==================== block 1
[src/rtl/riscv_pkg.sv]
// Shared types and constants for the RV32I pipeline control blocks.
package riscv_pkg;

  localparam logic [4:0] REG_ZERO = 5'd0;

  typedef enum logic [1:0] {
    FWD_RF = 2'b00,
    FWD_W  = 2'b01,
    FWD_M  = 2'b10
  } fwd_sel_t;

  typedef enum logic {
    RUN     = 1'b0,
    MD_BUSY = 1'b1
  } hz_state_t;

endpackage

[src/rtl/fwd_unit.sv]
// Execute-stage operand forwarding select for one source register.
module fwd_unit
  import riscv_pkg::*;
#(
  parameter int unsigned REG_ADDR_WIDTH = 5
) (
  input  logic [REG_ADDR_WIDTH-1:0] rs_i,
  input  logic [REG_ADDR_WIDTH-1:0] rd_m_i,
  input  logic [REG_ADDR_WIDTH-1:0] rd_w_i,
  input  logic                      reg_write_m_i,
  input  logic                      reg_write_w_i,
  output fwd_sel_t                  sel_o
);

  localparam logic [REG_ADDR_WIDTH-1:0] ZERO = REG_ADDR_WIDTH'(REG_ZERO);

  // The M stage holds the younger result, so it takes priority over W.
  always_comb begin
    sel_o = FWD_RF;
    if (reg_write_m_i && (rd_m_i != ZERO) && (rd_m_i == rs_i)) begin
      sel_o = FWD_M;
    end else if (reg_write_w_i && (rd_w_i != ZERO) && (rd_w_i == rs_i)) begin
      sel_o = FWD_W;
    end
  end

endmodule

[src/rtl/pipeline_hazard_ctrl.sv]
// Hazard controller: load-use stalls, branch flushes, mul/div hold with watchdog, forwarding.
module pipeline_hazard_ctrl
  import riscv_pkg::*;
#(
  parameter int unsigned REG_ADDR_WIDTH = 5,
  parameter int unsigned MD_MAX_CYCLES  = 34,
  parameter int unsigned CNT_WIDTH      = 32
) (
  input  logic                      clk,
  input  logic                      rst,
  input  logic [REG_ADDR_WIDTH-1:0] Rs1D,
  input  logic [REG_ADDR_WIDTH-1:0] Rs2D,
  input  logic [REG_ADDR_WIDTH-1:0] Rs1E,
  input  logic [REG_ADDR_WIDTH-1:0] Rs2E,
  input  logic [REG_ADDR_WIDTH-1:0] RdE,
  input  logic [REG_ADDR_WIDTH-1:0] RdM,
  input  logic [REG_ADDR_WIDTH-1:0] RdW,
  input  logic                      RegWriteM,
  input  logic                      RegWriteW,
  input  logic                      LoadE,
  input  logic                      PCSrcE,
  input  logic                      MdStartE,
  input  logic                      MdDoneE,
  output logic                      StallF,
  output logic                      StallD,
  output logic                      StallE,
  output logic                      FlushD,
  output logic                      FlushE,
  output logic                      FlushM,
  output logic [1:0]                ForwardAE,
  output logic [1:0]                ForwardBE,
  output logic                      md_timeout,
  output logic [CNT_WIDTH-1:0]      stall_cnt,
  output logic [CNT_WIDTH-1:0]      flush_cnt
);

  localparam int unsigned MDW = $clog2(MD_MAX_CYCLES + 1);
  localparam logic [MDW-1:0] MD_LIMIT = MDW'(MD_MAX_CYCLES - 1);
  localparam logic [REG_ADDR_WIDTH-1:0] ZERO = REG_ADDR_WIDTH'(REG_ZERO);

  hz_state_t            state_q;
  logic [MDW-1:0]       md_cnt_q;
  logic                 md_timeout_q;
  logic [CNT_WIDTH-1:0] stall_cnt_q;
  logic [CNT_WIDTH-1:0] flush_cnt_q;

  logic     lw_stall;
  logic     md_hold;
  logic     md_expire;
  fwd_sel_t fwd_a;
  fwd_sel_t fwd_b;

  fwd_unit #(.REG_ADDR_WIDTH(REG_ADDR_WIDTH)) u_fwd_a (
    .rs_i         (Rs1E),
    .rd_m_i       (RdM),
    .rd_w_i       (RdW),
    .reg_write_m_i(RegWriteM),
    .reg_write_w_i(RegWriteW),
    .sel_o        (fwd_a)
  );

  fwd_unit #(.REG_ADDR_WIDTH(REG_ADDR_WIDTH)) u_fwd_b (
    .rs_i         (Rs2E),
    .rd_m_i       (RdM),
    .rd_w_i       (RdW),
    .reg_write_m_i(RegWriteM),
    .reg_write_w_i(RegWriteW),
    .sel_o        (fwd_b)
  );

  // MdDoneE releases the pipeline in the same cycle, so the hold drops combinationally.
  always_comb begin
    lw_stall  = LoadE && (RdE != ZERO) && ((RdE == Rs1D) || (RdE == Rs2D));
    md_hold   = (state_q == MD_BUSY) && !MdDoneE;
    md_expire = md_hold && (md_cnt_q == MD_LIMIT);

    StallF    = 1'b0;
    StallD    = 1'b0;
    StallE    = 1'b0;
    FlushD    = 1'b0;
    FlushE    = 1'b0;
    FlushM    = 1'b0;
    ForwardAE = fwd_a;
    ForwardBE = fwd_b;

    if (rst) begin
      FlushD    = 1'b1;
      FlushE    = 1'b1;
      ForwardAE = FWD_RF;
      ForwardBE = FWD_RF;
    end else if (md_hold) begin
      StallF = 1'b1;
      StallD = 1'b1;
      StallE = 1'b1;
      FlushM = 1'b1;
    end else begin
      // A taken branch discards the stalled instruction, so it overrides the load-use stall.
      StallF = lw_stall && !PCSrcE;
      StallD = lw_stall && !PCSrcE;
      FlushD = PCSrcE;
      FlushE = PCSrcE || lw_stall;
    end
  end

  always_ff @(posedge clk) begin
    if (rst) begin
      state_q      <= RUN;
      md_cnt_q     <= '0;
      md_timeout_q <= 1'b0;
      stall_cnt_q  <= '0;
      flush_cnt_q  <= '0;
    end else begin
      case (state_q)
        RUN: begin
          if (MdStartE && !PCSrcE) begin
            state_q  <= MD_BUSY;
            md_cnt_q <= '0;
          end
        end
        MD_BUSY: begin
          if (md_cnt_q != '1) begin
            md_cnt_q <= md_cnt_q + MDW'(1);
          end
          if (MdDoneE) begin
            state_q <= RUN;
          end else if (md_expire) begin
            state_q      <= RUN;
            md_timeout_q <= 1'b1;
          end
        end
        default: state_q <= RUN;
      endcase

      if (StallF && (stall_cnt_q != '1)) begin
        stall_cnt_q <= stall_cnt_q + CNT_WIDTH'(1);
      end
      if (FlushD && (flush_cnt_q != '1)) begin
        flush_cnt_q <= flush_cnt_q + CNT_WIDTH'(1);
      end
    end
  end

  assign md_timeout = md_timeout_q;
  assign stall_cnt  = stall_cnt_q;
  assign flush_cnt  = flush_cnt_q;

endmodule

[config.mk]
export PLATFORM = sky130hd
export DESIGN_NAME = pipeline_hazard_ctrl
export DESIGN_NICKNAME = d
export VERILOG_FILES = /design/src/rtl/riscv_pkg.sv /design/src/rtl/fwd_unit.sv /design/src/rtl/pipeline_hazard_ctrl.sv
export SDC_FILE = /design/constraint.sdc
export NUM_CORES = 1
export LEC_CHECK = 0
export CORE_UTILIZATION = 45
export DETAILED_ROUTE_END_ITERATION = 8
export GPL_ROUTABILITY_DRIVEN = 0
export PLACE_DENSITY = 0.76
export REMOVE_ABC_BUFFERS = 1
export SYNTH_ARGS = -nofsm -noshare
export SYNTH_HDL_FRONTEND = slang
export SYNTH_HIERARCHICAL = 1
export SYNTH_SLANG_ARGS = --single-unit
[constraint.sdc]
create_clock -name clk -period 2.7 [get_ports clk]
set_input_delay 0.27 -clock clk [delete_from_list [all_inputs] [get_ports clk]]
set_output_delay 0.27 -clock clk [all_outputs]
set_load 0.005 [all_outputs]
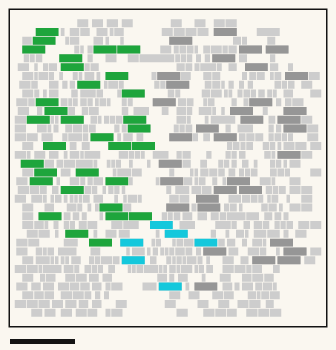
Fig. 1. Sequential cells coloured by netlist name (block 1).
The bar under the picture is 20 microns long. Other sequential cells in the stronger grey, the rest of the logic in the fainter grey.
cyan -> md_cnt_q  # flops 6, where bottom middle
green -> flush_cnt  # flops 32
not coloured = 34

==> results_dict.tcl <==
# metrics dict for downstream scripts
set metrics [dict create \
    status "finished with violations" \
    violations "DRC" \
    seq_area_share_pct 25.4 \
    drt_wl_total_mm 11.1 \
    numSynthFlops 72 \
    lay_top_count "clkdlybuf4s50_1" \
    yosys.area.top_type "dfxtp_1" \
    grt_pass1_vias 4140 \
    met3_usage_pct 5.94 \
    buf_share_pct 23.0 \
    compound_area_share_pct 14.7 \
    p_clk_share_pct 39.7 \
    cts_root_buffer "clkbuf_8" \
    drv_slew 0 \
    async_flop_share_pct 0 \
    rsz0062_at_grt "no" \
    drc 8 \
]

==================== block 2
==> src/rtl/uart_pkg.sv <==
// Shared UART definitions: frame state encoding and baud divider helpers.
// Used by both the transmitter and the fabric receiver.
package uart_pkg;

  typedef enum logic [1:0] {
    S_IDLE  = 2'd0,
    S_START = 2'd1,
    S_DATA  = 2'd2,
    S_STOP  = 2'd3
  } uart_state_t;

  function automatic int uart_div(
    input int clk_hz,
    input int baud
  );
    return clk_hz / baud;
  endfunction

  function automatic int uart_half_div(
    input int clk_hz,
    input int baud
  );
    return uart_div(clk_hz, baud) / 2;
  endfunction

endpackage

==> src/rtl/uart_baud_cnt.sv <==
// Bit-cell timer: counts 0..DIV-1 and pulses cell_end on the last clock.
// A synchronous clear parks the count at zero between frames.
module uart_baud_cnt #(
  parameter int DIV = 50
) (
  input  logic clk,
  input  logic rst_n,
  input  logic clr,
  output logic cell_end
);

  localparam int W = (DIV > 1) ? $clog2(DIV) : 1;
  localparam logic [W-1:0] LAST = W'(DIV - 1);

  logic [W-1:0] cnt;

  always_ff @(posedge clk or negedge rst_n) begin
    if (!rst_n) begin
      cnt <= '0;
    end else if (clr || cell_end) begin
      cnt <= '0;
    end else begin
      cnt <= cnt + W'(1);
    end
  end

  assign cell_end = (cnt == LAST);

endmodule

==> src/rtl/uart_tx_dbuf.sv <==
// 8-N-1 UART transmitter with a one-byte holding register ahead of the
// shifter, so back-to-back frames go out with no idle gap.
module uart_tx_dbuf
  import uart_pkg::*;
#(
  parameter int CLK_HZ    = 100_000_000,
  parameter int BAUD      = 2_000_000,
  parameter int STOP_BITS = 1
) (
  input  logic       clk,
  input  logic       rst_n,
  input  logic [7:0] tx_byte,
  input  logic       tx_vld,
  output logic       tx_rdy,
  output logic       txo,
  output logic       tx_busy
);

  localparam int DIV = uart_div(CLK_HZ, BAUD);
  localparam logic STOP_LAST = 1'(STOP_BITS - 1);

  if (DIV < 2 || STOP_BITS < 1 || STOP_BITS > 2) begin : g_bad_cfg
    $error("uart_tx_dbuf: need DIV >= 2 and STOP_BITS in {1,2}");
  end

  uart_state_t state, state_nx;
  logic       hold_full;
  logic [7:0] hold;
  logic [7:0] shreg, shreg_nx;
  logic [2:0] bit_idx, bit_idx_nx;
  logic [2:0] idx_inc;
  logic       stop_cnt, stop_cnt_nx;
  logic       txo_nx;
  logic       load;
  logic       cell_end;

  uart_baud_cnt #(
    .DIV(DIV)
  ) u_baud (
    .clk     (clk),
    .rst_n   (rst_n),
    .clr     (state == S_IDLE),
    .cell_end(cell_end)
  );

  assign tx_rdy  = !hold_full;
  assign tx_busy = (state != S_IDLE);
  assign idx_inc = bit_idx + 3'd1;

  // load only fires while hold_full is set, so it never meets an accept
  always_ff @(posedge clk or negedge rst_n) begin
    if (!rst_n) begin
      hold_full <= 1'b0;
      hold      <= '0;
    end else if (tx_vld && tx_rdy) begin
      hold_full <= 1'b1;
      hold      <= tx_byte;
    end else if (load) begin
      hold_full <= 1'b0;
    end
  end

  always_ff @(posedge clk or negedge rst_n) begin
    if (!rst_n) begin
      state    <= S_IDLE;
      shreg    <= '0;
      bit_idx  <= '0;
      stop_cnt <= 1'b0;
      txo      <= 1'b1;
    end else begin
      state    <= state_nx;
      shreg    <= shreg_nx;
      bit_idx  <= bit_idx_nx;
      stop_cnt <= stop_cnt_nx;
      txo      <= txo_nx;
    end
  end

  always_comb begin
    state_nx    = state;
    shreg_nx    = shreg;
    bit_idx_nx  = bit_idx;
    stop_cnt_nx = stop_cnt;
    txo_nx      = txo;
    load        = 1'b0;
    unique case (state)
      S_IDLE: begin
        txo_nx = 1'b1;
        load   = hold_full;
      end
      S_START: begin
        if (cell_end) begin
          txo_nx     = shreg[0];
          bit_idx_nx = '0;
          state_nx   = S_DATA;
        end
      end
      S_DATA: begin
        if (cell_end) begin
          if (bit_idx == 3'd7) begin
            txo_nx      = 1'b1;
            stop_cnt_nx = 1'b0;
            state_nx    = S_STOP;
          end else begin
            txo_nx     = shreg[idx_inc];
            bit_idx_nx = idx_inc;
          end
        end
      end
      S_STOP: begin
        if (cell_end) begin
          if (stop_cnt == STOP_LAST) begin
            load     = hold_full;
            state_nx = S_IDLE;
          end else begin
            stop_cnt_nx = 1'b1;
          end
        end
      end
      default: state_nx = S_IDLE;
    endcase
    // chaining straight from the last stop clock avoids an idle cell
    if (load) begin
      shreg_nx = hold;
      txo_nx   = 1'b0;
      state_nx = S_START;
    end
  end

endmodule

==> config.mk <==
export PLATFORM = sky130hd
export DESIGN_NAME = uart_tx_dbuf
export DESIGN_NICKNAME = d
export VERILOG_FILES = /design/src/rtl/uart_pkg.sv /design/src/rtl/uart_baud_cnt.sv /design/src/rtl/uart_tx_dbuf.sv
export SDC_FILE = /design/constraint.sdc
export NUM_CORES = 1
export LEC_CHECK = 0
export CAP_MARGIN = 10
export CORE_ASPECT_RATIO = 1.5
export CORE_MARGIN = 3
export CORE_UTILIZATION = 55
export DETAILED_ROUTE_END_ITERATION = 7
export PLACE_DENSITY = 0.83
export SYNTH_ARGS = -nofsm -noshare
export SYNTH_HDL_FRONTEND = slang
export SYNTH_SLANG_ARGS = --single-unit
==> constraint.sdc <==
create_clock -name clk -period 2 [get_ports clk]
set_input_delay 0.4 -clock clk [delete_from_list [all_inputs] [get_ports clk]]
set_output_delay 0.4 -clock clk [all_outputs]
set_load 0.05 [all_outputs]
==> results_dict.tcl <==
# metrics dict for downstream scripts
set metrics [dict create \
    status "finished clean" \
    cts.sinks 29 \
    hold_ws_ps 442 \
    top_cell_area_share_pct 47.8 \
    simple_gate_share_pct 14.6 \
    r2r_cells 7 \
    clk_latency_ps 330 \
    path_depth 7 \
    rows 22 \
    reg_top3 "hold: 8 flops, shreg: 8 flops, u_baud.cnt: 6 flops" \
    combPwrFrac_pct 32.4 \
    place_congestion 0.727 \
    max_stage_delay_ps 400 \
    r2r_setup_slack_ps 70 \
    setup_viol 0 \
    core-area_sq_um 2500 \
    top_power_group "sequential cells" \
]
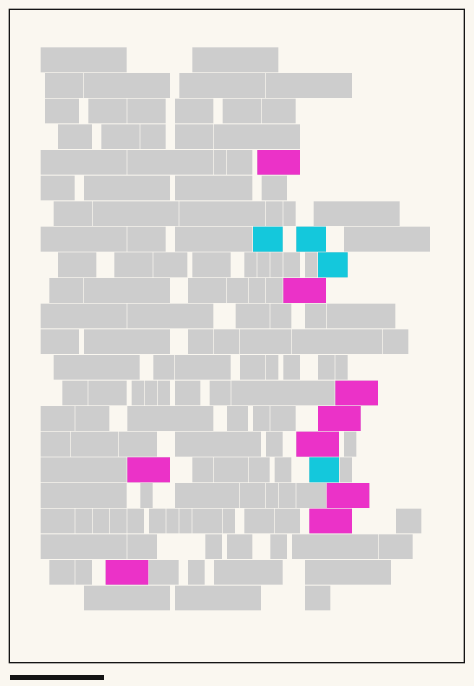
Fig. 2. Selected gate families (block 2).
The bar under the picture is 10 microns long.
cyan -> non-inverting ao/oa cells  # cells 4, most used a22o_1
magenta -> fa/ha/maj cells  # cells 9, most used ha_1


==================== block 3
Fig. 3: block 3, track usage over the die
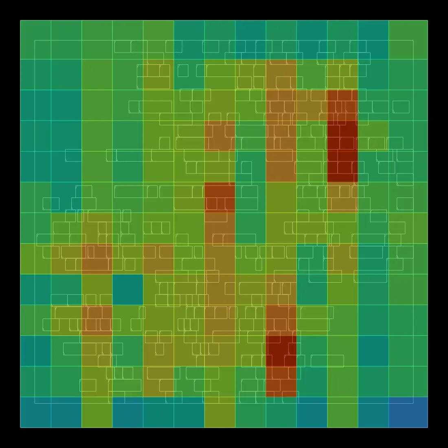
Fig. 4: block 3, placed cells, one colour a class
The bar under the picture is 20 microns long.
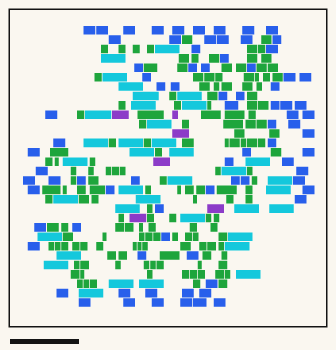
## config.mk

```make
export PLATFORM = sky130hd
export DESIGN_NAME = fwd_hazard_unit
export DESIGN_NICKNAME = d
export VERILOG_FILES = /design/src/rtl/fwd_hazard_unit.sv
export SDC_FILE = /design/constraint.sdc
export NUM_CORES = 1
export LEC_CHECK = 0
export CAP_MARGIN = 5
export CORE_MARGIN = 3
export CORE_UTILIZATION = 25
export CTS_CLUSTER_SIZE = 14
export DETAILED_ROUTE_END_ITERATION = 8
export PLACE_DENSITY_LB_ADDON = 0.1
export SLEW_MARGIN = 20
export SYNTH_ARGS = -nofsm -noshare
export SYNTH_HDL_FRONTEND = slang
export SYNTH_SLANG_ARGS = --single-unit
```

## constraint.sdc

```tcl
create_clock -name clk -period 2.4 [get_ports clk]
set_input_delay 0.36 -clock clk [delete_from_list [all_inputs] [get_ports clk]]
set_output_delay 0.36 -clock clk [all_outputs]
set_load 0.05 [all_outputs]
```

## src/rtl/fwd_hazard_unit.sv

```systemverilog
// fwd_hazard_unit
//   Forwarding and load-use hazard unit for a MIPS-style pipeline.
//   A shadow copy of the producer instructions from EX onward is kept here.
//   Each source operand of the instruction in ID is resolved against that copy.
//   The result is a registered forwarding select for the cycle the instruction sits in EX.
//   A combinational stall is raised when a load result is not yet available.
//
// Ports
//   clk          clock
//   reset        synchronous active-high reset
//   id_valid     ID holds a real instruction
//   id_src       NSRC packed source addresses, operand i at [i*ADDR_W +: ADDR_W]
//   id_src_used  per-operand "actually read" mask
//   id_dest      ID destination register
//   id_regwrite  ID instruction writes a register
//   id_is_load   ID instruction is a load
//   flush        squash the ID instruction
//   stall        combinational: hold PC/IF/ID, insert a bubble into EX
//   fwd_sel      registered per-operand select (0 = regfile, j = pipeline reg j)
//   stall_count  saturating count of stall cycles
module fwd_hazard_unit #(
  parameter int NSRC       = 3,
  parameter int ADDR_W     = 5,
  parameter int DEPTH      = 2,
  parameter int LOAD_READY = 2,
  parameter int SEL_W      = 2,
  parameter int CNT_W      = 16
) (
  input  logic                    clk,
  input  logic                    reset,
  input  logic                    id_valid,
  input  logic [NSRC*ADDR_W-1:0]  id_src,
  input  logic [NSRC-1:0]         id_src_used,
  input  logic [ADDR_W-1:0]       id_dest,
  input  logic                    id_regwrite,
  input  logic                    id_is_load,
  input  logic                    flush,
  output logic                    stall,
  output logic [NSRC*SEL_W-1:0]   fwd_sel,
  output logic [CNT_W-1:0]        stall_count
);

  // Shadow entries; index p is the producer that will sit in pipeline register p+1 next.
  logic              valid_reg    [DEPTH];
  logic              regwrite_reg [DEPTH];
  logic [ADDR_W-1:0] dest_reg     [DEPTH];
  logic              is_load_reg  [DEPTH];

  logic [NSRC*SEL_W-1:0] cand_sel;
  logic [NSRC-1:0]       op_late;
  logic                  issue;

  genvar gi;

  generate
    for (gi = 0; gi < NSRC; gi++) begin : g_op
      logic [ADDR_W-1:0] src;
      logic [SEL_W-1:0]  sel_c;
      logic              late_c;

      assign src = id_src[gi*ADDR_W +: ADDR_W];

      // Scan oldest to youngest so the youngest matching producer overwrites older ones.
      always_comb begin
        sel_c  = '0;
        late_c = 1'b0;
        for (int p = DEPTH - 1; p >= 0; p--) begin
          if (id_src_used[gi] && valid_reg[p] && regwrite_reg[p] &&
              (dest_reg[p] != '0) && (dest_reg[p] == src)) begin
            sel_c  = SEL_W'(p + 1);
            late_c = is_load_reg[p] && ((p + 1) < LOAD_READY);
          end
        end
      end

      assign cand_sel[gi*SEL_W +: SEL_W] = sel_c;
      assign op_late[gi]                 = late_c;
    end
  endgenerate

  // A squashed instruction never stalls; a bubble in ID never stalls.
  assign stall = id_valid & ~flush & (|op_late);
  assign issue = id_valid & ~stall & ~flush;

  // Entry 0 captures the issuing instruction or a bubble.
  always_ff @(posedge clk) begin
    if (reset) begin
      valid_reg[0]    <= 1'b0;
      regwrite_reg[0] <= 1'b0;
      dest_reg[0]     <= '0;
      is_load_reg[0]  <= 1'b0;
    end else begin
      valid_reg[0]    <= issue;
      regwrite_reg[0] <= issue & id_regwrite;
      dest_reg[0]     <= id_dest;
      is_load_reg[0]  <= issue & id_is_load;
    end
  end

  // Older entries simply age by one stage; the last one falls off.
  generate
    for (gi = 1; gi < DEPTH; gi++) begin : g_shift
      always_ff @(posedge clk) begin
        if (reset) begin
          valid_reg[gi]    <= 1'b0;
          regwrite_reg[gi] <= 1'b0;
          dest_reg[gi]     <= '0;
          is_load_reg[gi]  <= 1'b0;
        end else begin
          valid_reg[gi]    <= valid_reg[gi-1];
          regwrite_reg[gi] <= regwrite_reg[gi-1];
          dest_reg[gi]     <= dest_reg[gi-1];
          is_load_reg[gi]  <= is_load_reg[gi-1];
        end
      end
    end
  endgenerate

  always_ff @(posedge clk) begin
    if (reset) begin
      fwd_sel     <= '0;
      stall_count <= '0;
    end else begin
      fwd_sel <= issue ? cand_sel : '0;
      if (stall && (stall_count != {CNT_W{1'b1}})) begin
        stall_count <= stall_count + CNT_W'(1);
      end
    end
  end

endmodule

```

==> results_dict.tcl <==
# metrics dict for downstream scripts
set metrics [dict create \
    initCoreUtil_pct 26.3 \
    post-route-util_pct 39.9 \
    worstPathRequired_ps 2040 \
    path_depth 7 \
    layout.cells.non_filler 374 \
    status "finished clean" \
    endpoint_kind "output port" \
    cts_tree "yes" \
    first_iter_violations 47 \
    leakagePower_uw 0.00100 \
    die_w_microns 91.5 \
    nNetsFinal 309 \
    combPwrFrac_pct 13.6 \
    synthMuxAreaShare_pct 1.64 \
    ctsResizeCount 4 \
    lay_top_count "clkdlybuf4s50_1" \
    chip_area_sq_um 8380 \
]
Notes on Fig. 3 above:
gr busiest metal: met2
met2 Use GR: 19.1%
met3 Use GR: 3.48%
per-cell routed wire length: 13.3 microns
Global Route Usage Sum: 12.9%

Notes on Fig. 4 above:
cyan -> registers  # cells 37, share of their area 28%
blue -> remaining buffers and delay cells  # cells 80, share of their area 28%
green -> remaining logic cells  # cells 155, share of their area 42%
purple -> clock drivers and dummy loads  # cells 6, share of their area 2.8%


==================== block 4
`config.mk`:
```
export PLATFORM = sky130hd
export DESIGN_NAME = card_shoe
export DESIGN_NICKNAME = d
export VERILOG_FILES = /design/src/rtl/card_pkg.sv /design/src/rtl/card_shoe_lfsr.sv /design/src/rtl/card_shoe.sv
export SDC_FILE = /design/constraint.sdc
export NUM_CORES = 1
export LEC_CHECK = 0
export CAP_MARGIN = 20
export CELL_PAD_IN_SITES_DETAIL_PLACEMENT = 1
export CELL_PAD_IN_SITES_GLOBAL_PLACEMENT = 1
export CORE_MARGIN = 2
export CORE_UTILIZATION = 43
export DETAILED_ROUTE_END_ITERATION = 16
export PLACE_DENSITY = 0.75
export SYNTH_ARGS = -nofsm -noshare
export SYNTH_HDL_FRONTEND = slang
export SYNTH_SLANG_ARGS = --single-unit
export TNS_END_PERCENT = 100
```
`constraint.sdc`:
```
create_clock -name clk -period 4.4 [get_ports clk]
set_input_delay 1.32 -clock clk [delete_from_list [all_inputs] [get_ports clk]]
set_output_delay 1.32 -clock clk [all_outputs]
set_load 0.1 [all_outputs]
```
`src/rtl/card_pkg.sv`:
```
// Shared card definitions for the blackjack datapath: deck constants, shoe
// states, the dealt-card record and index/rank decoding helpers.
package card_pkg;

    localparam int DECK_SIZE = 52;
    localparam int RANKS     = 13;

    typedef enum logic [1:0] {
        S_IDLE    = 2'd0,
        S_PROBE   = 2'd1,
        S_DEAL    = 2'd2,
        S_SHUFFLE = 2'd3
    } shoe_state_t;

    typedef struct packed {
        logic [3:0] rank;
        logic [1:0] suit;
        logic [3:0] value;
    } card_t;

    // Face cards count ten; the ace stays 1 and soft-11 is left to the game FSM.
    function automatic logic [3:0] rank_to_value(input logic [3:0] rank);
        logic [3:0] v;
        if (rank > 4'd10) begin
            v = 4'd10;
        end else begin
            v = rank;
        end
        return v;
    endfunction

    function automatic card_t idx_to_card(input logic [5:0] idx);
        card_t c;
        c.suit  = 2'(idx / 6'(RANKS));
        c.rank  = 4'(idx % 6'(RANKS)) + 4'd1;
        c.value = rank_to_value(c.rank);
        return c;
    endfunction

endpackage

```
`src/rtl/card_shoe_lfsr.sv`:
```
// Free-running 16-bit Fibonacci LFSR with its low bits folded into a 0..51
// candidate card index.
module shoe_lfsr
    import card_pkg::*;
#(
    parameter logic [15:0] SEED = 16'hACE1
) (
    input  logic       clk,
    input  logic       reset,
    output logic [5:0] o_candidate
);

    logic [15:0] r_lfsr;
    logic        w_feedback;
    logic [5:0]  w_low;

    // Taps for x^16 + x^14 + x^13 + x^11 + 1 in right-shifting form.
    assign w_feedback = r_lfsr[0] ^ r_lfsr[2] ^ r_lfsr[3] ^ r_lfsr[5];
    assign w_low      = r_lfsr[5:0];

    // Steps every clock regardless of what the shoe is doing.
    always_ff @(posedge clk or posedge reset) begin
        if (reset) begin
            r_lfsr <= SEED;
        end else begin
            r_lfsr <= {w_feedback, r_lfsr[15:1]};
        end
    end

    assign o_candidate = (w_low >= 6'(DECK_SIZE)) ? (w_low - 6'(DECK_SIZE)) : w_low;

endmodule

```
`src/rtl/card_shoe.sv`:
```
// Single-deck card shoe: draws a non-repeating pseudo-random card per request
// using a used-card mask and linear probing, and reshuffles when empty.
module card_shoe
    import card_pkg::*;
#(
    parameter logic [15:0] SEED          = 16'hACE1,
    parameter int          LOW_THRESHOLD = 12
) (
    input  logic       clk,
    input  logic       reset,
    input  logic       i_deal_req,
    input  logic       i_shuffle_req,
    output logic       o_ready,
    output logic       o_deal_valid,
    output logic [3:0] o_card_rank,
    output logic [1:0] o_card_suit,
    output logic [3:0] o_card_value,
    output logic [5:0] o_cards_left,
    output logic       o_low_shoe,
    output logic       o_reshuffled
);

    shoe_state_t            r_state;
    logic [DECK_SIZE-1:0]   r_mask;
    logic [5:0]             r_ptr;
    logic [5:0]             r_cards_left;
    logic                   r_pending_deal;
    logic                   r_ready;
    logic                   r_deal_valid;
    logic                   r_reshuffled;
    card_t                  r_card;
    logic [5:0]             w_candidate;
    logic [5:0]             w_ptr_next;

    shoe_lfsr #(.SEED(SEED)) u_lfsr (
        .clk         (clk),
        .reset       (reset),
        .o_candidate (w_candidate)
    );

    assign w_ptr_next = (r_ptr == 6'(DECK_SIZE - 1)) ? 6'd0 : (r_ptr + 6'd1);

    // Shoe controller; a shuffle takes effect on the accepting edge so the
    // refilled count and the reshuffled pulse appear in the SHUFFLE cycle.
    always_ff @(posedge clk or posedge reset) begin
        if (reset) begin
            r_state        <= S_IDLE;
            r_mask         <= '0;
            r_ptr          <= 6'd0;
            r_cards_left   <= 6'(DECK_SIZE);
            r_pending_deal <= 1'b0;
            r_ready        <= 1'b1;
            r_deal_valid   <= 1'b0;
            r_reshuffled   <= 1'b0;
            r_card         <= '0;
        end else begin
            r_deal_valid <= 1'b0;
            r_reshuffled <= 1'b0;
            case (r_state)
                S_IDLE: begin
                    if (i_shuffle_req || (i_deal_req && (r_cards_left == 6'd0))) begin
                        r_mask         <= '0;
                        r_cards_left   <= 6'(DECK_SIZE);
                        r_reshuffled   <= 1'b1;
                        r_pending_deal <= ~i_shuffle_req;
                        r_ready        <= 1'b0;
                        r_state        <= S_SHUFFLE;
                    end else if (i_deal_req) begin
                        r_ptr   <= w_candidate;
                        r_ready <= 1'b0;
                        r_state <= S_PROBE;
                    end else begin
                        r_ready <= 1'b1;
                    end
                end
                S_PROBE: begin
                    if (r_mask[r_ptr]) begin
                        r_ptr <= w_ptr_next;
                    end else begin
                        r_mask[r_ptr] <= 1'b1;
                        r_cards_left  <= r_cards_left - 6'd1;
                        r_card        <= idx_to_card(r_ptr);
                        r_deal_valid  <= 1'b1;
                        r_state       <= S_DEAL;
                    end
                end
                S_DEAL: begin
                    r_ready <= 1'b1;
                    r_state <= S_IDLE;
                end
                S_SHUFFLE: begin
                    if (r_pending_deal) begin
                        r_pending_deal <= 1'b0;
                        r_ptr          <= w_candidate;
                        r_state        <= S_PROBE;
                    end else begin
                        r_ready <= 1'b1;
                        r_state <= S_IDLE;
                    end
                end
                default: begin
                    r_pending_deal <= 1'b0;
                    r_ready        <= 1'b1;
                    r_state        <= S_IDLE;
                end
            endcase
        end
    end

    assign o_ready      = r_ready;
    assign o_deal_valid = r_deal_valid;
    assign o_card_rank  = r_card.rank;
    assign o_card_suit  = r_card.suit;
    assign o_card_value = r_card.value;
    assign o_cards_left = r_cards_left;
    assign o_low_shoe   = (r_cards_left <= 6'(LOW_THRESHOLD));
    assign o_reshuffled = r_reshuffled;

endmodule
```
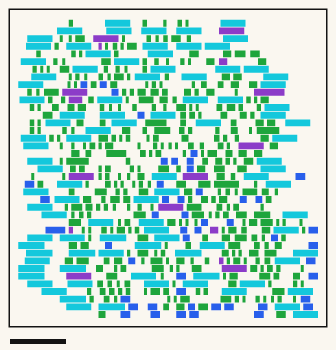
Fig. 5. Placed cells, one colour a class (block 4).
The bar under the picture is 20 microns long.
cyan -> registers  # cells 96, share of their area 43%
green -> remaining logic cells  # cells 385, share of their area 44%
purple -> clock drivers and dummy loads  # cells 16, share of their area 5.3%
blue -> remaining buffers and delay cells  # cells 49, share of their area 7.7%
Seq/total area: 41.6%
final instance area: 5800 sq um
core area: 11400 sq um
final core occ: 50.8%
Rows: 39

==> results_dict.tcl <==
# metrics dict for downstream scripts
set metrics [dict create \
    largest_reg_flops 52 \
    fin_total_pwr_uw 3600 \
    final_hold_viol_count 0 \
    reg2reg_from "r_ptr[5]" \
    min_from "u_lfsr.r_lfsr[8]" \
    synthMostInstantiatedCell "dfrtp_1" \
    clockBufferDepth 2 \
    fin_crit_sh_pct 93.3 \
    grt_pass1_wl_mm 22.2 \
    die_y_microns 112 \
    powerDensity_nw_per_um2 621 \
    internal_power_uw 1940 \
    rsz0062_at_grt "no" \
    status "finished clean" \
    seq_cells 96 \
    ys_top_cells_by_count "84 x dfrtp_1, 72 x nand2_1, 35 x nor2_1, 35 x o21ai_0" \
]

==================== block 5
==> src/rtl/modadd_arbiter.sv <==
// modadd_arbiter: round-robin sharing of one external modular adder between two requesters.
// Define MODADD_RANGE_CHECK_EN to flag operands that are not below the modulus M = 2^N_BITS - K.
module modadd_arbiter #(
    parameter int N_BITS    = 7,
    parameter int ADDER_LAT = 1
) (
    input  logic              clk,
    input  logic              rst,
    input  logic              cfg_we,
    input  logic [N_BITS-1:0] cfg_k,
    input  logic              req0_valid,
    output logic              req0_ready,
    input  logic [N_BITS-1:0] req0_a,
    input  logic [N_BITS-1:0] req0_b,
    input  logic              req1_valid,
    output logic              req1_ready,
    input  logic [N_BITS-1:0] req1_a,
    input  logic [N_BITS-1:0] req1_b,
    output logic [N_BITS-1:0] add_a,
    output logic [N_BITS-1:0] add_b,
    output logic [N_BITS-1:0] add_k,
    input  logic [N_BITS-1:0] add_sum,
    output logic              rsp_valid,
    input  logic              rsp_ready,
    output logic              rsp_id,
    output logic [N_BITS-1:0] rsp_sum,
    output logic              rsp_err,
    output logic              busy
);

    // state | meaning
    // IDLE  | accepts a config write or one new request
    // WAIT  | operands held on the adder while its latency elapses
    // RESP  | result held on rsp_* until the consumer takes it
    typedef enum logic [1:0] {
        IDLE = 2'd0,
        WAIT = 2'd1,
        RESP = 2'd2
    } state_t;

    localparam int CNT_W = (ADDER_LAT > 1) ? $clog2(ADDER_LAT) : 1;
    localparam logic [CNT_W-1:0] CNT_LOAD = CNT_W'(ADDER_LAT - 1);

    state_t            state;
    state_t            state_nxt;
    logic [N_BITS-1:0] k_reg;
    logic              last_grant;
    logic              grant;
    logic              any_valid;
    logic              accept;
    logic              range_err;
    logic [CNT_W-1:0]  cnt;
    logic [N_BITS-1:0] sel_a;
    logic [N_BITS-1:0] sel_b;

    // Contested cycles go to whoever did not win last; a config write blocks acceptance.
    always_comb begin
        any_valid = req0_valid | req1_valid;
        grant     = (req0_valid & req1_valid) ? ~last_grant : req1_valid;
        accept    = (state == IDLE) & ~cfg_we & ~rst & any_valid;
        sel_a     = grant ? req1_a : req0_a;
        sel_b     = grant ? req1_b : req0_b;
    end

    assign req0_ready = accept & ~grant;
    assign req1_ready = accept & grant;
    assign busy       = (state != IDLE);
    assign add_k      = k_reg;

`ifdef MODADD_RANGE_CHECK_EN
    logic [N_BITS:0] mod_m;

    always_comb begin
        mod_m     = {1'b1, {N_BITS{1'b0}}} - {1'b0, k_reg};
        range_err = ({1'b0, sel_a} >= mod_m) | ({1'b0, sel_b} >= mod_m);
    end
`else
    assign range_err = 1'b0;
`endif

    always_comb begin
        state_nxt = state;
        case (state)
            IDLE:    if (accept) state_nxt = WAIT;
            WAIT:    if (cnt == '0) state_nxt = RESP;
            RESP:    if (rsp_ready) state_nxt = IDLE;
            default: state_nxt = IDLE;
        endcase
    end

    always_ff @(posedge clk) begin
        if (rst) begin
            state <= IDLE;
        end else begin
            state <= state_nxt;
        end
    end

    always_ff @(posedge clk) begin
        if (rst) begin
            k_reg      <= '0;
            last_grant <= 1'b1;
            add_a      <= '0;
            add_b      <= '0;
            cnt        <= '0;
            rsp_valid  <= 1'b0;
            rsp_id     <= 1'b0;
            rsp_sum    <= '0;
            rsp_err    <= 1'b0;
        end else begin
            case (state)
                IDLE: begin
                    if (cfg_we) begin
                        k_reg <= cfg_k;
                    end else if (accept) begin
                        add_a      <= sel_a;
                        add_b      <= sel_b;
                        rsp_id     <= grant;
                        rsp_err    <= range_err;
                        last_grant <= grant;
                        cnt        <= CNT_LOAD;
                    end
                end
                WAIT: begin
                    if (cnt == '0) begin
                        rsp_sum   <= add_sum;
                        rsp_valid <= 1'b1;
                    end else begin
                        cnt <= cnt - 1'b1;
                    end
                end
                RESP: begin
                    if (rsp_ready) rsp_valid <= 1'b0;
                end
                default: ;
            endcase
        end
    end

endmodule

==> config.mk <==
export PLATFORM = sky130hd
export DESIGN_NAME = modadd_arbiter
export DESIGN_NICKNAME = d
export VERILOG_FILES = /design/src/rtl/modadd_arbiter.sv
export SDC_FILE = /design/constraint.sdc
export NUM_CORES = 1
export LEC_CHECK = 0
export ABC_AREA = 1
export CAP_MARGIN = 10
export CELL_PAD_IN_SITES_DETAIL_PLACEMENT = 1
export CELL_PAD_IN_SITES_GLOBAL_PLACEMENT = 2
export CORE_UTILIZATION = 17
export CTS_CLUSTER_DIAMETER = 150
export DETAILED_ROUTE_END_ITERATION = 10
export PLACE_DENSITY_LB_ADDON = 0.1
export SYNTH_ARGS = -nofsm -noshare
export SYNTH_HDL_FRONTEND = slang
export SYNTH_SLANG_ARGS = --single-unit
==> constraint.sdc <==
create_clock -name clk -period 0.98 [get_ports clk]
set_input_delay 0.147 -clock clk [delete_from_list [all_inputs] [get_ports clk]]
set_output_delay 0.147 -clock clk [all_outputs]
set_load 0.05 [all_outputs]
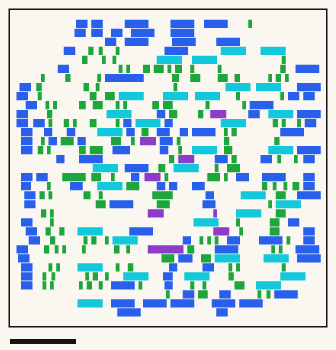
Fig. 6. Placed cells, one colour a class (block 5).
The bar under the picture is 20 microns long.
blue -> remaining buffers and delay cells  # cells 109, share of their area 46%
green -> remaining logic cells  # cells 156, share of their area 27%
purple -> clock drivers and dummy loads  # cells 8, share of their area 3.8%
cyan -> registers  # cells 33, share of their area 23%

==> results_dict.tcl <==
# metrics dict for downstream scripts
set metrics [dict create \
    violations "setup timing" \
    layout_setup_ws_ps -412 \
    hold_path_depth 3 \
    status "finished with violations" \
    max_stage_delay_ps 340 \
    drv_slew 0 \
    crit_chain "nor2_4 > buf_4 > nand3_4 > nor2_4 > buf_12" \
    setup_viol 27 \
    r2r_cells 7 \
    cp_num_buf_inv 2 \
    grt_pass1_vias 1578 \
    path_clk_slew_ps 70 \
    powerDensity_nw_per_um2 1330 \
    num_antenna_cells 0 \
    grt_use_total_pct 11.3 \
    drc 0 \
    ant_nets 0 \
    seq_cell_power_uw 1530 \
]
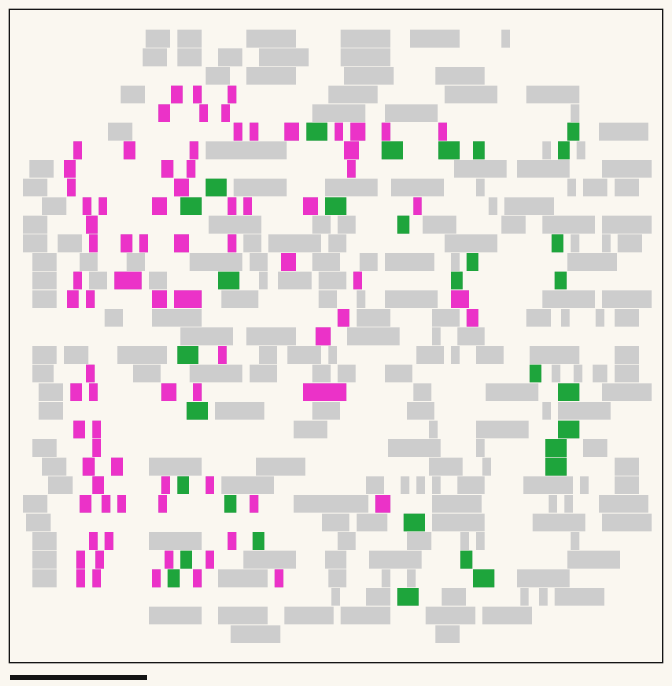
Fig. 7. Selected gate families (block 5).
The bar under the picture is 20 microns long.
magenta -> nand cells  # cells 81, most used nand2_1
green -> aoi and oai cells  # cells 31, most used a21oi_2


==================== block 6
<file path="config.mk">
export PLATFORM = sky130hd
export DESIGN_NAME = ncl_ula_bridge
export DESIGN_NICKNAME = d
export VERILOG_FILES = /design/src/rtl/ncl_pkg.sv /design/src/rtl/ncl_completion_sync.sv /design/src/rtl/ncl_ula_bridge.sv
export SDC_FILE = /design/constraint.sdc
export NUM_CORES = 1
export LEC_CHECK = 0
export CORE_UTILIZATION = 24
export CTS_CLUSTER_SIZE = 16
export DETAILED_ROUTE_END_ITERATION = 6
export GPL_ROUTABILITY_DRIVEN = 0
export PLACE_DENSITY = 0.5
export SKIP_CTS_REPAIR_TIMING = 1
export SYNTH_ARGS = -nofsm -noshare
export SYNTH_HDL_FRONTEND = slang
export SYNTH_SLANG_ARGS = --single-unit
</file>
<file path="constraint.sdc">
create_clock -name clk -period 2.62 [get_ports clk]
set_clock_uncertainty 0.05 [all_clocks]
set_input_delay 0.786 -clock clk [delete_from_list [all_inputs] [get_ports clk]]
set_output_delay 0.786 -clock clk [all_outputs]
set_load 0.02 [all_outputs]
</file>
<file path="src/rtl/ncl_pkg.sv">
// Shared NCL dual-rail helpers and bridge types.
// Rail pair [1]=true, [0]=false; 2'b00 is NULL.
package ncl_pkg;

  localparam logic [1:0] NCL_NULL = 2'b00;

  typedef enum logic [1:0] {
    IDLE,
    DATA,
    NULL
  } state_t;

  typedef struct packed {
    logic neg;
    logic zero;
    logic of;
    logic err;
  } rsp_flags_t;

  function automatic logic [1:0] dr_encode(input logic b);
    return {b, ~b};
  endfunction

  function automatic logic dr_is_data(input logic [1:0] p);
    return p[1] ^ p[0];
  endfunction

  function automatic logic dr_is_null(input logic [1:0] p);
    return p == NCL_NULL;
  endfunction

  function automatic logic dr_is_illegal(input logic [1:0] p);
    return &p;
  endfunction

endpackage

</file>
<file path="src/rtl/ncl_completion_sync.sv">
// NCL completion detectors for result + flags,
// brought into clk through a SYNC_STAGES flop chain.
module ncl_completion_sync
  import ncl_pkg::*;
#(
  parameter int WIDTH       = 8,
  parameter int SYNC_STAGES = 2
) (
  input  logic               clk,
  input  logic               rst,
  input  logic [2*WIDTH-1:0] res,
  input  logic [1:0]         neg,
  input  logic [1:0]         zero,
  input  logic [1:0]         of,
  output logic               data_done,
  output logic               null_done,
  output logic               illegal,
  output logic               full
);

  localparam int NP = WIDTH + 3;

  logic [2*NP-1:0] pairs;
  logic [3:0]      raw;
  logic [SYNC_STAGES-1:0][3:0] sh;

  assign pairs = {of, zero, neg, res};

  // full: no pair left NULL (data or illegal everywhere)
  always_comb begin
    logic d_all;
    logic n_all;
    logic ill;
    logic f_all;
    d_all = 1'b1;
    n_all = 1'b1;
    ill   = 1'b0;
    f_all = 1'b1;
    for (int i = 0; i < NP; i++) begin
      d_all = d_all & dr_is_data(pairs[2*i +: 2]);
      n_all = n_all & dr_is_null(pairs[2*i +: 2]);
      ill   = ill | dr_is_illegal(pairs[2*i +: 2]);
      f_all = f_all & ~dr_is_null(pairs[2*i +: 2]);
    end
    raw = {f_all, ill, n_all, d_all};
  end

  // shift all detectors together so they stay mutually consistent
  always_ff @(posedge clk or posedge rst) begin
    if (rst) begin
      sh <= '0;
    end else begin
      sh <= {sh[SYNC_STAGES-2:0], raw};
    end
  end

  assign {full, illegal, null_done, data_done} = sh[SYNC_STAGES-1];

endmodule

</file>
<file path="src/rtl/ncl_ula_bridge.sv">
// Clocked valid/ready to dual-rail NCL ULA bridge.
// Optional watchdog: define NCL_ULA_TIMEOUT_EN.
module ncl_ula_bridge
  import ncl_pkg::*;
#(
  parameter int WIDTH       = 8,
  parameter int SYNC_STAGES = 2,
  parameter int TIMEOUT_CYC = 255
) (
  input  logic               clk,
  input  logic               rst,
  input  logic               req_valid,
  output logic               req_ready,
  input  logic [WIDTH-1:0]   req_a,
  input  logic [WIDTH-1:0]   req_b,
  input  logic               req_sub,
  output logic [2*WIDTH-1:0] ula_a,
  output logic [2*WIDTH-1:0] ula_b,
  output logic [1:0]         ula_opr,
  input  logic [2*WIDTH-1:0] ula_res,
  input  logic [1:0]         ula_neg,
  input  logic [1:0]         ula_zero,
  input  logic [1:0]         ula_of,
  output logic               rsp_valid,
  input  logic               rsp_ready,
  output logic [WIDTH-1:0]   rsp_res,
  output logic               rsp_neg,
  output logic               rsp_zero,
  output logic               rsp_of,
  output logic               rsp_err
);

  state_t state;
  state_t state_nx;

  logic data_s;
  logic null_s;
  logic ill_s;
  logic full_s;
  logic done_s;
  logic rsp_free;
  logic accept;
  logic capture;
  logic tmo_cap;
  logic tmo_hit;

  logic [2*WIDTH-1:0] enc_a;
  logic [2*WIDTH-1:0] enc_b;
  logic [WIDTH-1:0]   dec_res;
  rsp_flags_t         flags_q;

  ncl_completion_sync #(
    .WIDTH       (WIDTH),
    .SYNC_STAGES (SYNC_STAGES)
  ) u_sync (
    .clk       (clk),
    .rst       (rst),
    .res       (ula_res),
    .neg       (ula_neg),
    .zero      (ula_zero),
    .of        (ula_of),
    .data_done (data_s),
    .null_done (null_s),
    .illegal   (ill_s),
    .full      (full_s)
  );

  // an 11 pair still ends the wavefront so it can be reported
  assign done_s   = data_s | (ill_s & full_s);
  assign rsp_free = ~rsp_valid | rsp_ready;

  // single-rail to dual-rail encode, true-rail decode
  always_comb begin
    enc_a   = '0;
    enc_b   = '0;
    dec_res = '0;
    for (int i = 0; i < WIDTH; i++) begin
      enc_a[2*i +: 2] = dr_encode(req_a[i]);
      enc_b[2*i +: 2] = dr_encode(req_b[i]);
      dec_res[i]      = ula_res[2*i+1];
    end
  end

`ifdef NCL_ULA_TIMEOUT_EN
  localparam int TB = $clog2(TIMEOUT_CYC + 1);
  localparam int TW = (TB > 8) ? TB : 8;
  localparam logic [TW-1:0] TMO_LIM = TW'(TIMEOUT_CYC);

  logic [TW-1:0] tmo_cnt;

  assign tmo_hit = (tmo_cnt >= TMO_LIM);

  // per-phase watchdog, restarts on every state change
  always_ff @(posedge clk or posedge rst) begin
    if (rst) begin
      tmo_cnt <= '0;
    end else if (state_nx != state) begin
      tmo_cnt <= '0;
    end else if (state != IDLE && !tmo_hit) begin
      tmo_cnt <= tmo_cnt + TW'(1);
    end
  end
`else
  assign tmo_hit = 1'b0;
`endif

  // state register
  always_ff @(posedge clk or posedge rst) begin
    if (rst) begin
      state <= IDLE;
    end else begin
      state <= state_nx;
    end
  end

  // next state and handshake strobes
  always_comb begin
    state_nx  = state;
    req_ready = 1'b0;
    accept    = 1'b0;
    capture   = 1'b0;
    tmo_cap   = 1'b0;
    unique case (state)
      IDLE: begin
        req_ready = 1'b1;
        if (req_valid) begin
          accept   = 1'b1;
          state_nx = DATA;
        end
      end
      DATA: begin
        if (done_s && rsp_free) begin
          capture  = 1'b1;
          state_nx = NULL;
        end else if (tmo_hit && rsp_free) begin
          tmo_cap  = 1'b1;
          state_nx = NULL;
        end
      end
      NULL: begin
        if (null_s || tmo_hit) begin
          state_nx = IDLE;
        end
      end
      default: state_nx = IDLE;
    endcase
  end

  // ULA drive: DATA wavefront on accept, NULL after capture
  always_ff @(posedge clk or posedge rst) begin
    if (rst) begin
      ula_a   <= '0;
      ula_b   <= '0;
      ula_opr <= NCL_NULL;
    end else if (accept) begin
      ula_a   <= enc_a;
      ula_b   <= enc_b;
      ula_opr <= dr_encode(req_sub);
    end else if (capture || tmo_cap) begin
      ula_a   <= '0;
      ula_b   <= '0;
      ula_opr <= NCL_NULL;
    end
  end

  // response register; a capture overrides a same-cycle consume
  always_ff @(posedge clk or posedge rst) begin
    if (rst) begin
      rsp_valid <= 1'b0;
      rsp_res   <= '0;
      flags_q   <= '0;
    end else if (capture) begin
      rsp_valid <= 1'b1;
      rsp_res   <= dec_res;
      flags_q   <= '{neg:  ula_neg[1],
                     zero: ula_zero[1],
                     of:   ula_of[1],
                     err:  ill_s};
    end else if (tmo_cap) begin
      rsp_valid <= 1'b1;
      rsp_res   <= '0;
      flags_q   <= '{neg: 1'b0, zero: 1'b0,
                     of: 1'b0, err: 1'b1};
    end else if (rsp_valid && rsp_ready) begin
      rsp_valid <= 1'b0;
    end
  end

  assign rsp_neg  = flags_q.neg;
  assign rsp_zero = flags_q.zero;
  assign rsp_of   = flags_q.of;
  assign rsp_err  = flags_q.err;

endmodule

</file>
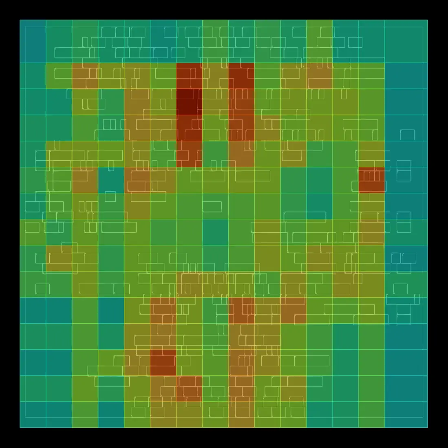
Fig. 8. Track usage over the die (block 6).
met2 Use GR: 19.8%
gr busiest metal: met2
final core occ: 36.4%

==> results_dict.tcl <==
# metrics dict for downstream scripts
set metrics [dict create \
    min_from "u_sync.sh[2]" \
    synth_seq_share_pct 52.9 \
    dpl.hpwl_mm 4.59 \
    status "finished clean" \
    ant_nets 0 \
    comb_area_share_pct 27.2 \
    area_growth_pct 47.0 \
    largest_class "registers" \
    ys_top_cells_by_count "57 x dfrtp_1, 52 x nand2_1, 23 x inv_1, 22 x ha_1, 17 x o22ai_2" \
    cts_root_buffer "clkbuf_8" \
    worstSetupPathType "reg -> out" \
    fin_setup_tns_ps 0 \
    tightest_slew_ps 339 \
    ctsHtreeMaxLevel 3 \
    top_layer_used "met4" \
    crit_family "buffers and inverters" \
    compound_area_share_pct 11.4 \
    grt_max_degree 58 \
    fin_crit_sh_pct 87.8 \
    r2r_cells 4 \
    vdd_drop_max_uv 434 \
    path_depth 2 \
    rsz0062_at_grt "no" \
    logic_area_sq_um 1080 \
    ys.flop_type "dfrtp_1" \
    fin_crit_ps 2300 \
    grt_use_total_pct 12.1 \
    maxCapViolCount 0 \
    yosys.area.top_type "dfrtp_1" \
]

==================== block 7
$ cat config.mk
export PLATFORM = sky130hd
export DESIGN_NAME = fan_ctrl_multi_flat
export DESIGN_NICKNAME = d
export VERILOG_FILES = /design/src/rtl/fan_ctrl_multi_if.sv /design/src/rtl/fan_ctrl_multi.sv /design/src/flat_wrapper.sv
export SDC_FILE = /design/constraint.sdc
export NUM_CORES = 1
export LEC_CHECK = 0
export CAP_MARGIN = 20
export CELL_PAD_IN_SITES_DETAIL_PLACEMENT = 1
export CELL_PAD_IN_SITES_GLOBAL_PLACEMENT = 2
export CORE_MARGIN = 2
export CORE_UTILIZATION = 35
export DETAILED_ROUTE_END_ITERATION = 10
export HOLD_SLACK_MARGIN = 0.05
export PLACE_DENSITY = 0.84
export SYNTH_ARGS = -nofsm -noshare
export SYNTH_HDL_FRONTEND = slang
export SYNTH_SLANG_ARGS = --single-unit
$ cat constraint.sdc
create_clock -name clk -period 4.32 [get_ports clk]
set_input_delay 0.432 -clock clk [delete_from_list [all_inputs] [get_ports clk]]
set_output_delay 0.432 -clock clk [all_outputs]
set_load 0.005 [all_outputs]
$ cat src/rtl/fan_ctrl_multi_if.sv
// Button/status bundle between the debounce front end and the fan controller.
// The controller uses the slave modport; the stimulus side uses master.
interface fan_ctrl_multi_if #(
    parameter int NCH   = 2,
    parameter int TMR_W = 16
);
    logic [NCH-1:0]   btn_speed;
    logic             btn_timer;
    logic [NCH-1:0]   pwm_out;
    logic [NCH*4-1:0] level_o;
    logic [1:0]       tmr_sel;
    logic [TMR_W-1:0] tmr_sec;
    logic             timeout;

    modport master (
        output btn_speed, btn_timer,
        input  pwm_out, level_o, tmr_sel, tmr_sec, timeout
    );

    modport slave (
        input  btn_speed, btn_timer,
        output pwm_out, level_o, tmr_sel, tmr_sec, timeout
    );
endinterface

$ cat src/rtl/fan_ctrl_multi.sv
// Multi-channel fan/light controller: per-channel button-cycled level,
// soft-ramped duty, wrap-synchronised PWM, and a shared off-timer that
// forces every channel to level 0 when it expires.
module fan_ctrl_multi #(
    parameter int NCH        = 2,
    parameter int PWM_BITS   = 8,
    parameter int LEVELS     = 4,
    parameter int DUTY_STEP  = 85,
    parameter int PWM_DIV    = 4,
    parameter int RAMP_DIV   = 1000,
    parameter int CLK_HZ     = 100000000,
    parameter int TMR_STEP_S = 60,
    parameter int TMR_W      = 16
) (
    input logic             clk,
    input logic             reset_p,
    fan_ctrl_multi_if.slave bus
);
    localparam int PW = $clog2(PWM_DIV + 1);
    localparam int RW = $clog2(RAMP_DIV + 1);
    localparam int SW = $clog2(CLK_HZ + 1);

    typedef enum logic {IDLE, RUN} state_t;

    logic [3:0]          level    [NCH];
    logic [PWM_BITS-1:0] target   [NCH];
    logic [PWM_BITS-1:0] cur_duty [NCH];
    logic [PWM_BITS-1:0] eff_duty [NCH];
    logic [NCH-1:0]      pwm_q;

    logic [PW-1:0]       pwm_pre;
    logic [RW-1:0]       ramp_pre;
    logic [SW-1:0]       sec_cnt;
    logic [PWM_BITS-1:0] pwm_cnt;

    state_t              state;
    logic [1:0]          tmr_sel;
    logic [1:0]          sel_inc;
    logic [TMR_W-1:0]    tmr_sec;
    logic                timeout;

    logic pwm_step, pwm_wrap, ramp_step, sec_tick, expire;

    // Strobes and per-channel target duty.
    // NOTE: every always_comb output gets a value on every path, so no latch is inferred.
    always_comb begin
        pwm_step  = (pwm_pre == PW'(PWM_DIV - 1));
        pwm_wrap  = pwm_step && (pwm_cnt == '1);
        ramp_step = (ramp_pre == RW'(RAMP_DIV - 1));
        // A timer press restarts the second counter and swallows a coinciding tick.
        sec_tick  = (sec_cnt == SW'(CLK_HZ - 1)) && !bus.btn_timer;
        expire    = (state == RUN) && sec_tick && (tmr_sec == TMR_W'(1));
        sel_inc   = tmr_sel + 2'd1;
        for (int i = 0; i < NCH; i++) begin
            target[i] = PWM_BITS'(32'(level[i]) * DUTY_STEP);
        end
    end

    // Prescalers, shared PWM counter and one-second counter.
    // NOTE: sequential state uses non-blocking assignments so every register samples pre-edge values.
    always_ff @(posedge clk) begin
        if (reset_p) begin
            pwm_pre  <= '0;
            ramp_pre <= '0;
            pwm_cnt  <= '0;
            sec_cnt  <= '0;
        end else begin
            pwm_pre  <= pwm_step ? '0 : pwm_pre + 1'b1;
            ramp_pre <= ramp_step ? '0 : ramp_pre + 1'b1;
            if (pwm_step) pwm_cnt <= pwm_cnt + 1'b1;
            if (bus.btn_timer || sec_tick) sec_cnt <= '0;
            else                           sec_cnt <= sec_cnt + 1'b1;
        end
    end

    // Per-channel level, duty ramp, period-latched duty and registered PWM pin.
    // NOTE: these small per-channel arrays are flops, not RAM, so they are reset like any register.
    always_ff @(posedge clk) begin
        if (reset_p) begin
            for (int i = 0; i < NCH; i++) begin
                level[i]    <= '0;
                cur_duty[i] <= '0;
                eff_duty[i] <= '0;
            end
            pwm_q <= '0;
        end else begin
            for (int i = 0; i < NCH; i++) begin
                if (expire)
                    level[i] <= '0;
                else if (bus.btn_speed[i])
                    level[i] <= (level[i] == 4'(LEVELS - 1)) ? '0 : level[i] + 4'd1;

                if (ramp_step) begin
                    if (cur_duty[i] < target[i])      cur_duty[i] <= cur_duty[i] + 1'b1;
                    else if (cur_duty[i] > target[i]) cur_duty[i] <= cur_duty[i] - 1'b1;
                end

                // Only pick up a new duty at the period boundary to avoid runt pulses.
                if (pwm_wrap) eff_duty[i] <= cur_duty[i];
                pwm_q[i] <= (pwm_cnt < eff_duty[i]);
            end
        end
    end

    // Off-timer FSM with registered sel/sec/timeout outputs.
    always_ff @(posedge clk) begin
        if (reset_p) begin
            state   <= IDLE;
            tmr_sel <= '0;
            tmr_sec <= '0;
            timeout <= 1'b0;
        end else begin
            timeout <= 1'b0;
            case (state)
                IDLE: begin
                    if (bus.btn_timer) begin
                        tmr_sel <= 2'd1;
                        tmr_sec <= TMR_W'(TMR_STEP_S);
                        state   <= RUN;
                    end
                end
                RUN: begin
                    if (bus.btn_timer) begin
                        if (tmr_sel == 2'd3) begin
                            tmr_sel <= '0;
                            tmr_sec <= '0;
                            state   <= IDLE;
                        end else begin
                            tmr_sel <= sel_inc;
                            tmr_sec <= TMR_W'(sel_inc) * TMR_W'(TMR_STEP_S);
                        end
                    end else if (expire) begin
                        tmr_sel <= '0;
                        tmr_sec <= '0;
                        timeout <= 1'b1;
                        state   <= IDLE;
                    end else if (sec_tick) begin
                        tmr_sec <= tmr_sec - 1'b1;
                    end
                end
                default: state <= IDLE;
            endcase
        end
    end

    // Status and pin outputs.
    for (genvar g = 0; g < NCH; g++) begin : g_level
        assign bus.level_o[4*g +: 4] = level[g];
    end
    assign bus.pwm_out = pwm_q;
    assign bus.tmr_sel = tmr_sel;
    assign bus.tmr_sec = tmr_sec;
    assign bus.timeout = timeout;
endmodule
$ cat src/flat_wrapper.sv
// flat-port wrapper written by rule: the top's interface ports become plain ports
module fan_ctrl_multi_flat 
#(
    parameter int NCH        = 2,
    parameter int PWM_BITS   = 8,
    parameter int LEVELS     = 4,
    parameter int DUTY_STEP  = 85,
    parameter int PWM_DIV    = 4,
    parameter int RAMP_DIV   = 1000,
    parameter int CLK_HZ     = 100000000,
    parameter int TMR_STEP_S = 60,
    parameter int TMR_W      = 16
)
  (clk, reset_p, bus_btn_speed, bus_btn_timer, bus_pwm_out, bus_level_o, bus_tmr_sel, bus_tmr_sec, bus_timeout);
  fan_ctrl_multi_if #(.NCH(NCH), .TMR_W(TMR_W)) bus_i ();
  input logic clk;
  input logic reset_p;
  input wire logic [$bits(bus_i.btn_speed)-1:0] bus_btn_speed;
  input wire logic [$bits(bus_i.btn_timer)-1:0] bus_btn_timer;
  output wire logic [$bits(bus_i.pwm_out)-1:0] bus_pwm_out;
  output wire logic [$bits(bus_i.level_o)-1:0] bus_level_o;
  output wire logic [$bits(bus_i.tmr_sel)-1:0] bus_tmr_sel;
  output wire logic [$bits(bus_i.tmr_sec)-1:0] bus_tmr_sec;
  output wire logic [$bits(bus_i.timeout)-1:0] bus_timeout;
  assign bus_i.btn_speed = bus_btn_speed;
  assign bus_i.btn_timer = bus_btn_timer;
  assign bus_pwm_out = bus_i.pwm_out;
  assign bus_level_o = bus_i.level_o;
  assign bus_tmr_sel = bus_i.tmr_sel;
  assign bus_tmr_sec = bus_i.tmr_sec;
  assign bus_timeout = bus_i.timeout;
  fan_ctrl_multi #(.NCH(NCH), .PWM_BITS(PWM_BITS), .LEVELS(LEVELS), .DUTY_STEP(DUTY_STEP), .PWM_DIV(PWM_DIV), .RAMP_DIV(RAMP_DIV), .CLK_HZ(CLK_HZ), .TMR_STEP_S(TMR_STEP_S), .TMR_W(TMR_W)) u_core (.clk(clk), .reset_p(reset_p), .bus(bus_i));
endmodule
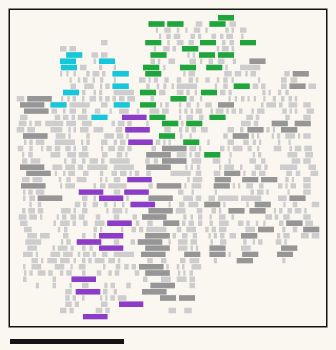
Fig. 9. Sequential cells coloured by netlist name (block 7).
The bar under the picture is 50 microns long. Other sequential cells in the stronger grey, the rest of the logic in the fainter grey.
green -> u_core.sec_cnt  # flops 27, where top middle
cyan -> u_core.ramp_pre  # flops 10, where top left
purple -> u_core.cur_duty  # flops 16
not coloured = 57

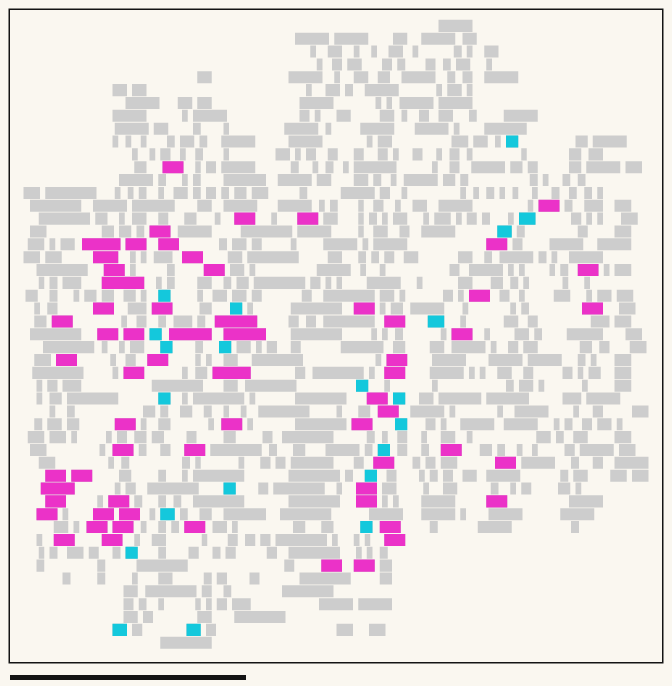
Fig. 10. Selected gate families (block 7).
The bar under the picture is 50 microns long.
cyan -> non-inverting ao/oa cells  # cells 21, most used a21o_1
magenta -> fa/ha/maj cells  # cells 64, most used ha_1
final cell count without fillers: 953
Top cell excl fill/tap: nor2_1

==> results_dict.tcl <==
# metrics dict for downstream scripts
set metrics [dict create \
    swShare_pct 26.0 \
    dpl.hpwl_mm 10.9 \
    place_congestion 0.779 \
    maxCapViolCount 0 \
    fmax_mhz 243 \
    syn_inst 680 \
    clock_buffers 10 \
    setup.worst_path.end "u_core.cur_duty[0][7]" \
    worstSetupPathType "reg -> reg" \
    r2r_cells 18 \
    final_hold_viol_count 0 \
    tightest_slew_ps 1020 \
    viasPerCell 5.18 \
    status "finished clean" \
    rows 49 \
    flop_area_sq_um 2600 \
    crit_path_start_kind "flip-flop" \
    top_power_group "sequential cells" \
    final_cell_mix "86 x nor2_1, 70 x dfxtp_1, 56 x ha_1, 49 x nand2_1, 44 x inv_1" \
]

==================== block 8
Fig. 11: block 8, selected gate families
The bar under the picture is 20 microns long.
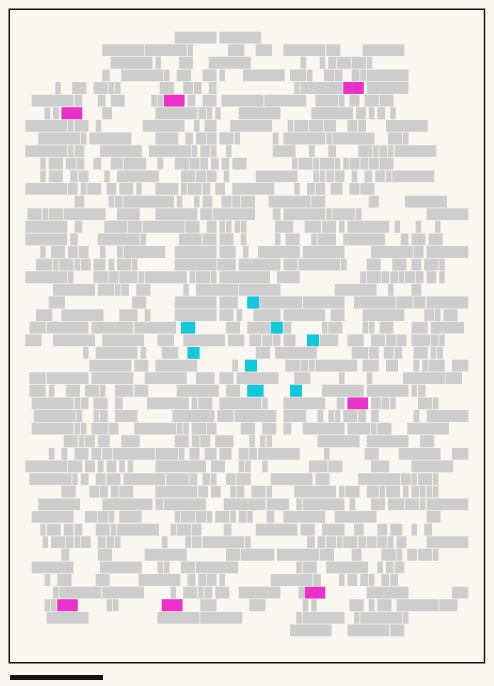
Fig. 12: block 8, placed cells, one colour a class
The bar under the picture is 20 microns long.
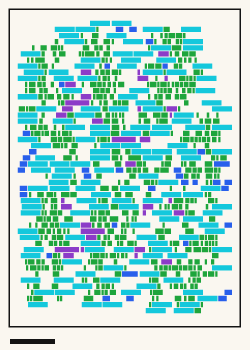
Fig. 13: block 8, cells by drive strength
The bar under the picture is 20 microns long.
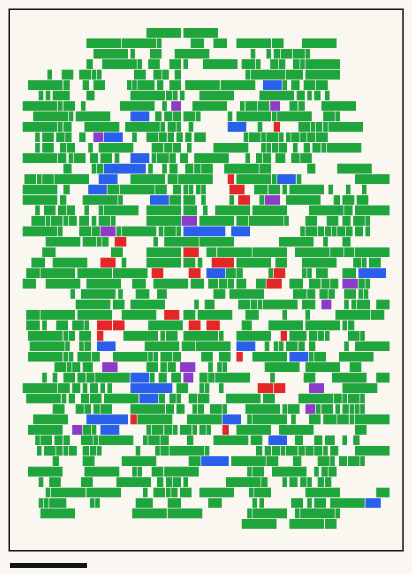
File: config.mk
export PLATFORM = sky130hd
export DESIGN_NAME = dip_debounce_flat
export DESIGN_NICKNAME = d
export VERILOG_FILES = /design/src/rtl/dip_debounce_pkg.sv /design/src/rtl/dip_debounce_if.sv /design/src/rtl/dip_debounce_bit.sv /design/src/rtl/dip_debounce.sv /design/src/flat_wrapper.sv
export SDC_FILE = /design/constraint.sdc
export NUM_CORES = 1
export LEC_CHECK = 0
export CAP_MARGIN = 20
export CORE_ASPECT_RATIO = 1.4
export CORE_MARGIN = 3
export CORE_UTILIZATION = 55
export CTS_BUF_LIST = sky130_fd_sc_hd__clkbuf_8
export CTS_CLUSTER_SIZE = 14
export DETAILED_ROUTE_END_ITERATION = 10
export GPL_ROUTABILITY_DRIVEN = 0
export PLACE_DENSITY_LB_ADDON = 0.15
export SYNTH_ARGS = -nofsm -noshare
export SYNTH_HDL_FRONTEND = slang
export SYNTH_HIERARCHICAL = 1
export SYNTH_SLANG_ARGS = --single-unit
File: constraint.sdc
create_clock -name CLK -period 2.7 [get_ports CLK]
set_clock_uncertainty 0.15 [all_clocks]
set_input_delay 0.54 -clock CLK [delete_from_list [all_inputs] [get_ports CLK]]
set_output_delay 0.54 -clock CLK [all_outputs]
set_load 0.02 [all_outputs]
File: src/rtl/dip_debounce_pkg.sv
// Shared constants and helpers for the DIP switch debounce front end.
package dip_pkg;

    localparam int DIP_W            = 7;
    localparam int DEFAULT_DEBOUNCE = 100000;
    localparam int SIM_DEBOUNCE     = 8;

    // Smallest n with 2**n >= value; callers pass DEBOUNCE_CYCLES+1 so the
    // counter can hold DEBOUNCE_CYCLES-1 with room to spare.
    function automatic int clog2(input int value);
        int result;
        int remain;
        result = 0;
        remain = value - 1;
        while (remain > 0) begin
            result = result + 1;
            remain = remain >> 1;
        end
        return result;
    endfunction

endpackage

File: src/rtl/dip_debounce_if.sv
// Change-event channel from the debouncer to its consumer: a valid/ready
// transfer carrying the mask of toggled switches, plus the sticky overrun flag.
interface dip_debounce_if #(
    parameter int WIDTH = dip_pkg::DIP_W
);

    logic             CHANGE_VALID;
    logic [WIDTH-1:0] CHANGE_MASK;
    logic             CHANGE_READY;
    logic             OVERRUN;

    modport master (
        output CHANGE_VALID,
        output CHANGE_MASK,
        output OVERRUN,
        input  CHANGE_READY
    );

    modport slave (
        input  CHANGE_VALID,
        input  CHANGE_MASK,
        input  OVERRUN,
        output CHANGE_READY
    );

endinterface

File: src/rtl/dip_debounce_bit.sv
// One switch: two-flop synchroniser, consecutive-mismatch counter and the
// debounced level. o_toggle pulses in the cycle the stable level flips.
module dip_debounce_bit #(
    parameter int DEBOUNCE_CYCLES = dip_pkg::DEFAULT_DEBOUNCE,
    parameter int CNT_W           = dip_pkg::clog2(DEBOUNCE_CYCLES + 1)
) (
    input  logic i_clk,
    input  logic i_rst_n,
    input  logic i_raw,
    output logic o_stable,
    output logic o_toggle
);

    localparam logic [CNT_W-1:0] C_LAST = CNT_W'(DEBOUNCE_CYCLES - 1);

    logic             r_sync1;
    logic             r_sync2;
    logic             r_stable;
    logic [CNT_W-1:0] r_cnt;
    logic             w_differ;
    logic             w_expire;

    assign w_differ = (r_sync2 != r_stable);
    assign w_expire = w_differ && (r_cnt == C_LAST);

    // Plain two-stage synchroniser; nothing may sit between the stages.
    // NOTE: sequential state uses non-blocking (<=) so every flop samples
    // the pre-edge value of its neighbours, exactly like the hardware.
    always_ff @(posedge i_clk or negedge i_rst_n) begin
        if (!i_rst_n) begin
            r_sync1 <= 1'b0;
            r_sync2 <= 1'b0;
        end else begin
            r_sync1 <= i_raw;
            r_sync2 <= r_sync1;
        end
    end

    // Count consecutive mismatches; any return to the stable level restarts.
    // NOTE: the counter is reset explicitly so a reset mid-debounce forces a
    // full interval again instead of inheriting partial credit.
    always_ff @(posedge i_clk or negedge i_rst_n) begin
        if (!i_rst_n) begin
            r_cnt    <= '0;
            r_stable <= 1'b0;
        end else if (!w_differ) begin
            r_cnt    <= '0;
        end else if (w_expire) begin
            r_cnt    <= '0;
            r_stable <= r_sync2;
        end else begin
            r_cnt    <= r_cnt + 1'b1;
        end
    end

    assign o_stable = r_stable;
    assign o_toggle = w_expire;

endmodule

File: src/rtl/dip_debounce.sv
// DIP switch front end: per-bit debounce plus a valid/ready change event that
// accumulates toggled bits until the consumer accepts them.
module dip_debounce
    import dip_pkg::*;
#(
    parameter int WIDTH           = DIP_W,
    parameter int DEBOUNCE_CYCLES = DEFAULT_DEBOUNCE,
    parameter int CNT_W           = clog2(DEBOUNCE_CYCLES + 1)
) (
    input  logic             CLK,
    input  logic             CPU_RESETN,
    input  logic [WIDTH-1:0] DIP_RAW,
    output logic [WIDTH-1:0] DIP_STABLE,
    dip_debounce_if.master   chg
);

    logic [WIDTH-1:0] w_stable;
    logic [WIDTH-1:0] w_toggle;
    logic [WIDTH-1:0] w_accept;
    logic [WIDTH-1:0] w_pending_nxt;
    logic             w_transfer;
    logic             w_ovr_evt;

    logic [WIDTH-1:0] r_pending;
    logic             r_valid;
    logic             r_overrun;

    for (genvar g = 0; g < WIDTH; g++) begin : g_bit
        dip_debounce_bit #(
            .DEBOUNCE_CYCLES (DEBOUNCE_CYCLES),
            .CNT_W           (CNT_W)
        ) u_bit (
            .i_clk    (CLK),
            .i_rst_n  (CPU_RESETN),
            .i_raw    (DIP_RAW[g]),
            .o_stable (w_stable[g]),
            .o_toggle (w_toggle[g])
        );
    end

    // Merge new toggles into the pending mask; an accept only removes the
    // bits that were visible to the consumer, so a coincident toggle survives.
    // NOTE: every output of this block gets a value on every path, so no
    // latch is inferred.
    always_comb begin
        w_transfer    = r_valid & chg.CHANGE_READY;
        w_accept      = w_transfer ? r_pending : '0;
        w_pending_nxt = (r_pending & ~w_accept) | w_toggle;
        w_ovr_evt     = |(w_toggle & r_pending & ~w_accept);
    end

    // Event state: pending mask, registered valid and sticky overrun.
    always_ff @(posedge CLK or negedge CPU_RESETN) begin
        if (!CPU_RESETN) begin
            r_pending <= '0;
            r_valid   <= 1'b0;
            r_overrun <= 1'b0;
        end else begin
            r_pending <= w_pending_nxt;
            r_valid   <= |w_pending_nxt;
            if (w_ovr_evt) begin
                r_overrun <= 1'b1;
            end else if (w_transfer) begin
                r_overrun <= 1'b0;
            end
        end
    end

    assign DIP_STABLE       = w_stable;
    assign chg.CHANGE_VALID = r_valid;
    assign chg.CHANGE_MASK  = r_pending;
    assign chg.OVERRUN      = r_overrun;

endmodule

File: src/flat_wrapper.sv
// flat-port wrapper written by rule: the top's interface ports become plain ports
module dip_debounce_flat import dip_pkg::*;
#(
    parameter int WIDTH           = DIP_W,
    parameter int DEBOUNCE_CYCLES = DEFAULT_DEBOUNCE,
    parameter int CNT_W           = clog2(DEBOUNCE_CYCLES + 1)
)
  (CLK, CPU_RESETN, DIP_RAW, DIP_STABLE, chg_CHANGE_VALID, chg_CHANGE_MASK, chg_OVERRUN, chg_CHANGE_READY);
  dip_debounce_if #(.WIDTH(WIDTH)) chg_i ();
  input  logic CLK;
  input  logic CPU_RESETN;
  input  logic [WIDTH-1:0] DIP_RAW;
  output logic [WIDTH-1:0] DIP_STABLE;
  output wire logic [$bits(chg_i.CHANGE_VALID)-1:0] chg_CHANGE_VALID;
  output wire logic [$bits(chg_i.CHANGE_MASK)-1:0] chg_CHANGE_MASK;
  output wire logic [$bits(chg_i.OVERRUN)-1:0] chg_OVERRUN;
  input wire logic [$bits(chg_i.CHANGE_READY)-1:0] chg_CHANGE_READY;
  assign chg_CHANGE_VALID = chg_i.CHANGE_VALID;
  assign chg_CHANGE_MASK = chg_i.CHANGE_MASK;
  assign chg_OVERRUN = chg_i.OVERRUN;
  assign chg_i.CHANGE_READY = chg_CHANGE_READY;
  dip_debounce #(.WIDTH(WIDTH), .DEBOUNCE_CYCLES(DEBOUNCE_CYCLES), .CNT_W(CNT_W)) u_core (.CLK(CLK), .CPU_RESETN(CPU_RESETN), .DIP_RAW(DIP_RAW), .DIP_STABLE(DIP_STABLE), .chg(chg_i));
endmodule
==> results_dict.tcl <==
# metrics dict for downstream scripts
set metrics [dict create \
    status "finished clean" \
    top_cell_area_share_pct 52.4 \
    fin_crit_ps 2460 \
    chip_area_sq_um 14400 \
    placement.cell_area_sq_um 7380 \
    top_power_group "sequential cells" \
    crit_family "simple AND/OR/NAND/NOR gates" \
    portBuffers 25 \
    cp_num_buf_inv 0 \
    wl_met3_microns 552 \
    maxCapViolCount 0 \
    syn_area_per_cell_sq_um 10.3 \
    met1_usage_pct 26.9 \
    synthTopCellsByArea "dfrtp_1 52%, xnor2_1 12%, nor2_1 7.8%" \
    drtPass1Iterations 5 \
    clk_latency_ps 430 \
    cp-startpoint "u_core/g_bit[3].u_bit/r_cnt[5]" \
    openroad.warnings 26 \
    inv_count 21 \
    syn_inst 692 \
    ant_nets 0 \
    num_vias 4967 \
    dpl.hpwl_mm 8.89 \
]
Notes on Fig. 11 above:
cyan -> non-inverting ao/oa cells  # cells 8, most used a21o_1, where middle
magenta -> fa/ha/maj cells  # cells 7, most used ha_1, where widely spread
final cell count without fillers: 881
combinational share of cell area: 38.9%
Top cell excl fill/tap: dfrtp_1

Notes on Fig. 12 above:
green -> remaining logic cells  # cells 515, share of their area 41%
cyan -> registers  # cells 149, share of their area 49%
purple -> clock drivers and dummy loads  # cells 32, share of their area 5.6%
blue -> remaining buffers and delay cells  # cells 35, share of their area 4.6%
Rows: 48
Seq/total area: 47.7%
final instance area: 7810 sq um

Notes on Fig. 13 above:
red -> x2  # cells 24, share 3.3%
purple -> x3 and x4  # cells 14, share 1.9%
green -> x1 and smaller  # cells 667, share 91%
blue -> x6 and larger  # cells 26, share 3.6%


==================== block 9
### src/rtl/bist_pkg.sv
// Shared types and default widths for the combinational equivalence BIST controller.
package bist_pkg;

    typedef enum logic [1:0] {
        IDLE  = 2'd0,
        DRIVE = 2'd1,
        CHECK = 2'd2,
        DONE  = 2'd3
    } bist_state_t;

    localparam int N_IN_DEF   = 3;
    localparam int N_OUT_DEF  = 2;
    localparam int SETTLE_DEF = 1;

    // Settle counter width; a single-cycle settle still needs one bit to hold zero.
    function automatic int cnt_width(input int settle);
        return (settle > 1) ? $clog2(settle) : 1;
    endfunction

endpackage

### src/rtl/bist_pattern_gen.sv
// N_IN-bit stimulus counter with clear/increment and an all-ones (last pattern) flag.
module bist_pattern_gen
    import bist_pkg::*;
#(
    parameter int N_IN = N_IN_DEF
) (
    input  logic            clk,
    input  logic            reset,
    input  logic            clr,
    input  logic            inc,
    output logic [N_IN-1:0] pattern,
    output logic            last
);

    logic [N_IN-1:0] pattern_r;

    // Pattern register; clear takes priority over increment.
    always_ff @(posedge clk) begin
        if (reset) begin
            pattern_r <= '0;
        end else if (clr) begin
            pattern_r <= '0;
        end else if (inc) begin
            pattern_r <= pattern_r + 1'b1;
        end
    end

    assign pattern = pattern_r;
    assign last    = &pattern_r;

endmodule

### src/rtl/equiv_bist_ctrl.sv
// Sweeps every input pattern into two implementations, compares their outputs and
// keeps pass/fail counts plus the first failing pattern.
module equiv_bist_ctrl
    import bist_pkg::*;
#(
    parameter int N_IN   = N_IN_DEF,
    parameter int N_OUT  = N_OUT_DEF,
    parameter int SETTLE = SETTLE_DEF
) (
    input  logic             clk,
    input  logic             reset,
    input  logic             start,
    input  logic [N_OUT-1:0] y_a,
    input  logic [N_OUT-1:0] y_b,
    output logic [N_IN-1:0]  pattern,
    output logic             busy,
    output logic             done,
    output logic [N_IN:0]    pass_count,
    output logic [N_IN:0]    fail_count,
    output logic             fail_seen,
    output logic [N_IN-1:0]  first_fail
);

    localparam int CW = cnt_width(SETTLE);
    localparam logic [CW-1:0] SETTLE_LAST = CW'(SETTLE - 1);

    bist_state_t     state_r;
    logic [CW-1:0]   settle_cnt_r;
    logic            busy_r;
    logic            done_r;
    logic [N_IN:0]   pass_r;
    logic [N_IN:0]   fail_r;
    logic            fail_seen_r;
    logic [N_IN-1:0] first_fail_r;
    logic [N_IN-1:0] pattern_s;
    logic            last_s;
    logic            clr_s;
    logic            inc_s;

    assign clr_s = (state_r == IDLE) && start;
    assign inc_s = (state_r == CHECK) && !last_s;

    bist_pattern_gen #(.N_IN(N_IN)) u_pattern_gen (
        .clk     (clk),
        .reset   (reset),
        .clr     (clr_s),
        .inc     (inc_s),
        .pattern (pattern_s),
        .last    (last_s)
    );

    // Sweep FSM with settle counter and result registers.
    always_ff @(posedge clk) begin
        if (reset) begin
            state_r      <= IDLE;
            settle_cnt_r <= '0;
            busy_r       <= 1'b0;
            done_r       <= 1'b0;
            pass_r       <= '0;
            fail_r       <= '0;
            fail_seen_r  <= 1'b0;
            first_fail_r <= '0;
        end else begin
            case (state_r)
                IDLE: begin
                    if (start) begin
                        pass_r       <= '0;
                        fail_r       <= '0;
                        fail_seen_r  <= 1'b0;
                        first_fail_r <= '0;
                        settle_cnt_r <= '0;
                        busy_r       <= 1'b1;
                        state_r      <= DRIVE;
                    end
                end
                DRIVE: begin
                    if (settle_cnt_r == SETTLE_LAST) begin
                        state_r <= CHECK;
                    end else begin
                        settle_cnt_r <= settle_cnt_r + 1'b1;
                    end
                end
                CHECK: begin
                    // An X/Z operand makes the equality unknown and lands in the mismatch branch.
                    if (y_a == y_b) begin
                        pass_r <= pass_r + 1'b1;
                    end else begin
                        fail_r <= fail_r + 1'b1;
                        if (!fail_seen_r) begin
                            fail_seen_r  <= 1'b1;
                            first_fail_r <= pattern_s;
                        end
                    end
                    if (last_s) begin
                        busy_r  <= 1'b0;
                        done_r  <= 1'b1;
                        state_r <= DONE;
                    end else begin
                        settle_cnt_r <= '0;
                        state_r      <= DRIVE;
                    end
                end
                DONE: begin
                    done_r  <= 1'b0;
                    state_r <= IDLE;
                end
                default: begin
                    busy_r  <= 1'b0;
                    done_r  <= 1'b0;
                    state_r <= IDLE;
                end
            endcase
        end
    end

    assign pattern    = pattern_s;
    assign busy       = busy_r;
    assign done       = done_r;
    assign pass_count = pass_r;
    assign fail_count = fail_r;
    assign fail_seen  = fail_seen_r;
    assign first_fail = first_fail_r;

endmodule

### config.mk
export PLATFORM = sky130hd
export DESIGN_NAME = equiv_bist_ctrl
export DESIGN_NICKNAME = d
export VERILOG_FILES = /design/src/rtl/bist_pkg.sv /design/src/rtl/bist_pattern_gen.sv /design/src/rtl/equiv_bist_ctrl.sv
export SDC_FILE = /design/constraint.sdc
export NUM_CORES = 1
export LEC_CHECK = 0
export ABC_AREA = 0
export CELL_PAD_IN_SITES_DETAIL_PLACEMENT = 0
export CELL_PAD_IN_SITES_GLOBAL_PLACEMENT = 1
export CORE_MARGIN = 2
export CORE_UTILIZATION = 34
export CTS_BUF_LIST = sky130_fd_sc_hd__clkbuf_8
export CTS_CLUSTER_DIAMETER = 60
export DETAILED_ROUTE_END_ITERATION = 7
export PLACE_DENSITY_LB_ADDON = 0.1
export SLEW_MARGIN = 20
export SYNTH_ARGS = -nofsm -noshare
export SYNTH_HDL_FRONTEND = slang
export SYNTH_HIERARCHICAL = 1
export SYNTH_SLANG_ARGS = --single-unit
### constraint.sdc
create_clock -name clk -period 1.3 [get_ports clk]
set_input_delay 0.39 -clock clk [delete_from_list [all_inputs] [get_ports clk]]
set_output_delay 0.39 -clock clk [all_outputs]
set_load 0.05 [all_outputs]
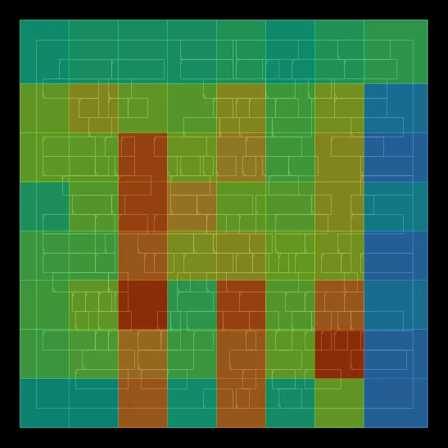
Fig. 14. Track usage over the die (block 9).
met2 Use GR: 25.8%
final core occ: 61.5%
Global Route Usage Sum: 15.1%

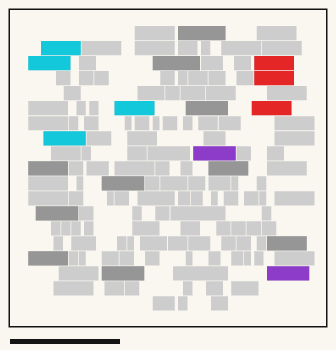
Fig. 15. Sequential cells coloured by netlist name (block 9).
The bar under the picture is 20 microns long. Other sequential cells in the stronger grey, the rest of the logic in the fainter grey.
cyan -> pass_count  # flops 4, where top left
purple -> state_r  # flops 2
red -> first_fail  # flops 3
not coloured = 10

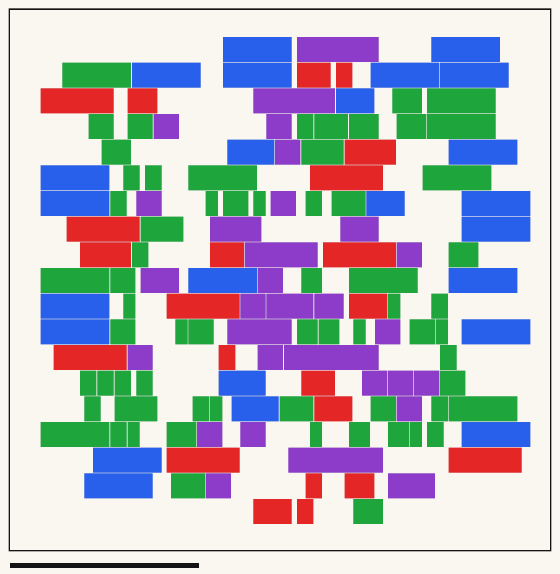
Fig. 16. Cells by drive strength (block 9).
The bar under the picture is 20 microns long.
green -> x1 and smaller  # cells 65, share 46%
purple -> x3 and x4  # cells 30, share 21%
red -> x2  # cells 22, share 16%
blue -> x6 and larger  # cells 24, share 17%
Non-CTS buffers: 45
final instance area: 1680 sq um
Syn-to-layout area delta: 74.4%

==> results_dict.tcl <==
# metrics dict for downstream scripts
set metrics [dict create \
    met1_usage_pct 18.3 \
    grt.busiest_layer "met2" \
    status "finished clean" \
    grt_pass1_vias 877 \
    ys_sh_xor_pct 4.29 \
    holdPathEnd "fail_count[0]" \
    seq_cell_power_uw 638 \
    num_antenna_cells 0 \
    place_inst 166 \
    grt_pass1_wl_mm 3.81 \
    edf_count 0 \
    first_iter_violations 9 \
    path_clk_slew_ps 70 \
    flop_area_sq_um 398 \
    worstSetupPathType "in -> reg" \
    chip_area_sq_um 3280 \
    relSlewSlack_pct 81.2 \
    top_cell_area_share_pct 39.5 \
    power.switching_uw 419 \
    place_congestion 0.685 \
]

==================== block 10
### config.mk
export PLATFORM = sky130hd
export DESIGN_NAME = key_loader_flat
export DESIGN_NICKNAME = d
export VERILOG_FILES = /design/src/rtl/key_loader_if.sv /design/src/rtl/key_loader.sv /design/src/flat_wrapper.sv
export SDC_FILE = /design/constraint.sdc
export NUM_CORES = 1
export LEC_CHECK = 0
export CAP_MARGIN = 10
export CORE_MARGIN = 5
export CORE_UTILIZATION = 55
export DETAILED_ROUTE_END_ITERATION = 7
export GPL_TIMING_DRIVEN = 0
export PLACE_DENSITY_LB_ADDON = 0.2
export SKIP_LAST_GASP = 1
export SYNTH_ARGS = -nofsm -noshare
export SYNTH_HDL_FRONTEND = slang
export SYNTH_SLANG_ARGS = --single-unit
### constraint.sdc
create_clock -name clk -period 5.84 [get_ports clk]
set_input_delay 1.168 -clock clk [delete_from_list [all_inputs] [get_ports clk]]
set_output_delay 1.168 -clock clk [all_outputs]
set_load 0.01 [all_outputs]
### src/rtl/key_loader_if.sv
`default_nettype none
//------------------------------------------------------------------------------
// Module   : key_loader_if
// Brief    : Load request plus bit-serial valid/ready key channel.
// Revision : 1.0
//------------------------------------------------------------------------------
interface key_loader_if;
  logic load_start;
  logic ser_valid;
  logic ser_data;
  logic ser_ready;

  modport master (
    output load_start,
    output ser_valid,
    output ser_data,
    input  ser_ready
  );

  modport slave (
    input  load_start,
    input  ser_valid,
    input  ser_data,
    output ser_ready
  );
endinterface
`default_nettype wire

### src/rtl/key_loader.sv
`default_nettype none
//------------------------------------------------------------------------------
// Module   : key_loader
// Brief    : Serial key loader with even-parity check and fail lockout.
// Revision : 1.0
//------------------------------------------------------------------------------
module key_loader #(
  parameter int KEY_W    = 4,
  parameter int MAX_FAIL = 3
) (
  input  wire logic             clk,
  input  wire logic             rst_n,
  key_loader_if.slave           ser,
  output logic [KEY_W-1:0]      key_out,
  output logic                  key_valid,
  output logic                  busy,
  output logic                  err,
  output logic                  locked_out
);

  localparam int CNT_W = $clog2(KEY_W + 1);
  localparam logic [CNT_W-1:0] c_bit_last = CNT_W'(KEY_W);
  localparam logic [2:0]       c_max_fail = 3'(MAX_FAIL);

  typedef enum logic [1:0] {
    S_IDLE    = 2'd0,
    S_SHIFT   = 2'd1,
    S_CHECK   = 2'd2,
    S_LOCKOUT = 2'd3
  } state_t;

  state_t           r_state;
  logic [CNT_W-1:0] r_bit_cnt;
  logic [KEY_W-1:0] r_shadow;
  logic             r_parity;
  logic [2:0]       r_fail_cnt;
  logic [KEY_W-1:0] r_key_out;
  logic             r_key_valid;
  logic             r_err;
  logic             r_locked_out;

  logic             w_parity_ok;
  logic [2:0]       w_fail_next;

  assign w_parity_ok = ~(^r_shadow ^ r_parity);
  assign w_fail_next = (r_fail_cnt >= c_max_fail) ? r_fail_cnt : r_fail_cnt + 3'd1;

  assign ser.ser_ready = (r_state == S_SHIFT);
  assign busy          = (r_state == S_SHIFT) || (r_state == S_CHECK);
  assign key_out       = r_key_out;
  assign key_valid     = r_key_valid;
  assign err           = r_err;
  assign locked_out    = r_locked_out;

  always_ff @(posedge clk or negedge rst_n) begin
    if (!rst_n) begin
      r_state      <= S_IDLE;
      r_bit_cnt    <= '0;
      r_shadow     <= '0;
      r_parity     <= 1'b0;
      r_fail_cnt   <= 3'd0;
      r_key_out    <= '0;
      r_key_valid  <= 1'b0;
      r_err        <= 1'b0;
      r_locked_out <= 1'b0;
    end else begin
      r_err <= 1'b0;
      case (r_state)
        S_IDLE: begin
          if (ser.load_start) begin
            r_bit_cnt <= '0;
            r_shadow  <= '0;
            r_state   <= S_SHIFT;
          end
        end
        S_SHIFT: begin
          // ser_ready is 1 throughout SHIFT, so ser_valid alone marks a transfer
          if (ser.ser_valid) begin
            if (r_bit_cnt == c_bit_last) begin
              r_parity <= ser.ser_data;
              r_state  <= S_CHECK;
            end else begin
              r_shadow  <= {r_shadow[KEY_W-2:0], ser.ser_data};
              r_bit_cnt <= r_bit_cnt + 1'b1;
            end
          end
        end
        S_CHECK: begin
          if (w_parity_ok) begin
            r_key_out   <= r_shadow;
            r_key_valid <= 1'b1;
            r_fail_cnt  <= 3'd0;
            r_state     <= S_IDLE;
          end else begin
            r_err      <= 1'b1;
            r_fail_cnt <= w_fail_next;
            if (w_fail_next == c_max_fail) begin
              r_key_out    <= '0;
              r_key_valid  <= 1'b0;
              r_locked_out <= 1'b1;
              r_state      <= S_LOCKOUT;
            end else begin
              r_state <= S_IDLE;
            end
          end
        end
        S_LOCKOUT: begin
          r_key_out    <= '0;
          r_key_valid  <= 1'b0;
          r_locked_out <= 1'b1;
        end
        default: r_state <= S_IDLE;
      endcase
    end
  end

endmodule
`default_nettype wire

### src/flat_wrapper.sv
// flat-port wrapper written by rule: the top's interface ports become plain ports
module key_loader_flat 
#(
  parameter int KEY_W    = 4,
  parameter int MAX_FAIL = 3
)
  (clk, rst_n, key_out, key_valid, busy, err, locked_out, ser_load_start, ser_ser_valid, ser_ser_data, ser_ser_ready);
  key_loader_if ser_i ();
  input  wire logic clk;
  input  wire logic rst_n;
  output logic [KEY_W-1:0] key_out;
  output logic key_valid;
  output logic busy;
  output logic err;
  output logic locked_out;
  input wire logic [$bits(ser_i.load_start)-1:0] ser_load_start;
  input wire logic [$bits(ser_i.ser_valid)-1:0] ser_ser_valid;
  input wire logic [$bits(ser_i.ser_data)-1:0] ser_ser_data;
  output wire logic [$bits(ser_i.ser_ready)-1:0] ser_ser_ready;
  assign ser_i.load_start = ser_load_start;
  assign ser_i.ser_valid = ser_ser_valid;
  assign ser_i.ser_data = ser_ser_data;
  assign ser_ser_ready = ser_i.ser_ready;
  key_loader #(.KEY_W(KEY_W), .MAX_FAIL(MAX_FAIL)) u_core (.clk(clk), .rst_n(rst_n), .ser(ser_i), .key_out(key_out), .key_valid(key_valid), .busy(busy), .err(err), .locked_out(locked_out));
endmodule
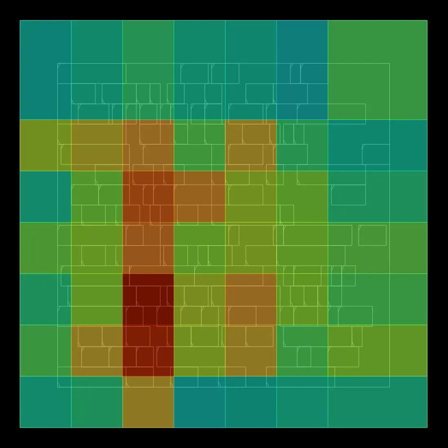
Fig. 17. Track usage over the die (block 10).
gr busiest metal: met2
met2 Use GR: 28.9%
per-cell routed wire length: 14.5 microns
met1 Use GR: 19.7%

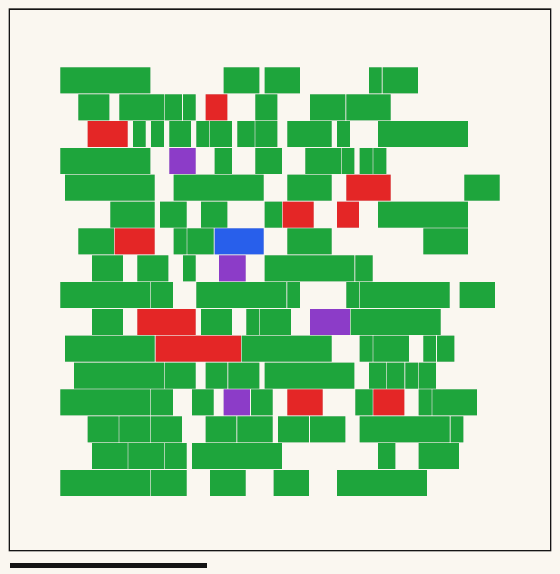
Fig. 18. Cells by drive strength (block 10).
The bar under the picture is 20 microns long.
purple -> x3 and x4  # cells 4, share 3.4%
blue -> x6 and larger  # cells 1, share 0.85%
green -> x1 and smaller  # cells 102, share 87%
red -> x2  # cells 10, share 8.5%

==> results_dict.tcl <==
# metrics dict for downstream scripts
set metrics [dict create \
    worstPathRequired_ps 4670 \
    fillers 181 \
    comb_area_share_pct 43.0 \
    placement.cell_area_sq_um 1260 \
    nNetsFinal 131 \
    fin_total_pwr_uw 722 \
    openroad.warnings 30 \
    r2r_setup_slack_ps 3570 \
    cts_tree "yes" \
    dp_worst_setup_slack_ps 3140 \
    edf_count 0 \
    layout.cells.non_filler 144 \
    logic_area_sq_um 559 \
    dpl.hpwl_mm 1.54 \
    synth_area_sq_um 1100 \
    holdPathEnd "u_core.locked_out" \
    tap-cell-count 27 \
    leakagePower_uw 0.000560 \
    lay_top_count "dfrtp_1" \
    status "finished clean" \
    cp_num_buf_inv 2 \
    synthMuxAreaShare_pct 3.86 \
    io_pins 14 \
    max_stage_delay_ps 530 \
    ctsHoldBuffers 0 \
    p_clk_share_pct 11.3 \
    num_antenna_cells 0 \
    worstSetupPathType "reg -> out" \
    seq_area_share_pct 38.5 \
]

==================== block 11
`config.mk`:
```
export PLATFORM = sky130hd
export DESIGN_NAME = uart_baud_gen
export DESIGN_NICKNAME = d
export VERILOG_FILES = /design/src/rtl/uart_baud_gen.sv
export SDC_FILE = /design/constraint.sdc
export NUM_CORES = 1
export LEC_CHECK = 0
export CORE_MARGIN = 1.5
export CORE_UTILIZATION = 45
export CTS_CLUSTER_DIAMETER = 50
export DETAILED_ROUTE_END_ITERATION = 16
export GPL_TIMING_DRIVEN = 1
export SLEW_MARGIN = 20
export SYNTH_ARGS = -nofsm -noshare
export SYNTH_HDL_FRONTEND = slang
export SYNTH_SLANG_ARGS = --single-unit
```
`constraint.sdc`:
```
create_clock -name clk -period 5.7 [get_ports clk]
set_input_delay 0.855 -clock clk [delete_from_list [all_inputs] [get_ports clk]]
set_output_delay 0.855 -clock clk [all_outputs]
set_load 0.03 [all_outputs]
```
`src/rtl/uart_baud_gen.sv`:
```
// Fractional baud-tick generator: a phase accumulator produces oversample, mid-bit
// and bit-end ticks for the UART engines from a runtime-selectable baud table.
module uart_baud_gen #(
    parameter int CLK_FREQ    = 50_000_000,
    parameter int OVERSAMPLE  = 16,
    parameter int ACC_W       = 32,
    parameter int DEFAULT_SEL = 3
) (
    input  logic       clk,
    input  logic       arst,
    input  logic       en,
    input  logic       sync,
    input  logic [3:0] baud_sel,
    output logic       tick_os,
    output logic       tick_mid,
    output logic       tick_bit,
    output logic       baud_err
);

    localparam int              CNT_W    = $clog2(OVERSAMPLE);
    localparam logic [CNT_W-1:0] CNT_LAST = CNT_W'(OVERSAMPLE - 1);
    localparam logic [CNT_W-1:0] CNT_MID  = CNT_W'(OVERSAMPLE / 2 - 1);
    localparam logic [3:0]       SEL_RST  = 4'(DEFAULT_SEL);

    function automatic logic [63:0] baud_of(input int idx);
        case (idx)
            0:       return 64'd1200;
            1:       return 64'd2400;
            2:       return 64'd4800;
            3:       return 64'd9600;
            4:       return 64'd19200;
            5:       return 64'd28800;
            6:       return 64'd38400;
            7:       return 64'd57600;
            8:       return 64'd76800;
            9:       return 64'd115200;
            10:      return 64'd230400;
            11:      return 64'd460800;
            12:      return 64'd921600;
            default: return 64'd0;
        endcase
    endfunction

    function automatic logic is_legal(input int idx);
        return (idx <= 12) && ((baud_of(idx) * 64'(OVERSAMPLE)) < 64'(CLK_FREQ));
    endfunction

    // Rounded-to-nearest phase increment, evaluated only at elaboration.
    function automatic logic [ACC_W-1:0] inc_of(input int idx);
        logic [63:0] num;
        num = (baud_of(idx) * 64'(OVERSAMPLE)) << ACC_W;
        return ACC_W'((num + 64'(CLK_FREQ / 2)) / 64'(CLK_FREQ));
    endfunction

    logic [ACC_W-1:0] inc_tab [16];
    logic [15:0]      legal_tab;

    for (genvar i = 0; i < 16; i++) begin : g_tab
        assign legal_tab[i] = is_legal(i);
        assign inc_tab[i]   = is_legal(i) ? inc_of(i) : inc_of(DEFAULT_SEL);
    end

    logic [3:0]       sel_q;
    logic [ACC_W-1:0] acc;
    logic [CNT_W-1:0] os_cnt;
    logic [ACC_W:0]   sum;
    logic             carry;

    assign sum   = {1'b0, acc} + {1'b0, inc_tab[sel_q]};
    assign carry = sum[ACC_W];

    always_ff @(posedge clk or posedge arst) begin
        if (arst) begin
            sel_q    <= SEL_RST;
            acc      <= '0;
            os_cnt   <= '0;
            tick_os  <= 1'b0;
            tick_mid <= 1'b0;
            tick_bit <= 1'b0;
            baud_err <= 1'b0;
        end else if (sync || (baud_sel != sel_q)) begin
            // Restart realigns the phase and re-registers the selection together.
            sel_q    <= baud_sel;
            baud_err <= ~legal_tab[baud_sel];
            acc      <= '0;
            os_cnt   <= '0;
            tick_os  <= 1'b0;
            tick_mid <= 1'b0;
            tick_bit <= 1'b0;
        end else if (!en) begin
            tick_os  <= 1'b0;
            tick_mid <= 1'b0;
            tick_bit <= 1'b0;
        end else begin
            acc      <= sum[ACC_W-1:0];
            tick_os  <= carry;
            tick_mid <= carry && (os_cnt == CNT_MID);
            tick_bit <= carry && (os_cnt == CNT_LAST);
            if (carry) begin
                os_cnt <= (os_cnt == CNT_LAST) ? '0 : os_cnt + CNT_W'(1);
            end
        end
    end

endmodule

```
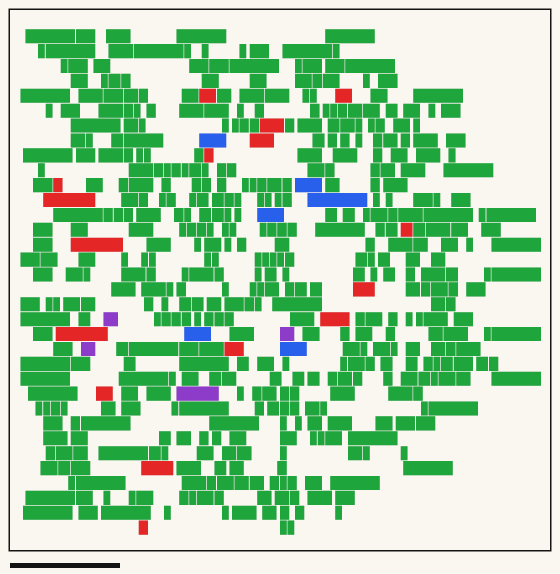
Fig. 19. Cells by drive strength (block 11).
The bar under the picture is 20 microns long.
red -> x2  # cells 16, share 3.2%
blue -> x6 and larger  # cells 6, share 1.2%
purple -> x3 and x4  # cells 4, share 0.81%
green -> x1 and smaller  # cells 470, share 95%

==> results_dict.tcl <==
# metrics dict for downstream scripts
set metrics [dict create \
    cts_tree "yes" \
    syn_inst 504 \
    logic_area_sq_um 2840 \
    synth_seq_share_pct 26.8 \
    synthMostInstantiatedCell "nor2_1" \
    setup.worst_path.end "tick_bit" \
    ant_nets 0 \
    numSynthFlops 44 \
    fin_setup_tns_ps 0 \
    reg2reg_from "sel_q[3]" \
    nNetsFinal 548 \
    top_layer_used "met4" \
    arrival_ps 4990 \
    grt.busiest_layer "met2" \
    rsz0062_at_grt "no" \
    layout_setup_ws_ps 905 \
    crit_chain "inv_1 > o311ai_0 > ha_1 > nand4_1 > nor3_1 > a211oi_2 > o311ai_1 > nor2_1 > o31ai_4 > o21ai_2 > nor3_1 > and3_1" \
    power.switching_uw 246 \
    dp_worst_setup_slack_ps 1040 \
    place_congestion 0.949 \
    status "finished clean" \
    grt_max_degree 45 \
    top_logic_kind "AND-OR/OR-AND gates" \
]

==================== block 12
Fig. 20: block 12, sequential cells coloured by netlist name
The bar under the picture is 50 microns long. Other sequential cells in the stronger grey, the rest of the logic in the fainter grey.
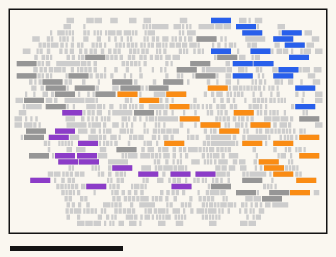
Fig. 21: block 12, selected gate families
The bar under the picture is 50 microns long.
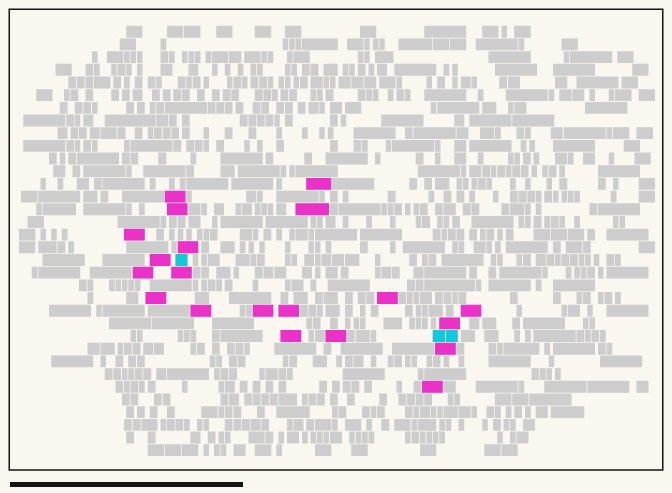
===== src/rtl/log_divider.sv =====
// log_divider: 3-stage pipelined Mitchell (logarithmic) approximate divider
module log_divider #(
   parameter int WIDTH_A = 16,
   parameter int WIDTH_B = 16,
   parameter int SIGNED  = 0
) (
   input  logic               clk,
   input  logic               rst_n,
   input  logic               in_valid,
   output logic               in_ready,
   input  logic [WIDTH_A-1:0] A,
   input  logic [WIDTH_B-1:0] B,
   output logic               out_valid,
   input  logic               out_ready,
   output logic [WIDTH_A-1:0] Q,
   output logic               div_zero
);
   localparam int F  = (WIDTH_A > WIDTH_B) ? WIDTH_A : WIDTH_B;
   localparam int XW = F - 1;
   localparam int KW = $clog2(F);
   localparam int DW = KW + XW + 1;
   localparam logic [WIDTH_A-1:0] QMAX = {1'b0, {(WIDTH_A-1){1'b1}}};

   function automatic logic [KW-1:0] lead_one(input logic [F-1:0] m);
      lead_one = '0;
      for (int i = 0; i < F; i++) if (m[i]) lead_one = KW'(i);
   endfunction

   // Bits below the leading one, left-aligned into the fraction field.
   function automatic logic [XW-1:0] frac(input logic [F-1:0] m, input logic [KW-1:0] k);
      logic [F-1:0] t;
      t = m << (KW'(XW) - k);
      frac = t[XW-1:0];
   endfunction

   logic               en;
   logic               a_neg, b_neg;
   logic [WIDTH_A-1:0] mag_a;
   logic [WIDTH_B-1:0] mag_b;
   logic [F-1:0]       ext_a, ext_b;
   logic               v1_q, v1_d, neg1_q, neg1_d, an1_q, an1_d, az1_q, az1_d, bz1_q, bz1_d;
   logic [KW-1:0]      ka_q, ka_d, kb_q, kb_d;
   logic [XW-1:0]      xa_q, xa_d, xb_q, xb_d;
   logic               v2_q, v2_d, neg2_q, neg2_d, an2_q, an2_d, az2_q, az2_d, bz2_q, bz2_d;
   logic [DW-1:0]      diff_q, diff_d;
   logic               v3_q, v3_d, dz_q, dz_d;
   logic [WIDTH_A-1:0] q_q, q_d, res;
   logic [KW-1:0]      kq;
   logic [XW-1:0]      xq;
   logic [2*F-2:0]     sh;
   logic [F-1:0]       mag;

   assign en        = !v3_q | out_ready;
   assign in_ready  = en;
   assign out_valid = v3_q;
   assign Q         = q_q;
   assign div_zero  = dz_q;

   // Operand magnitudes and signs (two's-complement only when SIGNED)
   always_comb begin
      a_neg = (SIGNED != 0) && A[WIDTH_A-1];
      b_neg = (SIGNED != 0) && B[WIDTH_B-1];
      mag_a = a_neg ? -A : A;
      mag_b = b_neg ? -B : B;
      ext_a = F'(mag_a);
      ext_b = F'(mag_b);
   end

   // Stage 1: logarithm (k, x) of each magnitude plus sign and zero flags
   always_comb begin
      v1_d  = en ? in_valid : v1_q;
      ka_d  = en ? lead_one(ext_a) : ka_q;
      kb_d  = en ? lead_one(ext_b) : kb_q;
      xa_d  = en ? frac(ext_a, lead_one(ext_a)) : xa_q;
      xb_d  = en ? frac(ext_b, lead_one(ext_b)) : xb_q;
      neg1_d = en ? a_neg ^ b_neg : neg1_q;
      an1_d = en ? a_neg : an1_q;
      az1_d = en ? (A == '0) : az1_q;
      bz1_d = en ? (B == '0) : bz1_q;
   end

   // Stage 2: log difference, one extra bit so it can go negative without overflow
   always_comb begin
      v2_d   = en ? v1_q : v2_q;
      diff_d = en ? {1'b0, ka_q, xa_q} - {1'b0, kb_q, xb_q} : diff_q;
      neg2_d = en ? neg1_q : neg2_q;
      an2_d  = en ? an1_q : an2_q;
      az2_d  = en ? az1_q : az2_q;
      bz2_d  = en ? bz1_q : bz2_q;
   end

   // Stage 3: antilog, sign, saturation and divide-by-zero substitution
   always_comb begin
      kq   = diff_q[DW-2:XW];
      xq   = diff_q[XW-1:0];
      sh   = (2*F-1)'({1'b1, xq}) << kq;
      mag  = diff_q[DW-1] ? '0 : sh[2*F-2:XW];
      res  = bz2_q ? ((SIGNED != 0) ? (an2_q ? ~QMAX : QMAX) : '1)
           : az2_q ? '0
           : neg2_q ? -mag[WIDTH_A-1:0]
           : ((SIGNED != 0) && (mag > F'(QMAX))) ? QMAX
           : mag[WIDTH_A-1:0];
      v3_d = en ? v2_q : v3_q;
      q_d  = en ? res : q_q;
      dz_d = en ? bz2_q : dz_q;
   end

   // Pipeline registers; everything holds together when the output stalls
   always_ff @(posedge clk or negedge rst_n) begin
      if (!rst_n) begin
         v1_q <= 1'b0; ka_q <= '0; kb_q <= '0; xa_q <= '0; xb_q <= '0;
         neg1_q <= 1'b0; an1_q <= 1'b0; az1_q <= 1'b0; bz1_q <= 1'b0;
         v2_q <= 1'b0; diff_q <= '0; neg2_q <= 1'b0; an2_q <= 1'b0; az2_q <= 1'b0; bz2_q <= 1'b0;
         v3_q <= 1'b0; q_q <= '0; dz_q <= 1'b0;
      end else begin
         v1_q <= v1_d; ka_q <= ka_d; kb_q <= kb_d; xa_q <= xa_d; xb_q <= xb_d;
         neg1_q <= neg1_d; an1_q <= an1_d; az1_q <= az1_d; bz1_q <= bz1_d;
         v2_q <= v2_d; diff_q <= diff_d; neg2_q <= neg2_d; an2_q <= an2_d; az2_q <= az2_d; bz2_q <= bz2_d;
         v3_q <= v3_d; q_q <= q_d; dz_q <= dz_d;
      end
   end
endmodule


===== config.mk =====
export PLATFORM = sky130hd
export DESIGN_NAME = log_divider
export DESIGN_NICKNAME = d
export VERILOG_FILES = /design/src/rtl/log_divider.sv
export SDC_FILE = /design/constraint.sdc
export NUM_CORES = 1
export LEC_CHECK = 0
export ABC_AREA = 1
export ABC_CLOCK_PERIOD_IN_PS = 2350
export CAP_MARGIN = 0
export CORE_ASPECT_RATIO = 0.7
export CORE_MARGIN = 1
export CORE_UTILIZATION = 45
export CTS_BUF_LIST = sky130_fd_sc_hd__clkbuf_16
export CTS_CLUSTER_DIAMETER = 30
export DETAILED_ROUTE_END_ITERATION = 16
export GPL_ROUTABILITY_DRIVEN = 0
export PLACE_DENSITY = 0.65
export SLEW_MARGIN = 0
export SYNTH_ARGS = -nofsm -noshare
export SYNTH_HDL_FRONTEND = slang
export SYNTH_SLANG_ARGS = --single-unit

===== constraint.sdc =====
create_clock -name clk -period 2.35 [get_ports clk]
set_input_delay 0.3525 -clock clk [delete_from_list [all_inputs] [get_ports clk]]
set_output_delay 0.3525 -clock clk [all_outputs]
set_load 0.02 [all_outputs]

==> results_dict.tcl <==
# metrics dict for downstream scripts
set metrics [dict create \
    seq_cells 82 \
    layout_setup_ws_ps 47.8 \
    leakagePower_uw 0.00345 \
    path_clk_slew_ps 60 \
    drt_wl_total_mm 17.2 \
    comb_area_share_pct 47.9 \
    cp-startpoint "xa_q[2]" \
    vdd_drop_max_uv 528 \
    drive_gt1_share_pct 8.27 \
    combPwrFrac_pct 53.6 \
    top_logic_kind "simple AND/OR/NAND/NOR gates" \
    dp_worst_setup_slack_ps -139 \
    status "finished clean" \
    grt.busiest_layer "met1" \
    grt_use_total_pct 25.9 \
    synthTopCellsByArea "dfrtp_1 34%, nand3_1 14%, nand2_1 13%" \
    worstPathRequired_ps 2560 \
    dpl.hpwl_mm 13.4 \
    ys_sh_xor_pct 1.61 \
    initCoreUtil_pct 47.2 \
    grt_pass1_vias 5589 \
    post_cts_buffers 0 \
    fin_total_pwr_uw 8050 \
    power.switching_uw 3620 \
    synth-cells-yosys 873 \
    largest_reg_flops 20 \
]
Notes on Fig. 20 above:
blue -> Q  # flops 16, where top right
purple -> xa_q  # flops 15
orange -> diff_q  # flops 20
Storage cell area: 2050 sq um
Seq/total area: 28.8%
final core occ: 56.2%
sequential power: 2240 uW

Notes on Fig. 21 above:
cyan -> non-inverting ao/oa cells  # cells 3, most used a21o_1
magenta -> fa/ha/maj cells  # cells 20, most used ha_1


==================== block 13
===== config.mk =====
export PLATFORM = sky130hd
export DESIGN_NAME = uart_tx_ctrl
export DESIGN_NICKNAME = d
export VERILOG_FILES = /design/src/rtl/uart_pkg.sv /design/src/rtl/bit_9_10_decoder.sv /design/src/rtl/uart_tx_ctrl.sv
export SDC_FILE = /design/constraint.sdc
export NUM_CORES = 1
export LEC_CHECK = 0
export ABC_AREA = 1
export CAP_MARGIN = 20
export CORE_MARGIN = 4
export CORE_UTILIZATION = 35
export CTS_CLUSTER_SIZE = 24
export DETAILED_ROUTE_END_ITERATION = 8
export PLACE_DENSITY = 0.67
export SKIP_LAST_GASP = 1
export SYNTH_ARGS = -nofsm -noshare
export SYNTH_HDL_FRONTEND = slang
export SYNTH_SLANG_ARGS = --single-unit

===== constraint.sdc =====
create_clock -name clk -period 3.12 [get_ports clk]
set_input_delay 0.468 -clock clk [delete_from_list [all_inputs] [get_ports clk]]
set_output_delay 0.468 -clock clk [all_outputs]
set_load 0.01 [all_outputs]

===== src/rtl/uart_pkg.sv =====
`default_nettype none
// ============================================================================
//  Module      : uart_pkg
//  Description : Shared constants and types for the UART transmit controller:
//                state encodings, default widths, line-level constants and
//                the frame-configuration snapshot type.
//  Revision    : 1.0 - initial release
// ============================================================================
package uart_pkg;

    // Default geometry
    localparam int c_BAUD_W_DEF     = 20;
    localparam int c_FRAME_BITS_DEF = 11;

    // Controller states (explicit 2-bit encoding)
    localparam logic [1:0] c_ST_IDLE  = 2'd0;
    localparam logic [1:0] c_ST_LOAD  = 2'd1;
    localparam logic [1:0] c_ST_SHIFT = 2'd2;

    // Line levels
    localparam logic c_LINE_IDLE = 1'b1;
    localparam logic c_START_BIT = 1'b0;

    // Frame configuration captured on the accepted write
    typedef struct packed {
        logic eight;
        logic pen;
        logic ohel;
    } frame_cfg_t;

endpackage
`default_nettype wire


===== src/rtl/bit_9_10_decoder.sv =====
`default_nettype none
// ============================================================================
//  Module      : bit_9_10_decoder
//  Description : Forms frame bits 9 and 10 from the captured byte and the
//                frame-configuration snapshot (7/8 data bits, parity enable,
//                odd/even parity sense). Purely combinational.
//  Revision    : 1.0 - initial release
// ============================================================================
module bit_9_10_decoder (
    input  logic [7:0] i_ldata,
    input  logic       i_eight,
    input  logic       i_pen,
    input  logic       i_ohel,
    output logic       o_bit_nine,
    output logic       o_bit_ten
);

    logic w_par7;
    logic w_par8;

    // Even parity over the transmitted data bits; ohel=1 flips it to odd
    assign w_par7 = ^i_ldata[6:0];
    assign w_par8 = ^i_ldata;

    // Select which of data bit 7, parity or stop-level ones fill bits 9 and 10
    always_comb begin
        o_bit_nine = 1'b1;
        o_bit_ten  = 1'b1;
        if (i_eight) begin
            o_bit_nine = i_ldata[7];
            if (i_pen) begin
                o_bit_ten = w_par8 ^ i_ohel;
            end
        end else if (i_pen) begin
            o_bit_nine = w_par7 ^ i_ohel;
        end
    end

endmodule
`default_nettype wire


===== src/rtl/uart_tx_ctrl.sv =====
`default_nettype none
// ============================================================================
//  Module      : uart_tx_ctrl
//  Description : UART transmit controller. Accepts one byte per write while
//                idle, snapshots the frame configuration, loads an 11-bit
//                frame into a shift register and shifts it out LSB-first on
//                a programmable baud tick. txrdy reports idle to the CPU.
//                Optional macro UART_TX_BREAK_EN adds a 'brk' input that
//                holds the line low while idle.
//  Revision    : 1.0 - initial release
// ============================================================================
module uart_tx_ctrl
    import uart_pkg::*;
#(
    parameter int BAUD_W     = c_BAUD_W_DEF,
    parameter int FRAME_BITS = c_FRAME_BITS_DEF
) (
    input  logic              clk,
    input  logic              reset_n,
    input  logic              load,
    input  logic [7:0]        out_port,
    input  logic              eight,
    input  logic              pen,
    input  logic              ohel,
    input  logic [BAUD_W-1:0] baud_k,
`ifdef UART_TX_BREAK_EN
    input  logic              brk,
`endif
    output logic              tx,
    output logic              txrdy
);

    localparam int c_BCNT_W = $clog2(FRAME_BITS + 1);

    logic [1:0]            r_state;
    logic [1:0]            w_state_next;
    logic [7:0]            r_ldata;
    frame_cfg_t            r_cfg;
    logic [FRAME_BITS-1:0] r_shift;
    logic [FRAME_BITS-1:0] w_sr_load;
    logic [BAUD_W-1:0]     r_baud_cnt;
    logic [BAUD_W-1:0]     w_baud_max;
    logic [c_BCNT_W-1:0]   r_bit_cnt;
    logic                  r_txrdy;
    logic                  r_brk;
    logic                  w_brk;
    logic                  w_accept;
    logic                  w_tick;
    logic                  w_done;
    logic                  w_bit_nine;
    logic                  w_bit_ten;

`ifdef UART_TX_BREAK_EN
    assign w_brk = brk;
`else
    assign w_brk = 1'b0;
`endif

    bit_9_10_decoder u_dec (
        .i_ldata    (r_ldata),
        .i_eight    (r_cfg.eight),
        .i_pen      (r_cfg.pen),
        .i_ohel     (r_cfg.ohel),
        .o_bit_nine (w_bit_nine),
        .o_bit_ten  (w_bit_ten)
    );

    // Frame image: idle slot first, then start bit, 7 data bits, bits 9/10
    assign w_sr_load = FRAME_BITS'({w_bit_ten, w_bit_nine, r_ldata[6:0],
                                    c_START_BIT, c_LINE_IDLE});

    // baud_k=0 behaves as 1 (tick every clock)
    assign w_baud_max = (baud_k == '0) ? '0 : (baud_k - BAUD_W'(1));

    // State register
    always_ff @(posedge clk) begin
        if (!reset_n) begin
            r_state <= c_ST_IDLE;
        end else begin
            r_state <= w_state_next;
        end
    end

    // Next-state logic, write acceptance, baud tick and frame-complete strobe.
    // The tick uses >= so that lowering baud_k mid-frame ends the current bit
    // promptly instead of waiting for the counter to wrap.
    always_comb begin
        w_state_next = r_state;
        w_accept     = 1'b0;
        w_tick       = 1'b0;
        w_done       = 1'b0;
        case (r_state)
            c_ST_IDLE: begin
                w_accept = load & r_txrdy & ~w_brk;
                if (w_accept) begin
                    w_state_next = c_ST_LOAD;
                end
            end
            c_ST_LOAD: begin
                w_state_next = c_ST_SHIFT;
            end
            c_ST_SHIFT: begin
                w_tick = (r_baud_cnt >= w_baud_max);
                if (w_tick && (r_bit_cnt == c_BCNT_W'(FRAME_BITS - 1))) begin
                    w_done       = 1'b1;
                    w_state_next = c_ST_IDLE;
                end
            end
            default: begin
                w_state_next = c_ST_IDLE;
            end
        endcase
    end

    // Datapath: byte/config capture, shift register, baud and bit counters, txrdy
    always_ff @(posedge clk) begin
        if (!reset_n) begin
            r_ldata    <= '0;
            r_cfg      <= '0;
            r_shift    <= '1;
            r_baud_cnt <= '0;
            r_bit_cnt  <= '0;
            r_txrdy    <= 1'b1;
            r_brk      <= 1'b0;
        end else begin
            if (w_accept) begin
                r_ldata <= out_port;
                r_cfg   <= '{eight: eight, pen: pen, ohel: ohel};
            end

            case (r_state)
                c_ST_LOAD: begin
                    r_shift    <= w_sr_load;
                    r_baud_cnt <= '0;
                    r_bit_cnt  <= '0;
                end
                c_ST_SHIFT: begin
                    if (w_tick) begin
                        r_baud_cnt <= '0;
                        r_shift    <= {c_LINE_IDLE, r_shift[FRAME_BITS-1:1]};
                        r_bit_cnt  <= r_bit_cnt + c_BCNT_W'(1);
                    end else begin
                        r_baud_cnt <= r_baud_cnt + BAUD_W'(1);
                    end
                end
                default: begin
                end
            endcase

            if (w_accept) begin
                r_txrdy <= 1'b0;
            end else if (w_done) begin
                r_txrdy <= 1'b1;
            end else if (r_state == c_ST_IDLE) begin
                // Break only acts between frames; it also blocks writes
                r_txrdy <= ~w_brk;
            end

            r_brk <= (r_state == c_ST_IDLE) && !w_accept && w_brk;
        end
    end

`ifdef UART_TX_BREAK_EN
    assign tx = r_shift[0] & ~r_brk;
`else
    assign tx = r_shift[0];
`endif
    assign txrdy = r_txrdy;

endmodule
`default_nettype wire

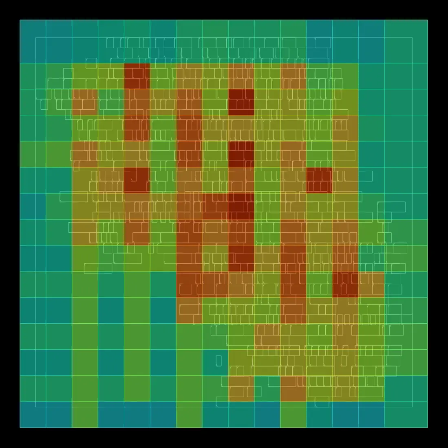
Fig. 22. Track usage over the die (block 13).
Global Route Usage Sum: 15.7%
gr busiest metal: met2
met1 Use GR: 20.9%
per-cell routed wire length: 12.5 microns
final core occ: 50.5%

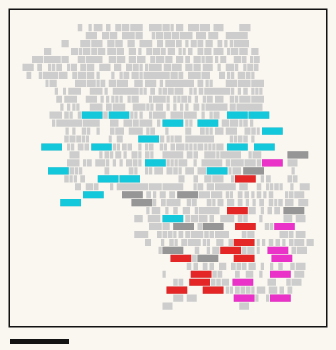
Fig. 23. Sequential cells coloured by netlist name (block 13).
The bar under the picture is 20 microns long. Other sequential cells in the stronger grey, the rest of the logic in the fainter grey.
magenta -> r_ldata  # flops 8, where bottom right
red -> r_shift  # flops 11
cyan -> r_baud_cnt  # flops 20
sequential power: 719 uW
Seq/total area: 19.9%
Storage cell area: 981 sq um

==> results_dict.tcl <==
# metrics dict for downstream scripts
set metrics [dict create \
    top_logic_kind "simple AND/OR/NAND/NOR gates" \
    viasPerCell 4.86 \
    synth_chip_area_sq_um 3500 \
    drt_wl_total_mm 9.26 \
    synthTopCellsByArea "dfxtp_1 28%, nand2_1 14%, ha_1 9.6%" \
    min_from "r_shift[1]" \
    openroad.warnings 31 \
    fin_crit_ps 3030 \
    power.switching_uw 540 \
    final_cell_mix "107 x nand2_1, 53 x nand3_1, 52 x buf_4, 50 x inv_1, 49 x dfxtp_1" \
    fin_setup_tns_ps 0 \
    status "finished clean" \
    dpl.hpwl_mm 6.06 \
    p_clk_uw 469 \
    ctsHtreeMaxLevel 2 \
]

==================== block 14
--- src/rtl/imem_boot_loader.sv ---
// imem_boot_loader: receives a boot image as a byte stream
// (LEN_HI, LEN_LO, N x {DATA_HI, DATA_LO}, CHK), assembles big-endian
// 16-bit words, writes them into instruction memory starting at BASE_ADDR,
// and holds the CPU stalled until the whole image is in and the XOR
// checksum over all data bytes matches.
module imem_boot_loader #(
  parameter logic [15:0] BASE_ADDR = 16'h0000,
  parameter int          MAX_WORDS = 256
) (
  input  logic        clk,
  input  logic        rst_n,
  input  logic        start,
  input  logic [7:0]  rx_data,
  input  logic        rx_valid,
  output logic        rx_ready,
  output logic [15:0] instruction_in,
  output logic [15:0] load_address,
  output logic        instruction_write,
  output logic        cpu_hold,
  output logic        load_done,
  output logic        load_error,
  output logic [15:0] words_loaded
);

  typedef enum logic [3:0] {
    S_IDLE,
    S_LEN_HI,
    S_LEN_LO,
    S_DATA_HI,
    S_DATA_LO,
    S_WRITE,
    S_CHK,
    S_DONE,
    S_ERROR
  } state_t;

  // Length limit widened by one bit so lengths up to 0xFFFF compare cleanly.
  localparam logic [16:0] MAX_LEN = 17'(MAX_WORDS);

  state_t      state;
  logic [15:0] len;
  logic [7:0]  csum;
  logic [7:0]  word_hi;
  logic        xfer;
  logic [15:0] len_next;

  // Byte acceptance is a pure decode of the state register.
  assign rx_ready = (state == S_LEN_HI)  || (state == S_LEN_LO) ||
                    (state == S_DATA_HI) || (state == S_DATA_LO) ||
                    (state == S_CHK);
  assign xfer     = rx_valid & rx_ready;
  assign len_next = {len[15:8], rx_data};

  // Upper data byte is held until its low byte arrives; it needs no reset
  // because it is only consumed after being written in DATA_HI.
  always_ff @(posedge clk) begin
    if (state == S_DATA_HI && xfer) begin
      word_hi <= rx_data;
    end
  end

  // Load sequencer with registered memory-side and status outputs.
  always_ff @(posedge clk or negedge rst_n) begin
    if (!rst_n) begin
      state             <= S_IDLE;
      len               <= 16'd0;
      csum              <= 8'd0;
      instruction_in    <= 16'd0;
      load_address      <= 16'd0;
      instruction_write <= 1'b0;
      cpu_hold          <= 1'b1;
      load_done         <= 1'b0;
      load_error        <= 1'b0;
      words_loaded      <= 16'd0;
    end else begin
      instruction_write <= 1'b0;
      case (state)
        S_IDLE, S_DONE, S_ERROR: begin
          if (start) begin
            state        <= S_LEN_HI;
            words_loaded <= 16'd0;
            csum         <= 8'd0;
            cpu_hold     <= 1'b1;
            load_done    <= 1'b0;
            load_error   <= 1'b0;
          end
        end
        S_LEN_HI: begin
          if (xfer) begin
            len[15:8] <= rx_data;
            state     <= S_LEN_LO;
          end
        end
        S_LEN_LO: begin
          if (xfer) begin
            len[7:0] <= rx_data;
            if (len_next == 16'd0 || {1'b0, len_next} > MAX_LEN) begin
              state      <= S_ERROR;
              load_error <= 1'b1;
            end else begin
              state <= S_DATA_HI;
            end
          end
        end
        S_DATA_HI: begin
          if (xfer) begin
            csum  <= csum ^ rx_data;
            state <= S_DATA_LO;
          end
        end
        S_DATA_LO: begin
          // Strobe and address/data are registered here so they are
          // presented for exactly the single WRITE cycle.
          if (xfer) begin
            csum              <= csum ^ rx_data;
            instruction_in    <= {word_hi, rx_data};
            load_address      <= BASE_ADDR + words_loaded;
            instruction_write <= 1'b1;
            state             <= S_WRITE;
          end
        end
        S_WRITE: begin
          words_loaded <= words_loaded + 16'd1;
          if (words_loaded + 16'd1 == len) begin
            state <= S_CHK;
          end else begin
            state <= S_DATA_HI;
          end
        end
        S_CHK: begin
          if (xfer) begin
            if (rx_data == csum) begin
              state     <= S_DONE;
              cpu_hold  <= 1'b0;
              load_done <= 1'b1;
            end else begin
              state      <= S_ERROR;
              load_error <= 1'b1;
            end
          end
        end
        default: begin
          state <= S_IDLE;
        end
      endcase
    end
  end

endmodule

--- config.mk ---
export PLATFORM = sky130hd
export DESIGN_NAME = imem_boot_loader
export DESIGN_NICKNAME = d
export VERILOG_FILES = /design/src/rtl/imem_boot_loader.sv
export SDC_FILE = /design/constraint.sdc
export NUM_CORES = 1
export LEC_CHECK = 0
export CORE_MARGIN = 3
export CORE_UTILIZATION = 49
export DETAILED_ROUTE_END_ITERATION = 12
export PLACE_DENSITY = 0.76
export SYNTH_ARGS = -nofsm -noshare
export SYNTH_HDL_FRONTEND = slang
export SYNTH_SLANG_ARGS = --single-unit
--- constraint.sdc ---
create_clock -name clk -period 2.5 [get_ports clk]
set_input_delay 0.5 -clock clk [delete_from_list [all_inputs] [get_ports clk]]
set_output_delay 0.5 -clock clk [all_outputs]
set_load 0.03 [all_outputs]
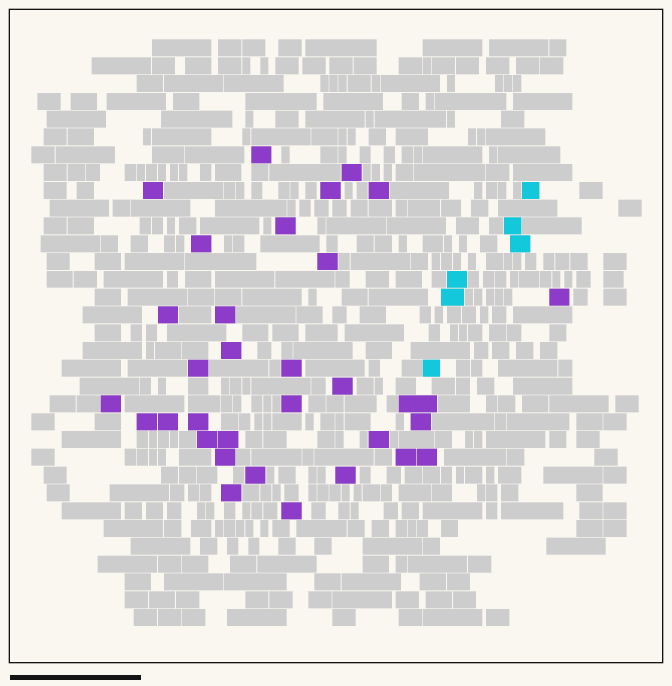
Fig. 24. Selected gate families (block 14).
The bar under the picture is 20 microns long.
cyan -> non-inverting ao/oa cells  # cells 6, most used o21a_1, where right middle
purple -> xor and xnor cells  # cells 32, most used xor2_1

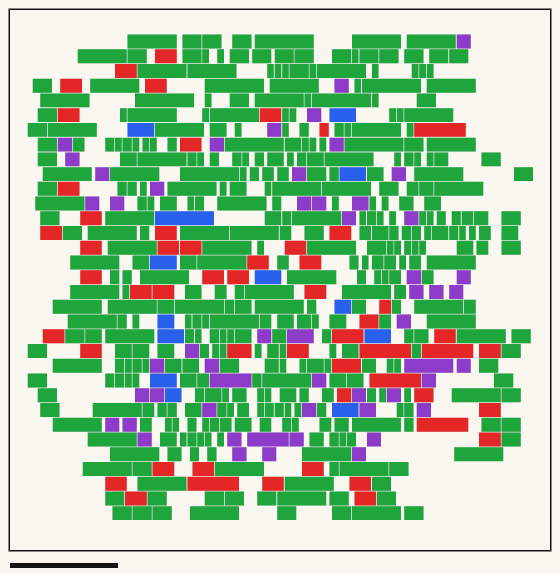
Fig. 25. Cells by drive strength (block 14).
The bar under the picture is 20 microns long.
red -> x2  # cells 53, share 10%
blue -> x6 and larger  # cells 13, share 2.5%
purple -> x3 and x4  # cells 53, share 10%
green -> x1 and smaller  # cells 402, share 77%
Final WS setup: 9.69 ps
Non-CTS buffers: 110
final instance area: 5540 sq um
Syn-to-layout area delta: 29.0%

==> results_dict.tcl <==
# metrics dict for downstream scripts
set metrics [dict create \
    crit_path_max_fanout 7 \
    drt_wl_total_mm 10.3 \
    max_stage_delay_ps 530 \
    synth_area_sq_um 4300 \
    status "finished clean" \
    tap-cell-count 105 \
    overflow 0 \
    syn_area_per_cell_sq_um 10.4 \
    placement.cell_area_sq_um 5300 \
    cts_tree "yes" \
    drv_slew 0 \
    grt_pass1_vias 3455 \
    top_logic_kind "simple AND/OR/NAND/NOR gates" \
    cp_num_buf_inv 0 \
    r2r_cells 8 \
    synth_cell_types 50 \
    skew_ps 6.24 \
    met1_length_mm 4.65 \
    fillers 637 \
    crit_path_start_kind "flip-flop" \
    ys.flop_type "dfrtp_1" \
    top_power_group "combinational cells" \
    worstSetupPathType "reg -> reg" \
    p_clk_uw 1010 \
]


==> layout pictures side by side <==
Placed cells, one colour a class.
image #1
The bar under the picture is 20 microns long.
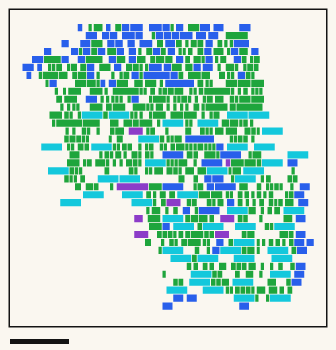
image #2
The bar under the picture is 20 microns long.
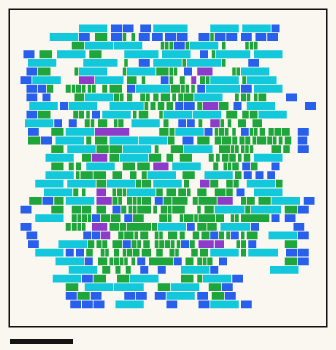
image #3
The bar under the picture is 20 microns long.
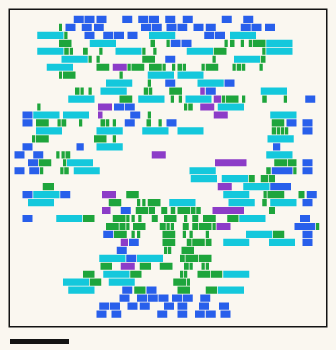
image #4
The bar under the picture is 20 microns long.
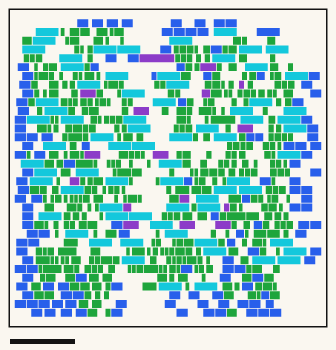
image #5
The bar under the picture is 50 microns long.
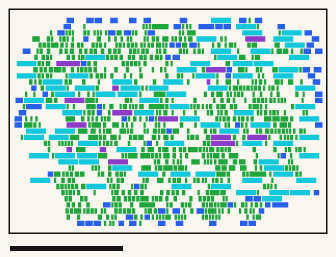
image #6
The bar under the picture is 20 microns long.
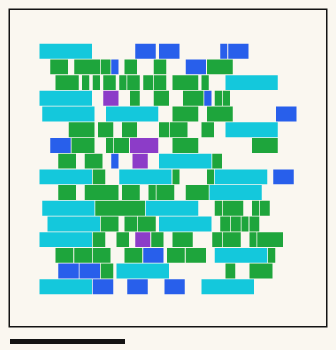
Of these, lowest utilization: image #3
Of these, fewest cells: image #6
- block 1 = image #4
- block 14 = image #2
- block 10 = image #6
- block 13 = image #1
- block 12 = image #5
- block 6 = image #3

Key to image #4:
purple -> clock drivers and dummy loads  # cells 16, share of their area 3.5%
cyan -> registers  # cells 72, share of their area 26%
green -> remaining logic cells  # cells 428, share of their area 47%
blue -> remaining buffers and delay cells  # cells 134, share of their area 24%


==> notes/layouts.md <==
Pictures saved along the way, in no particular order.

Cells by drive strength.
picture 1
The bar under the picture is 20 microns long.
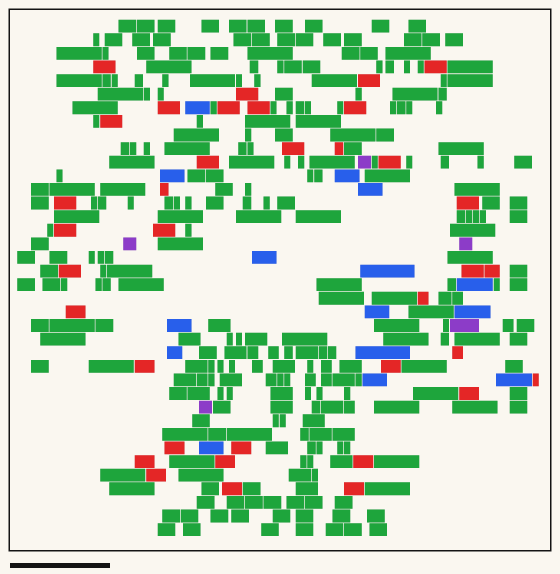
picture 2
The bar under the picture is 50 microns long.
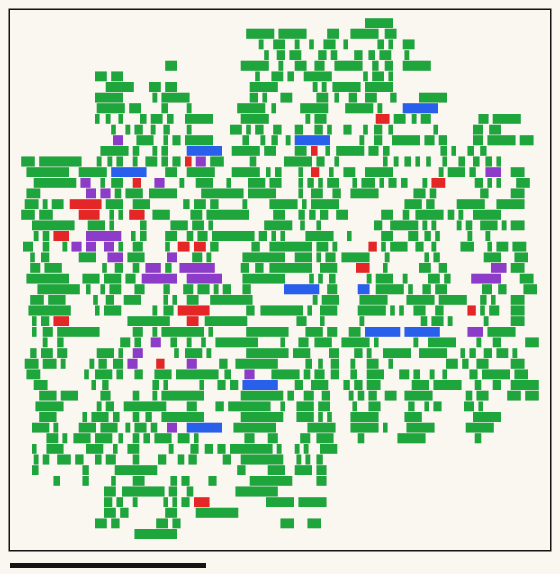
picture 3
The bar under the picture is 20 microns long.
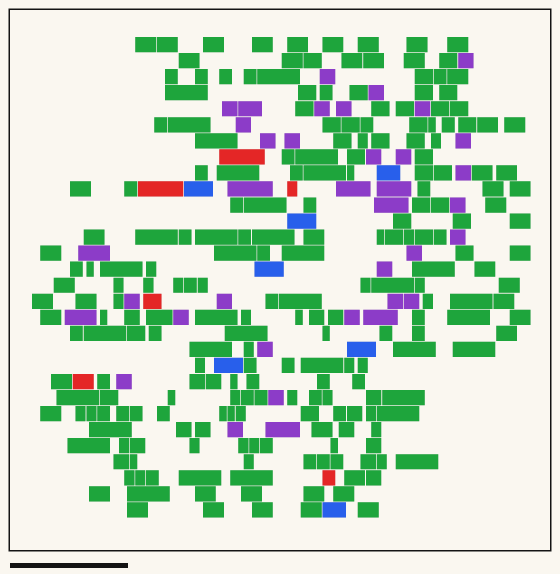
picture 4
The bar under the picture is 20 microns long.
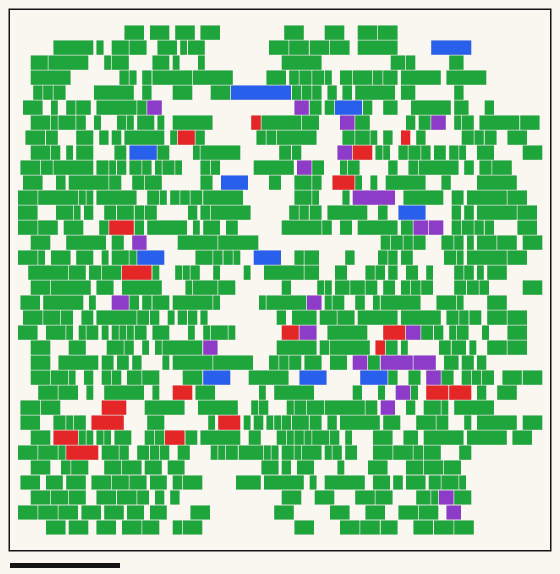
picture 5
The bar under the picture is 10 microns long.
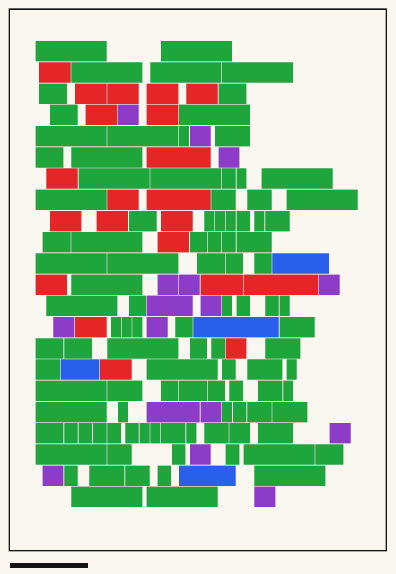
picture 6
The bar under the picture is 20 microns long.
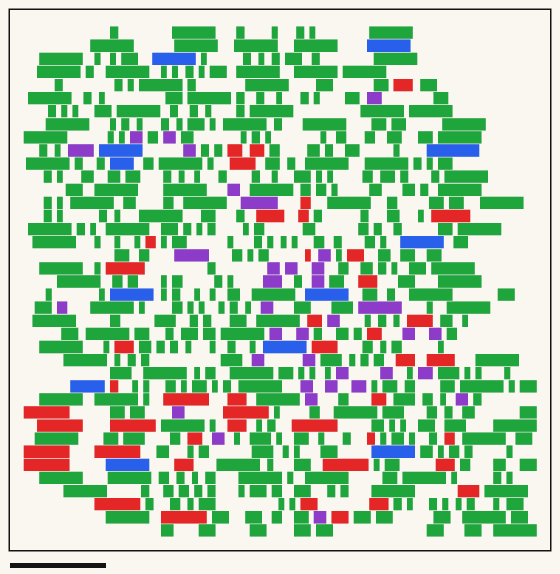
picture 2 -> block 7
picture 1 -> block 6
picture 4 -> block 1
picture 3 -> block 3
picture 5 -> block 2
picture 6 -> block 4
The one with the largest die is picture 2.

Power and IR drop assume default switching activity.
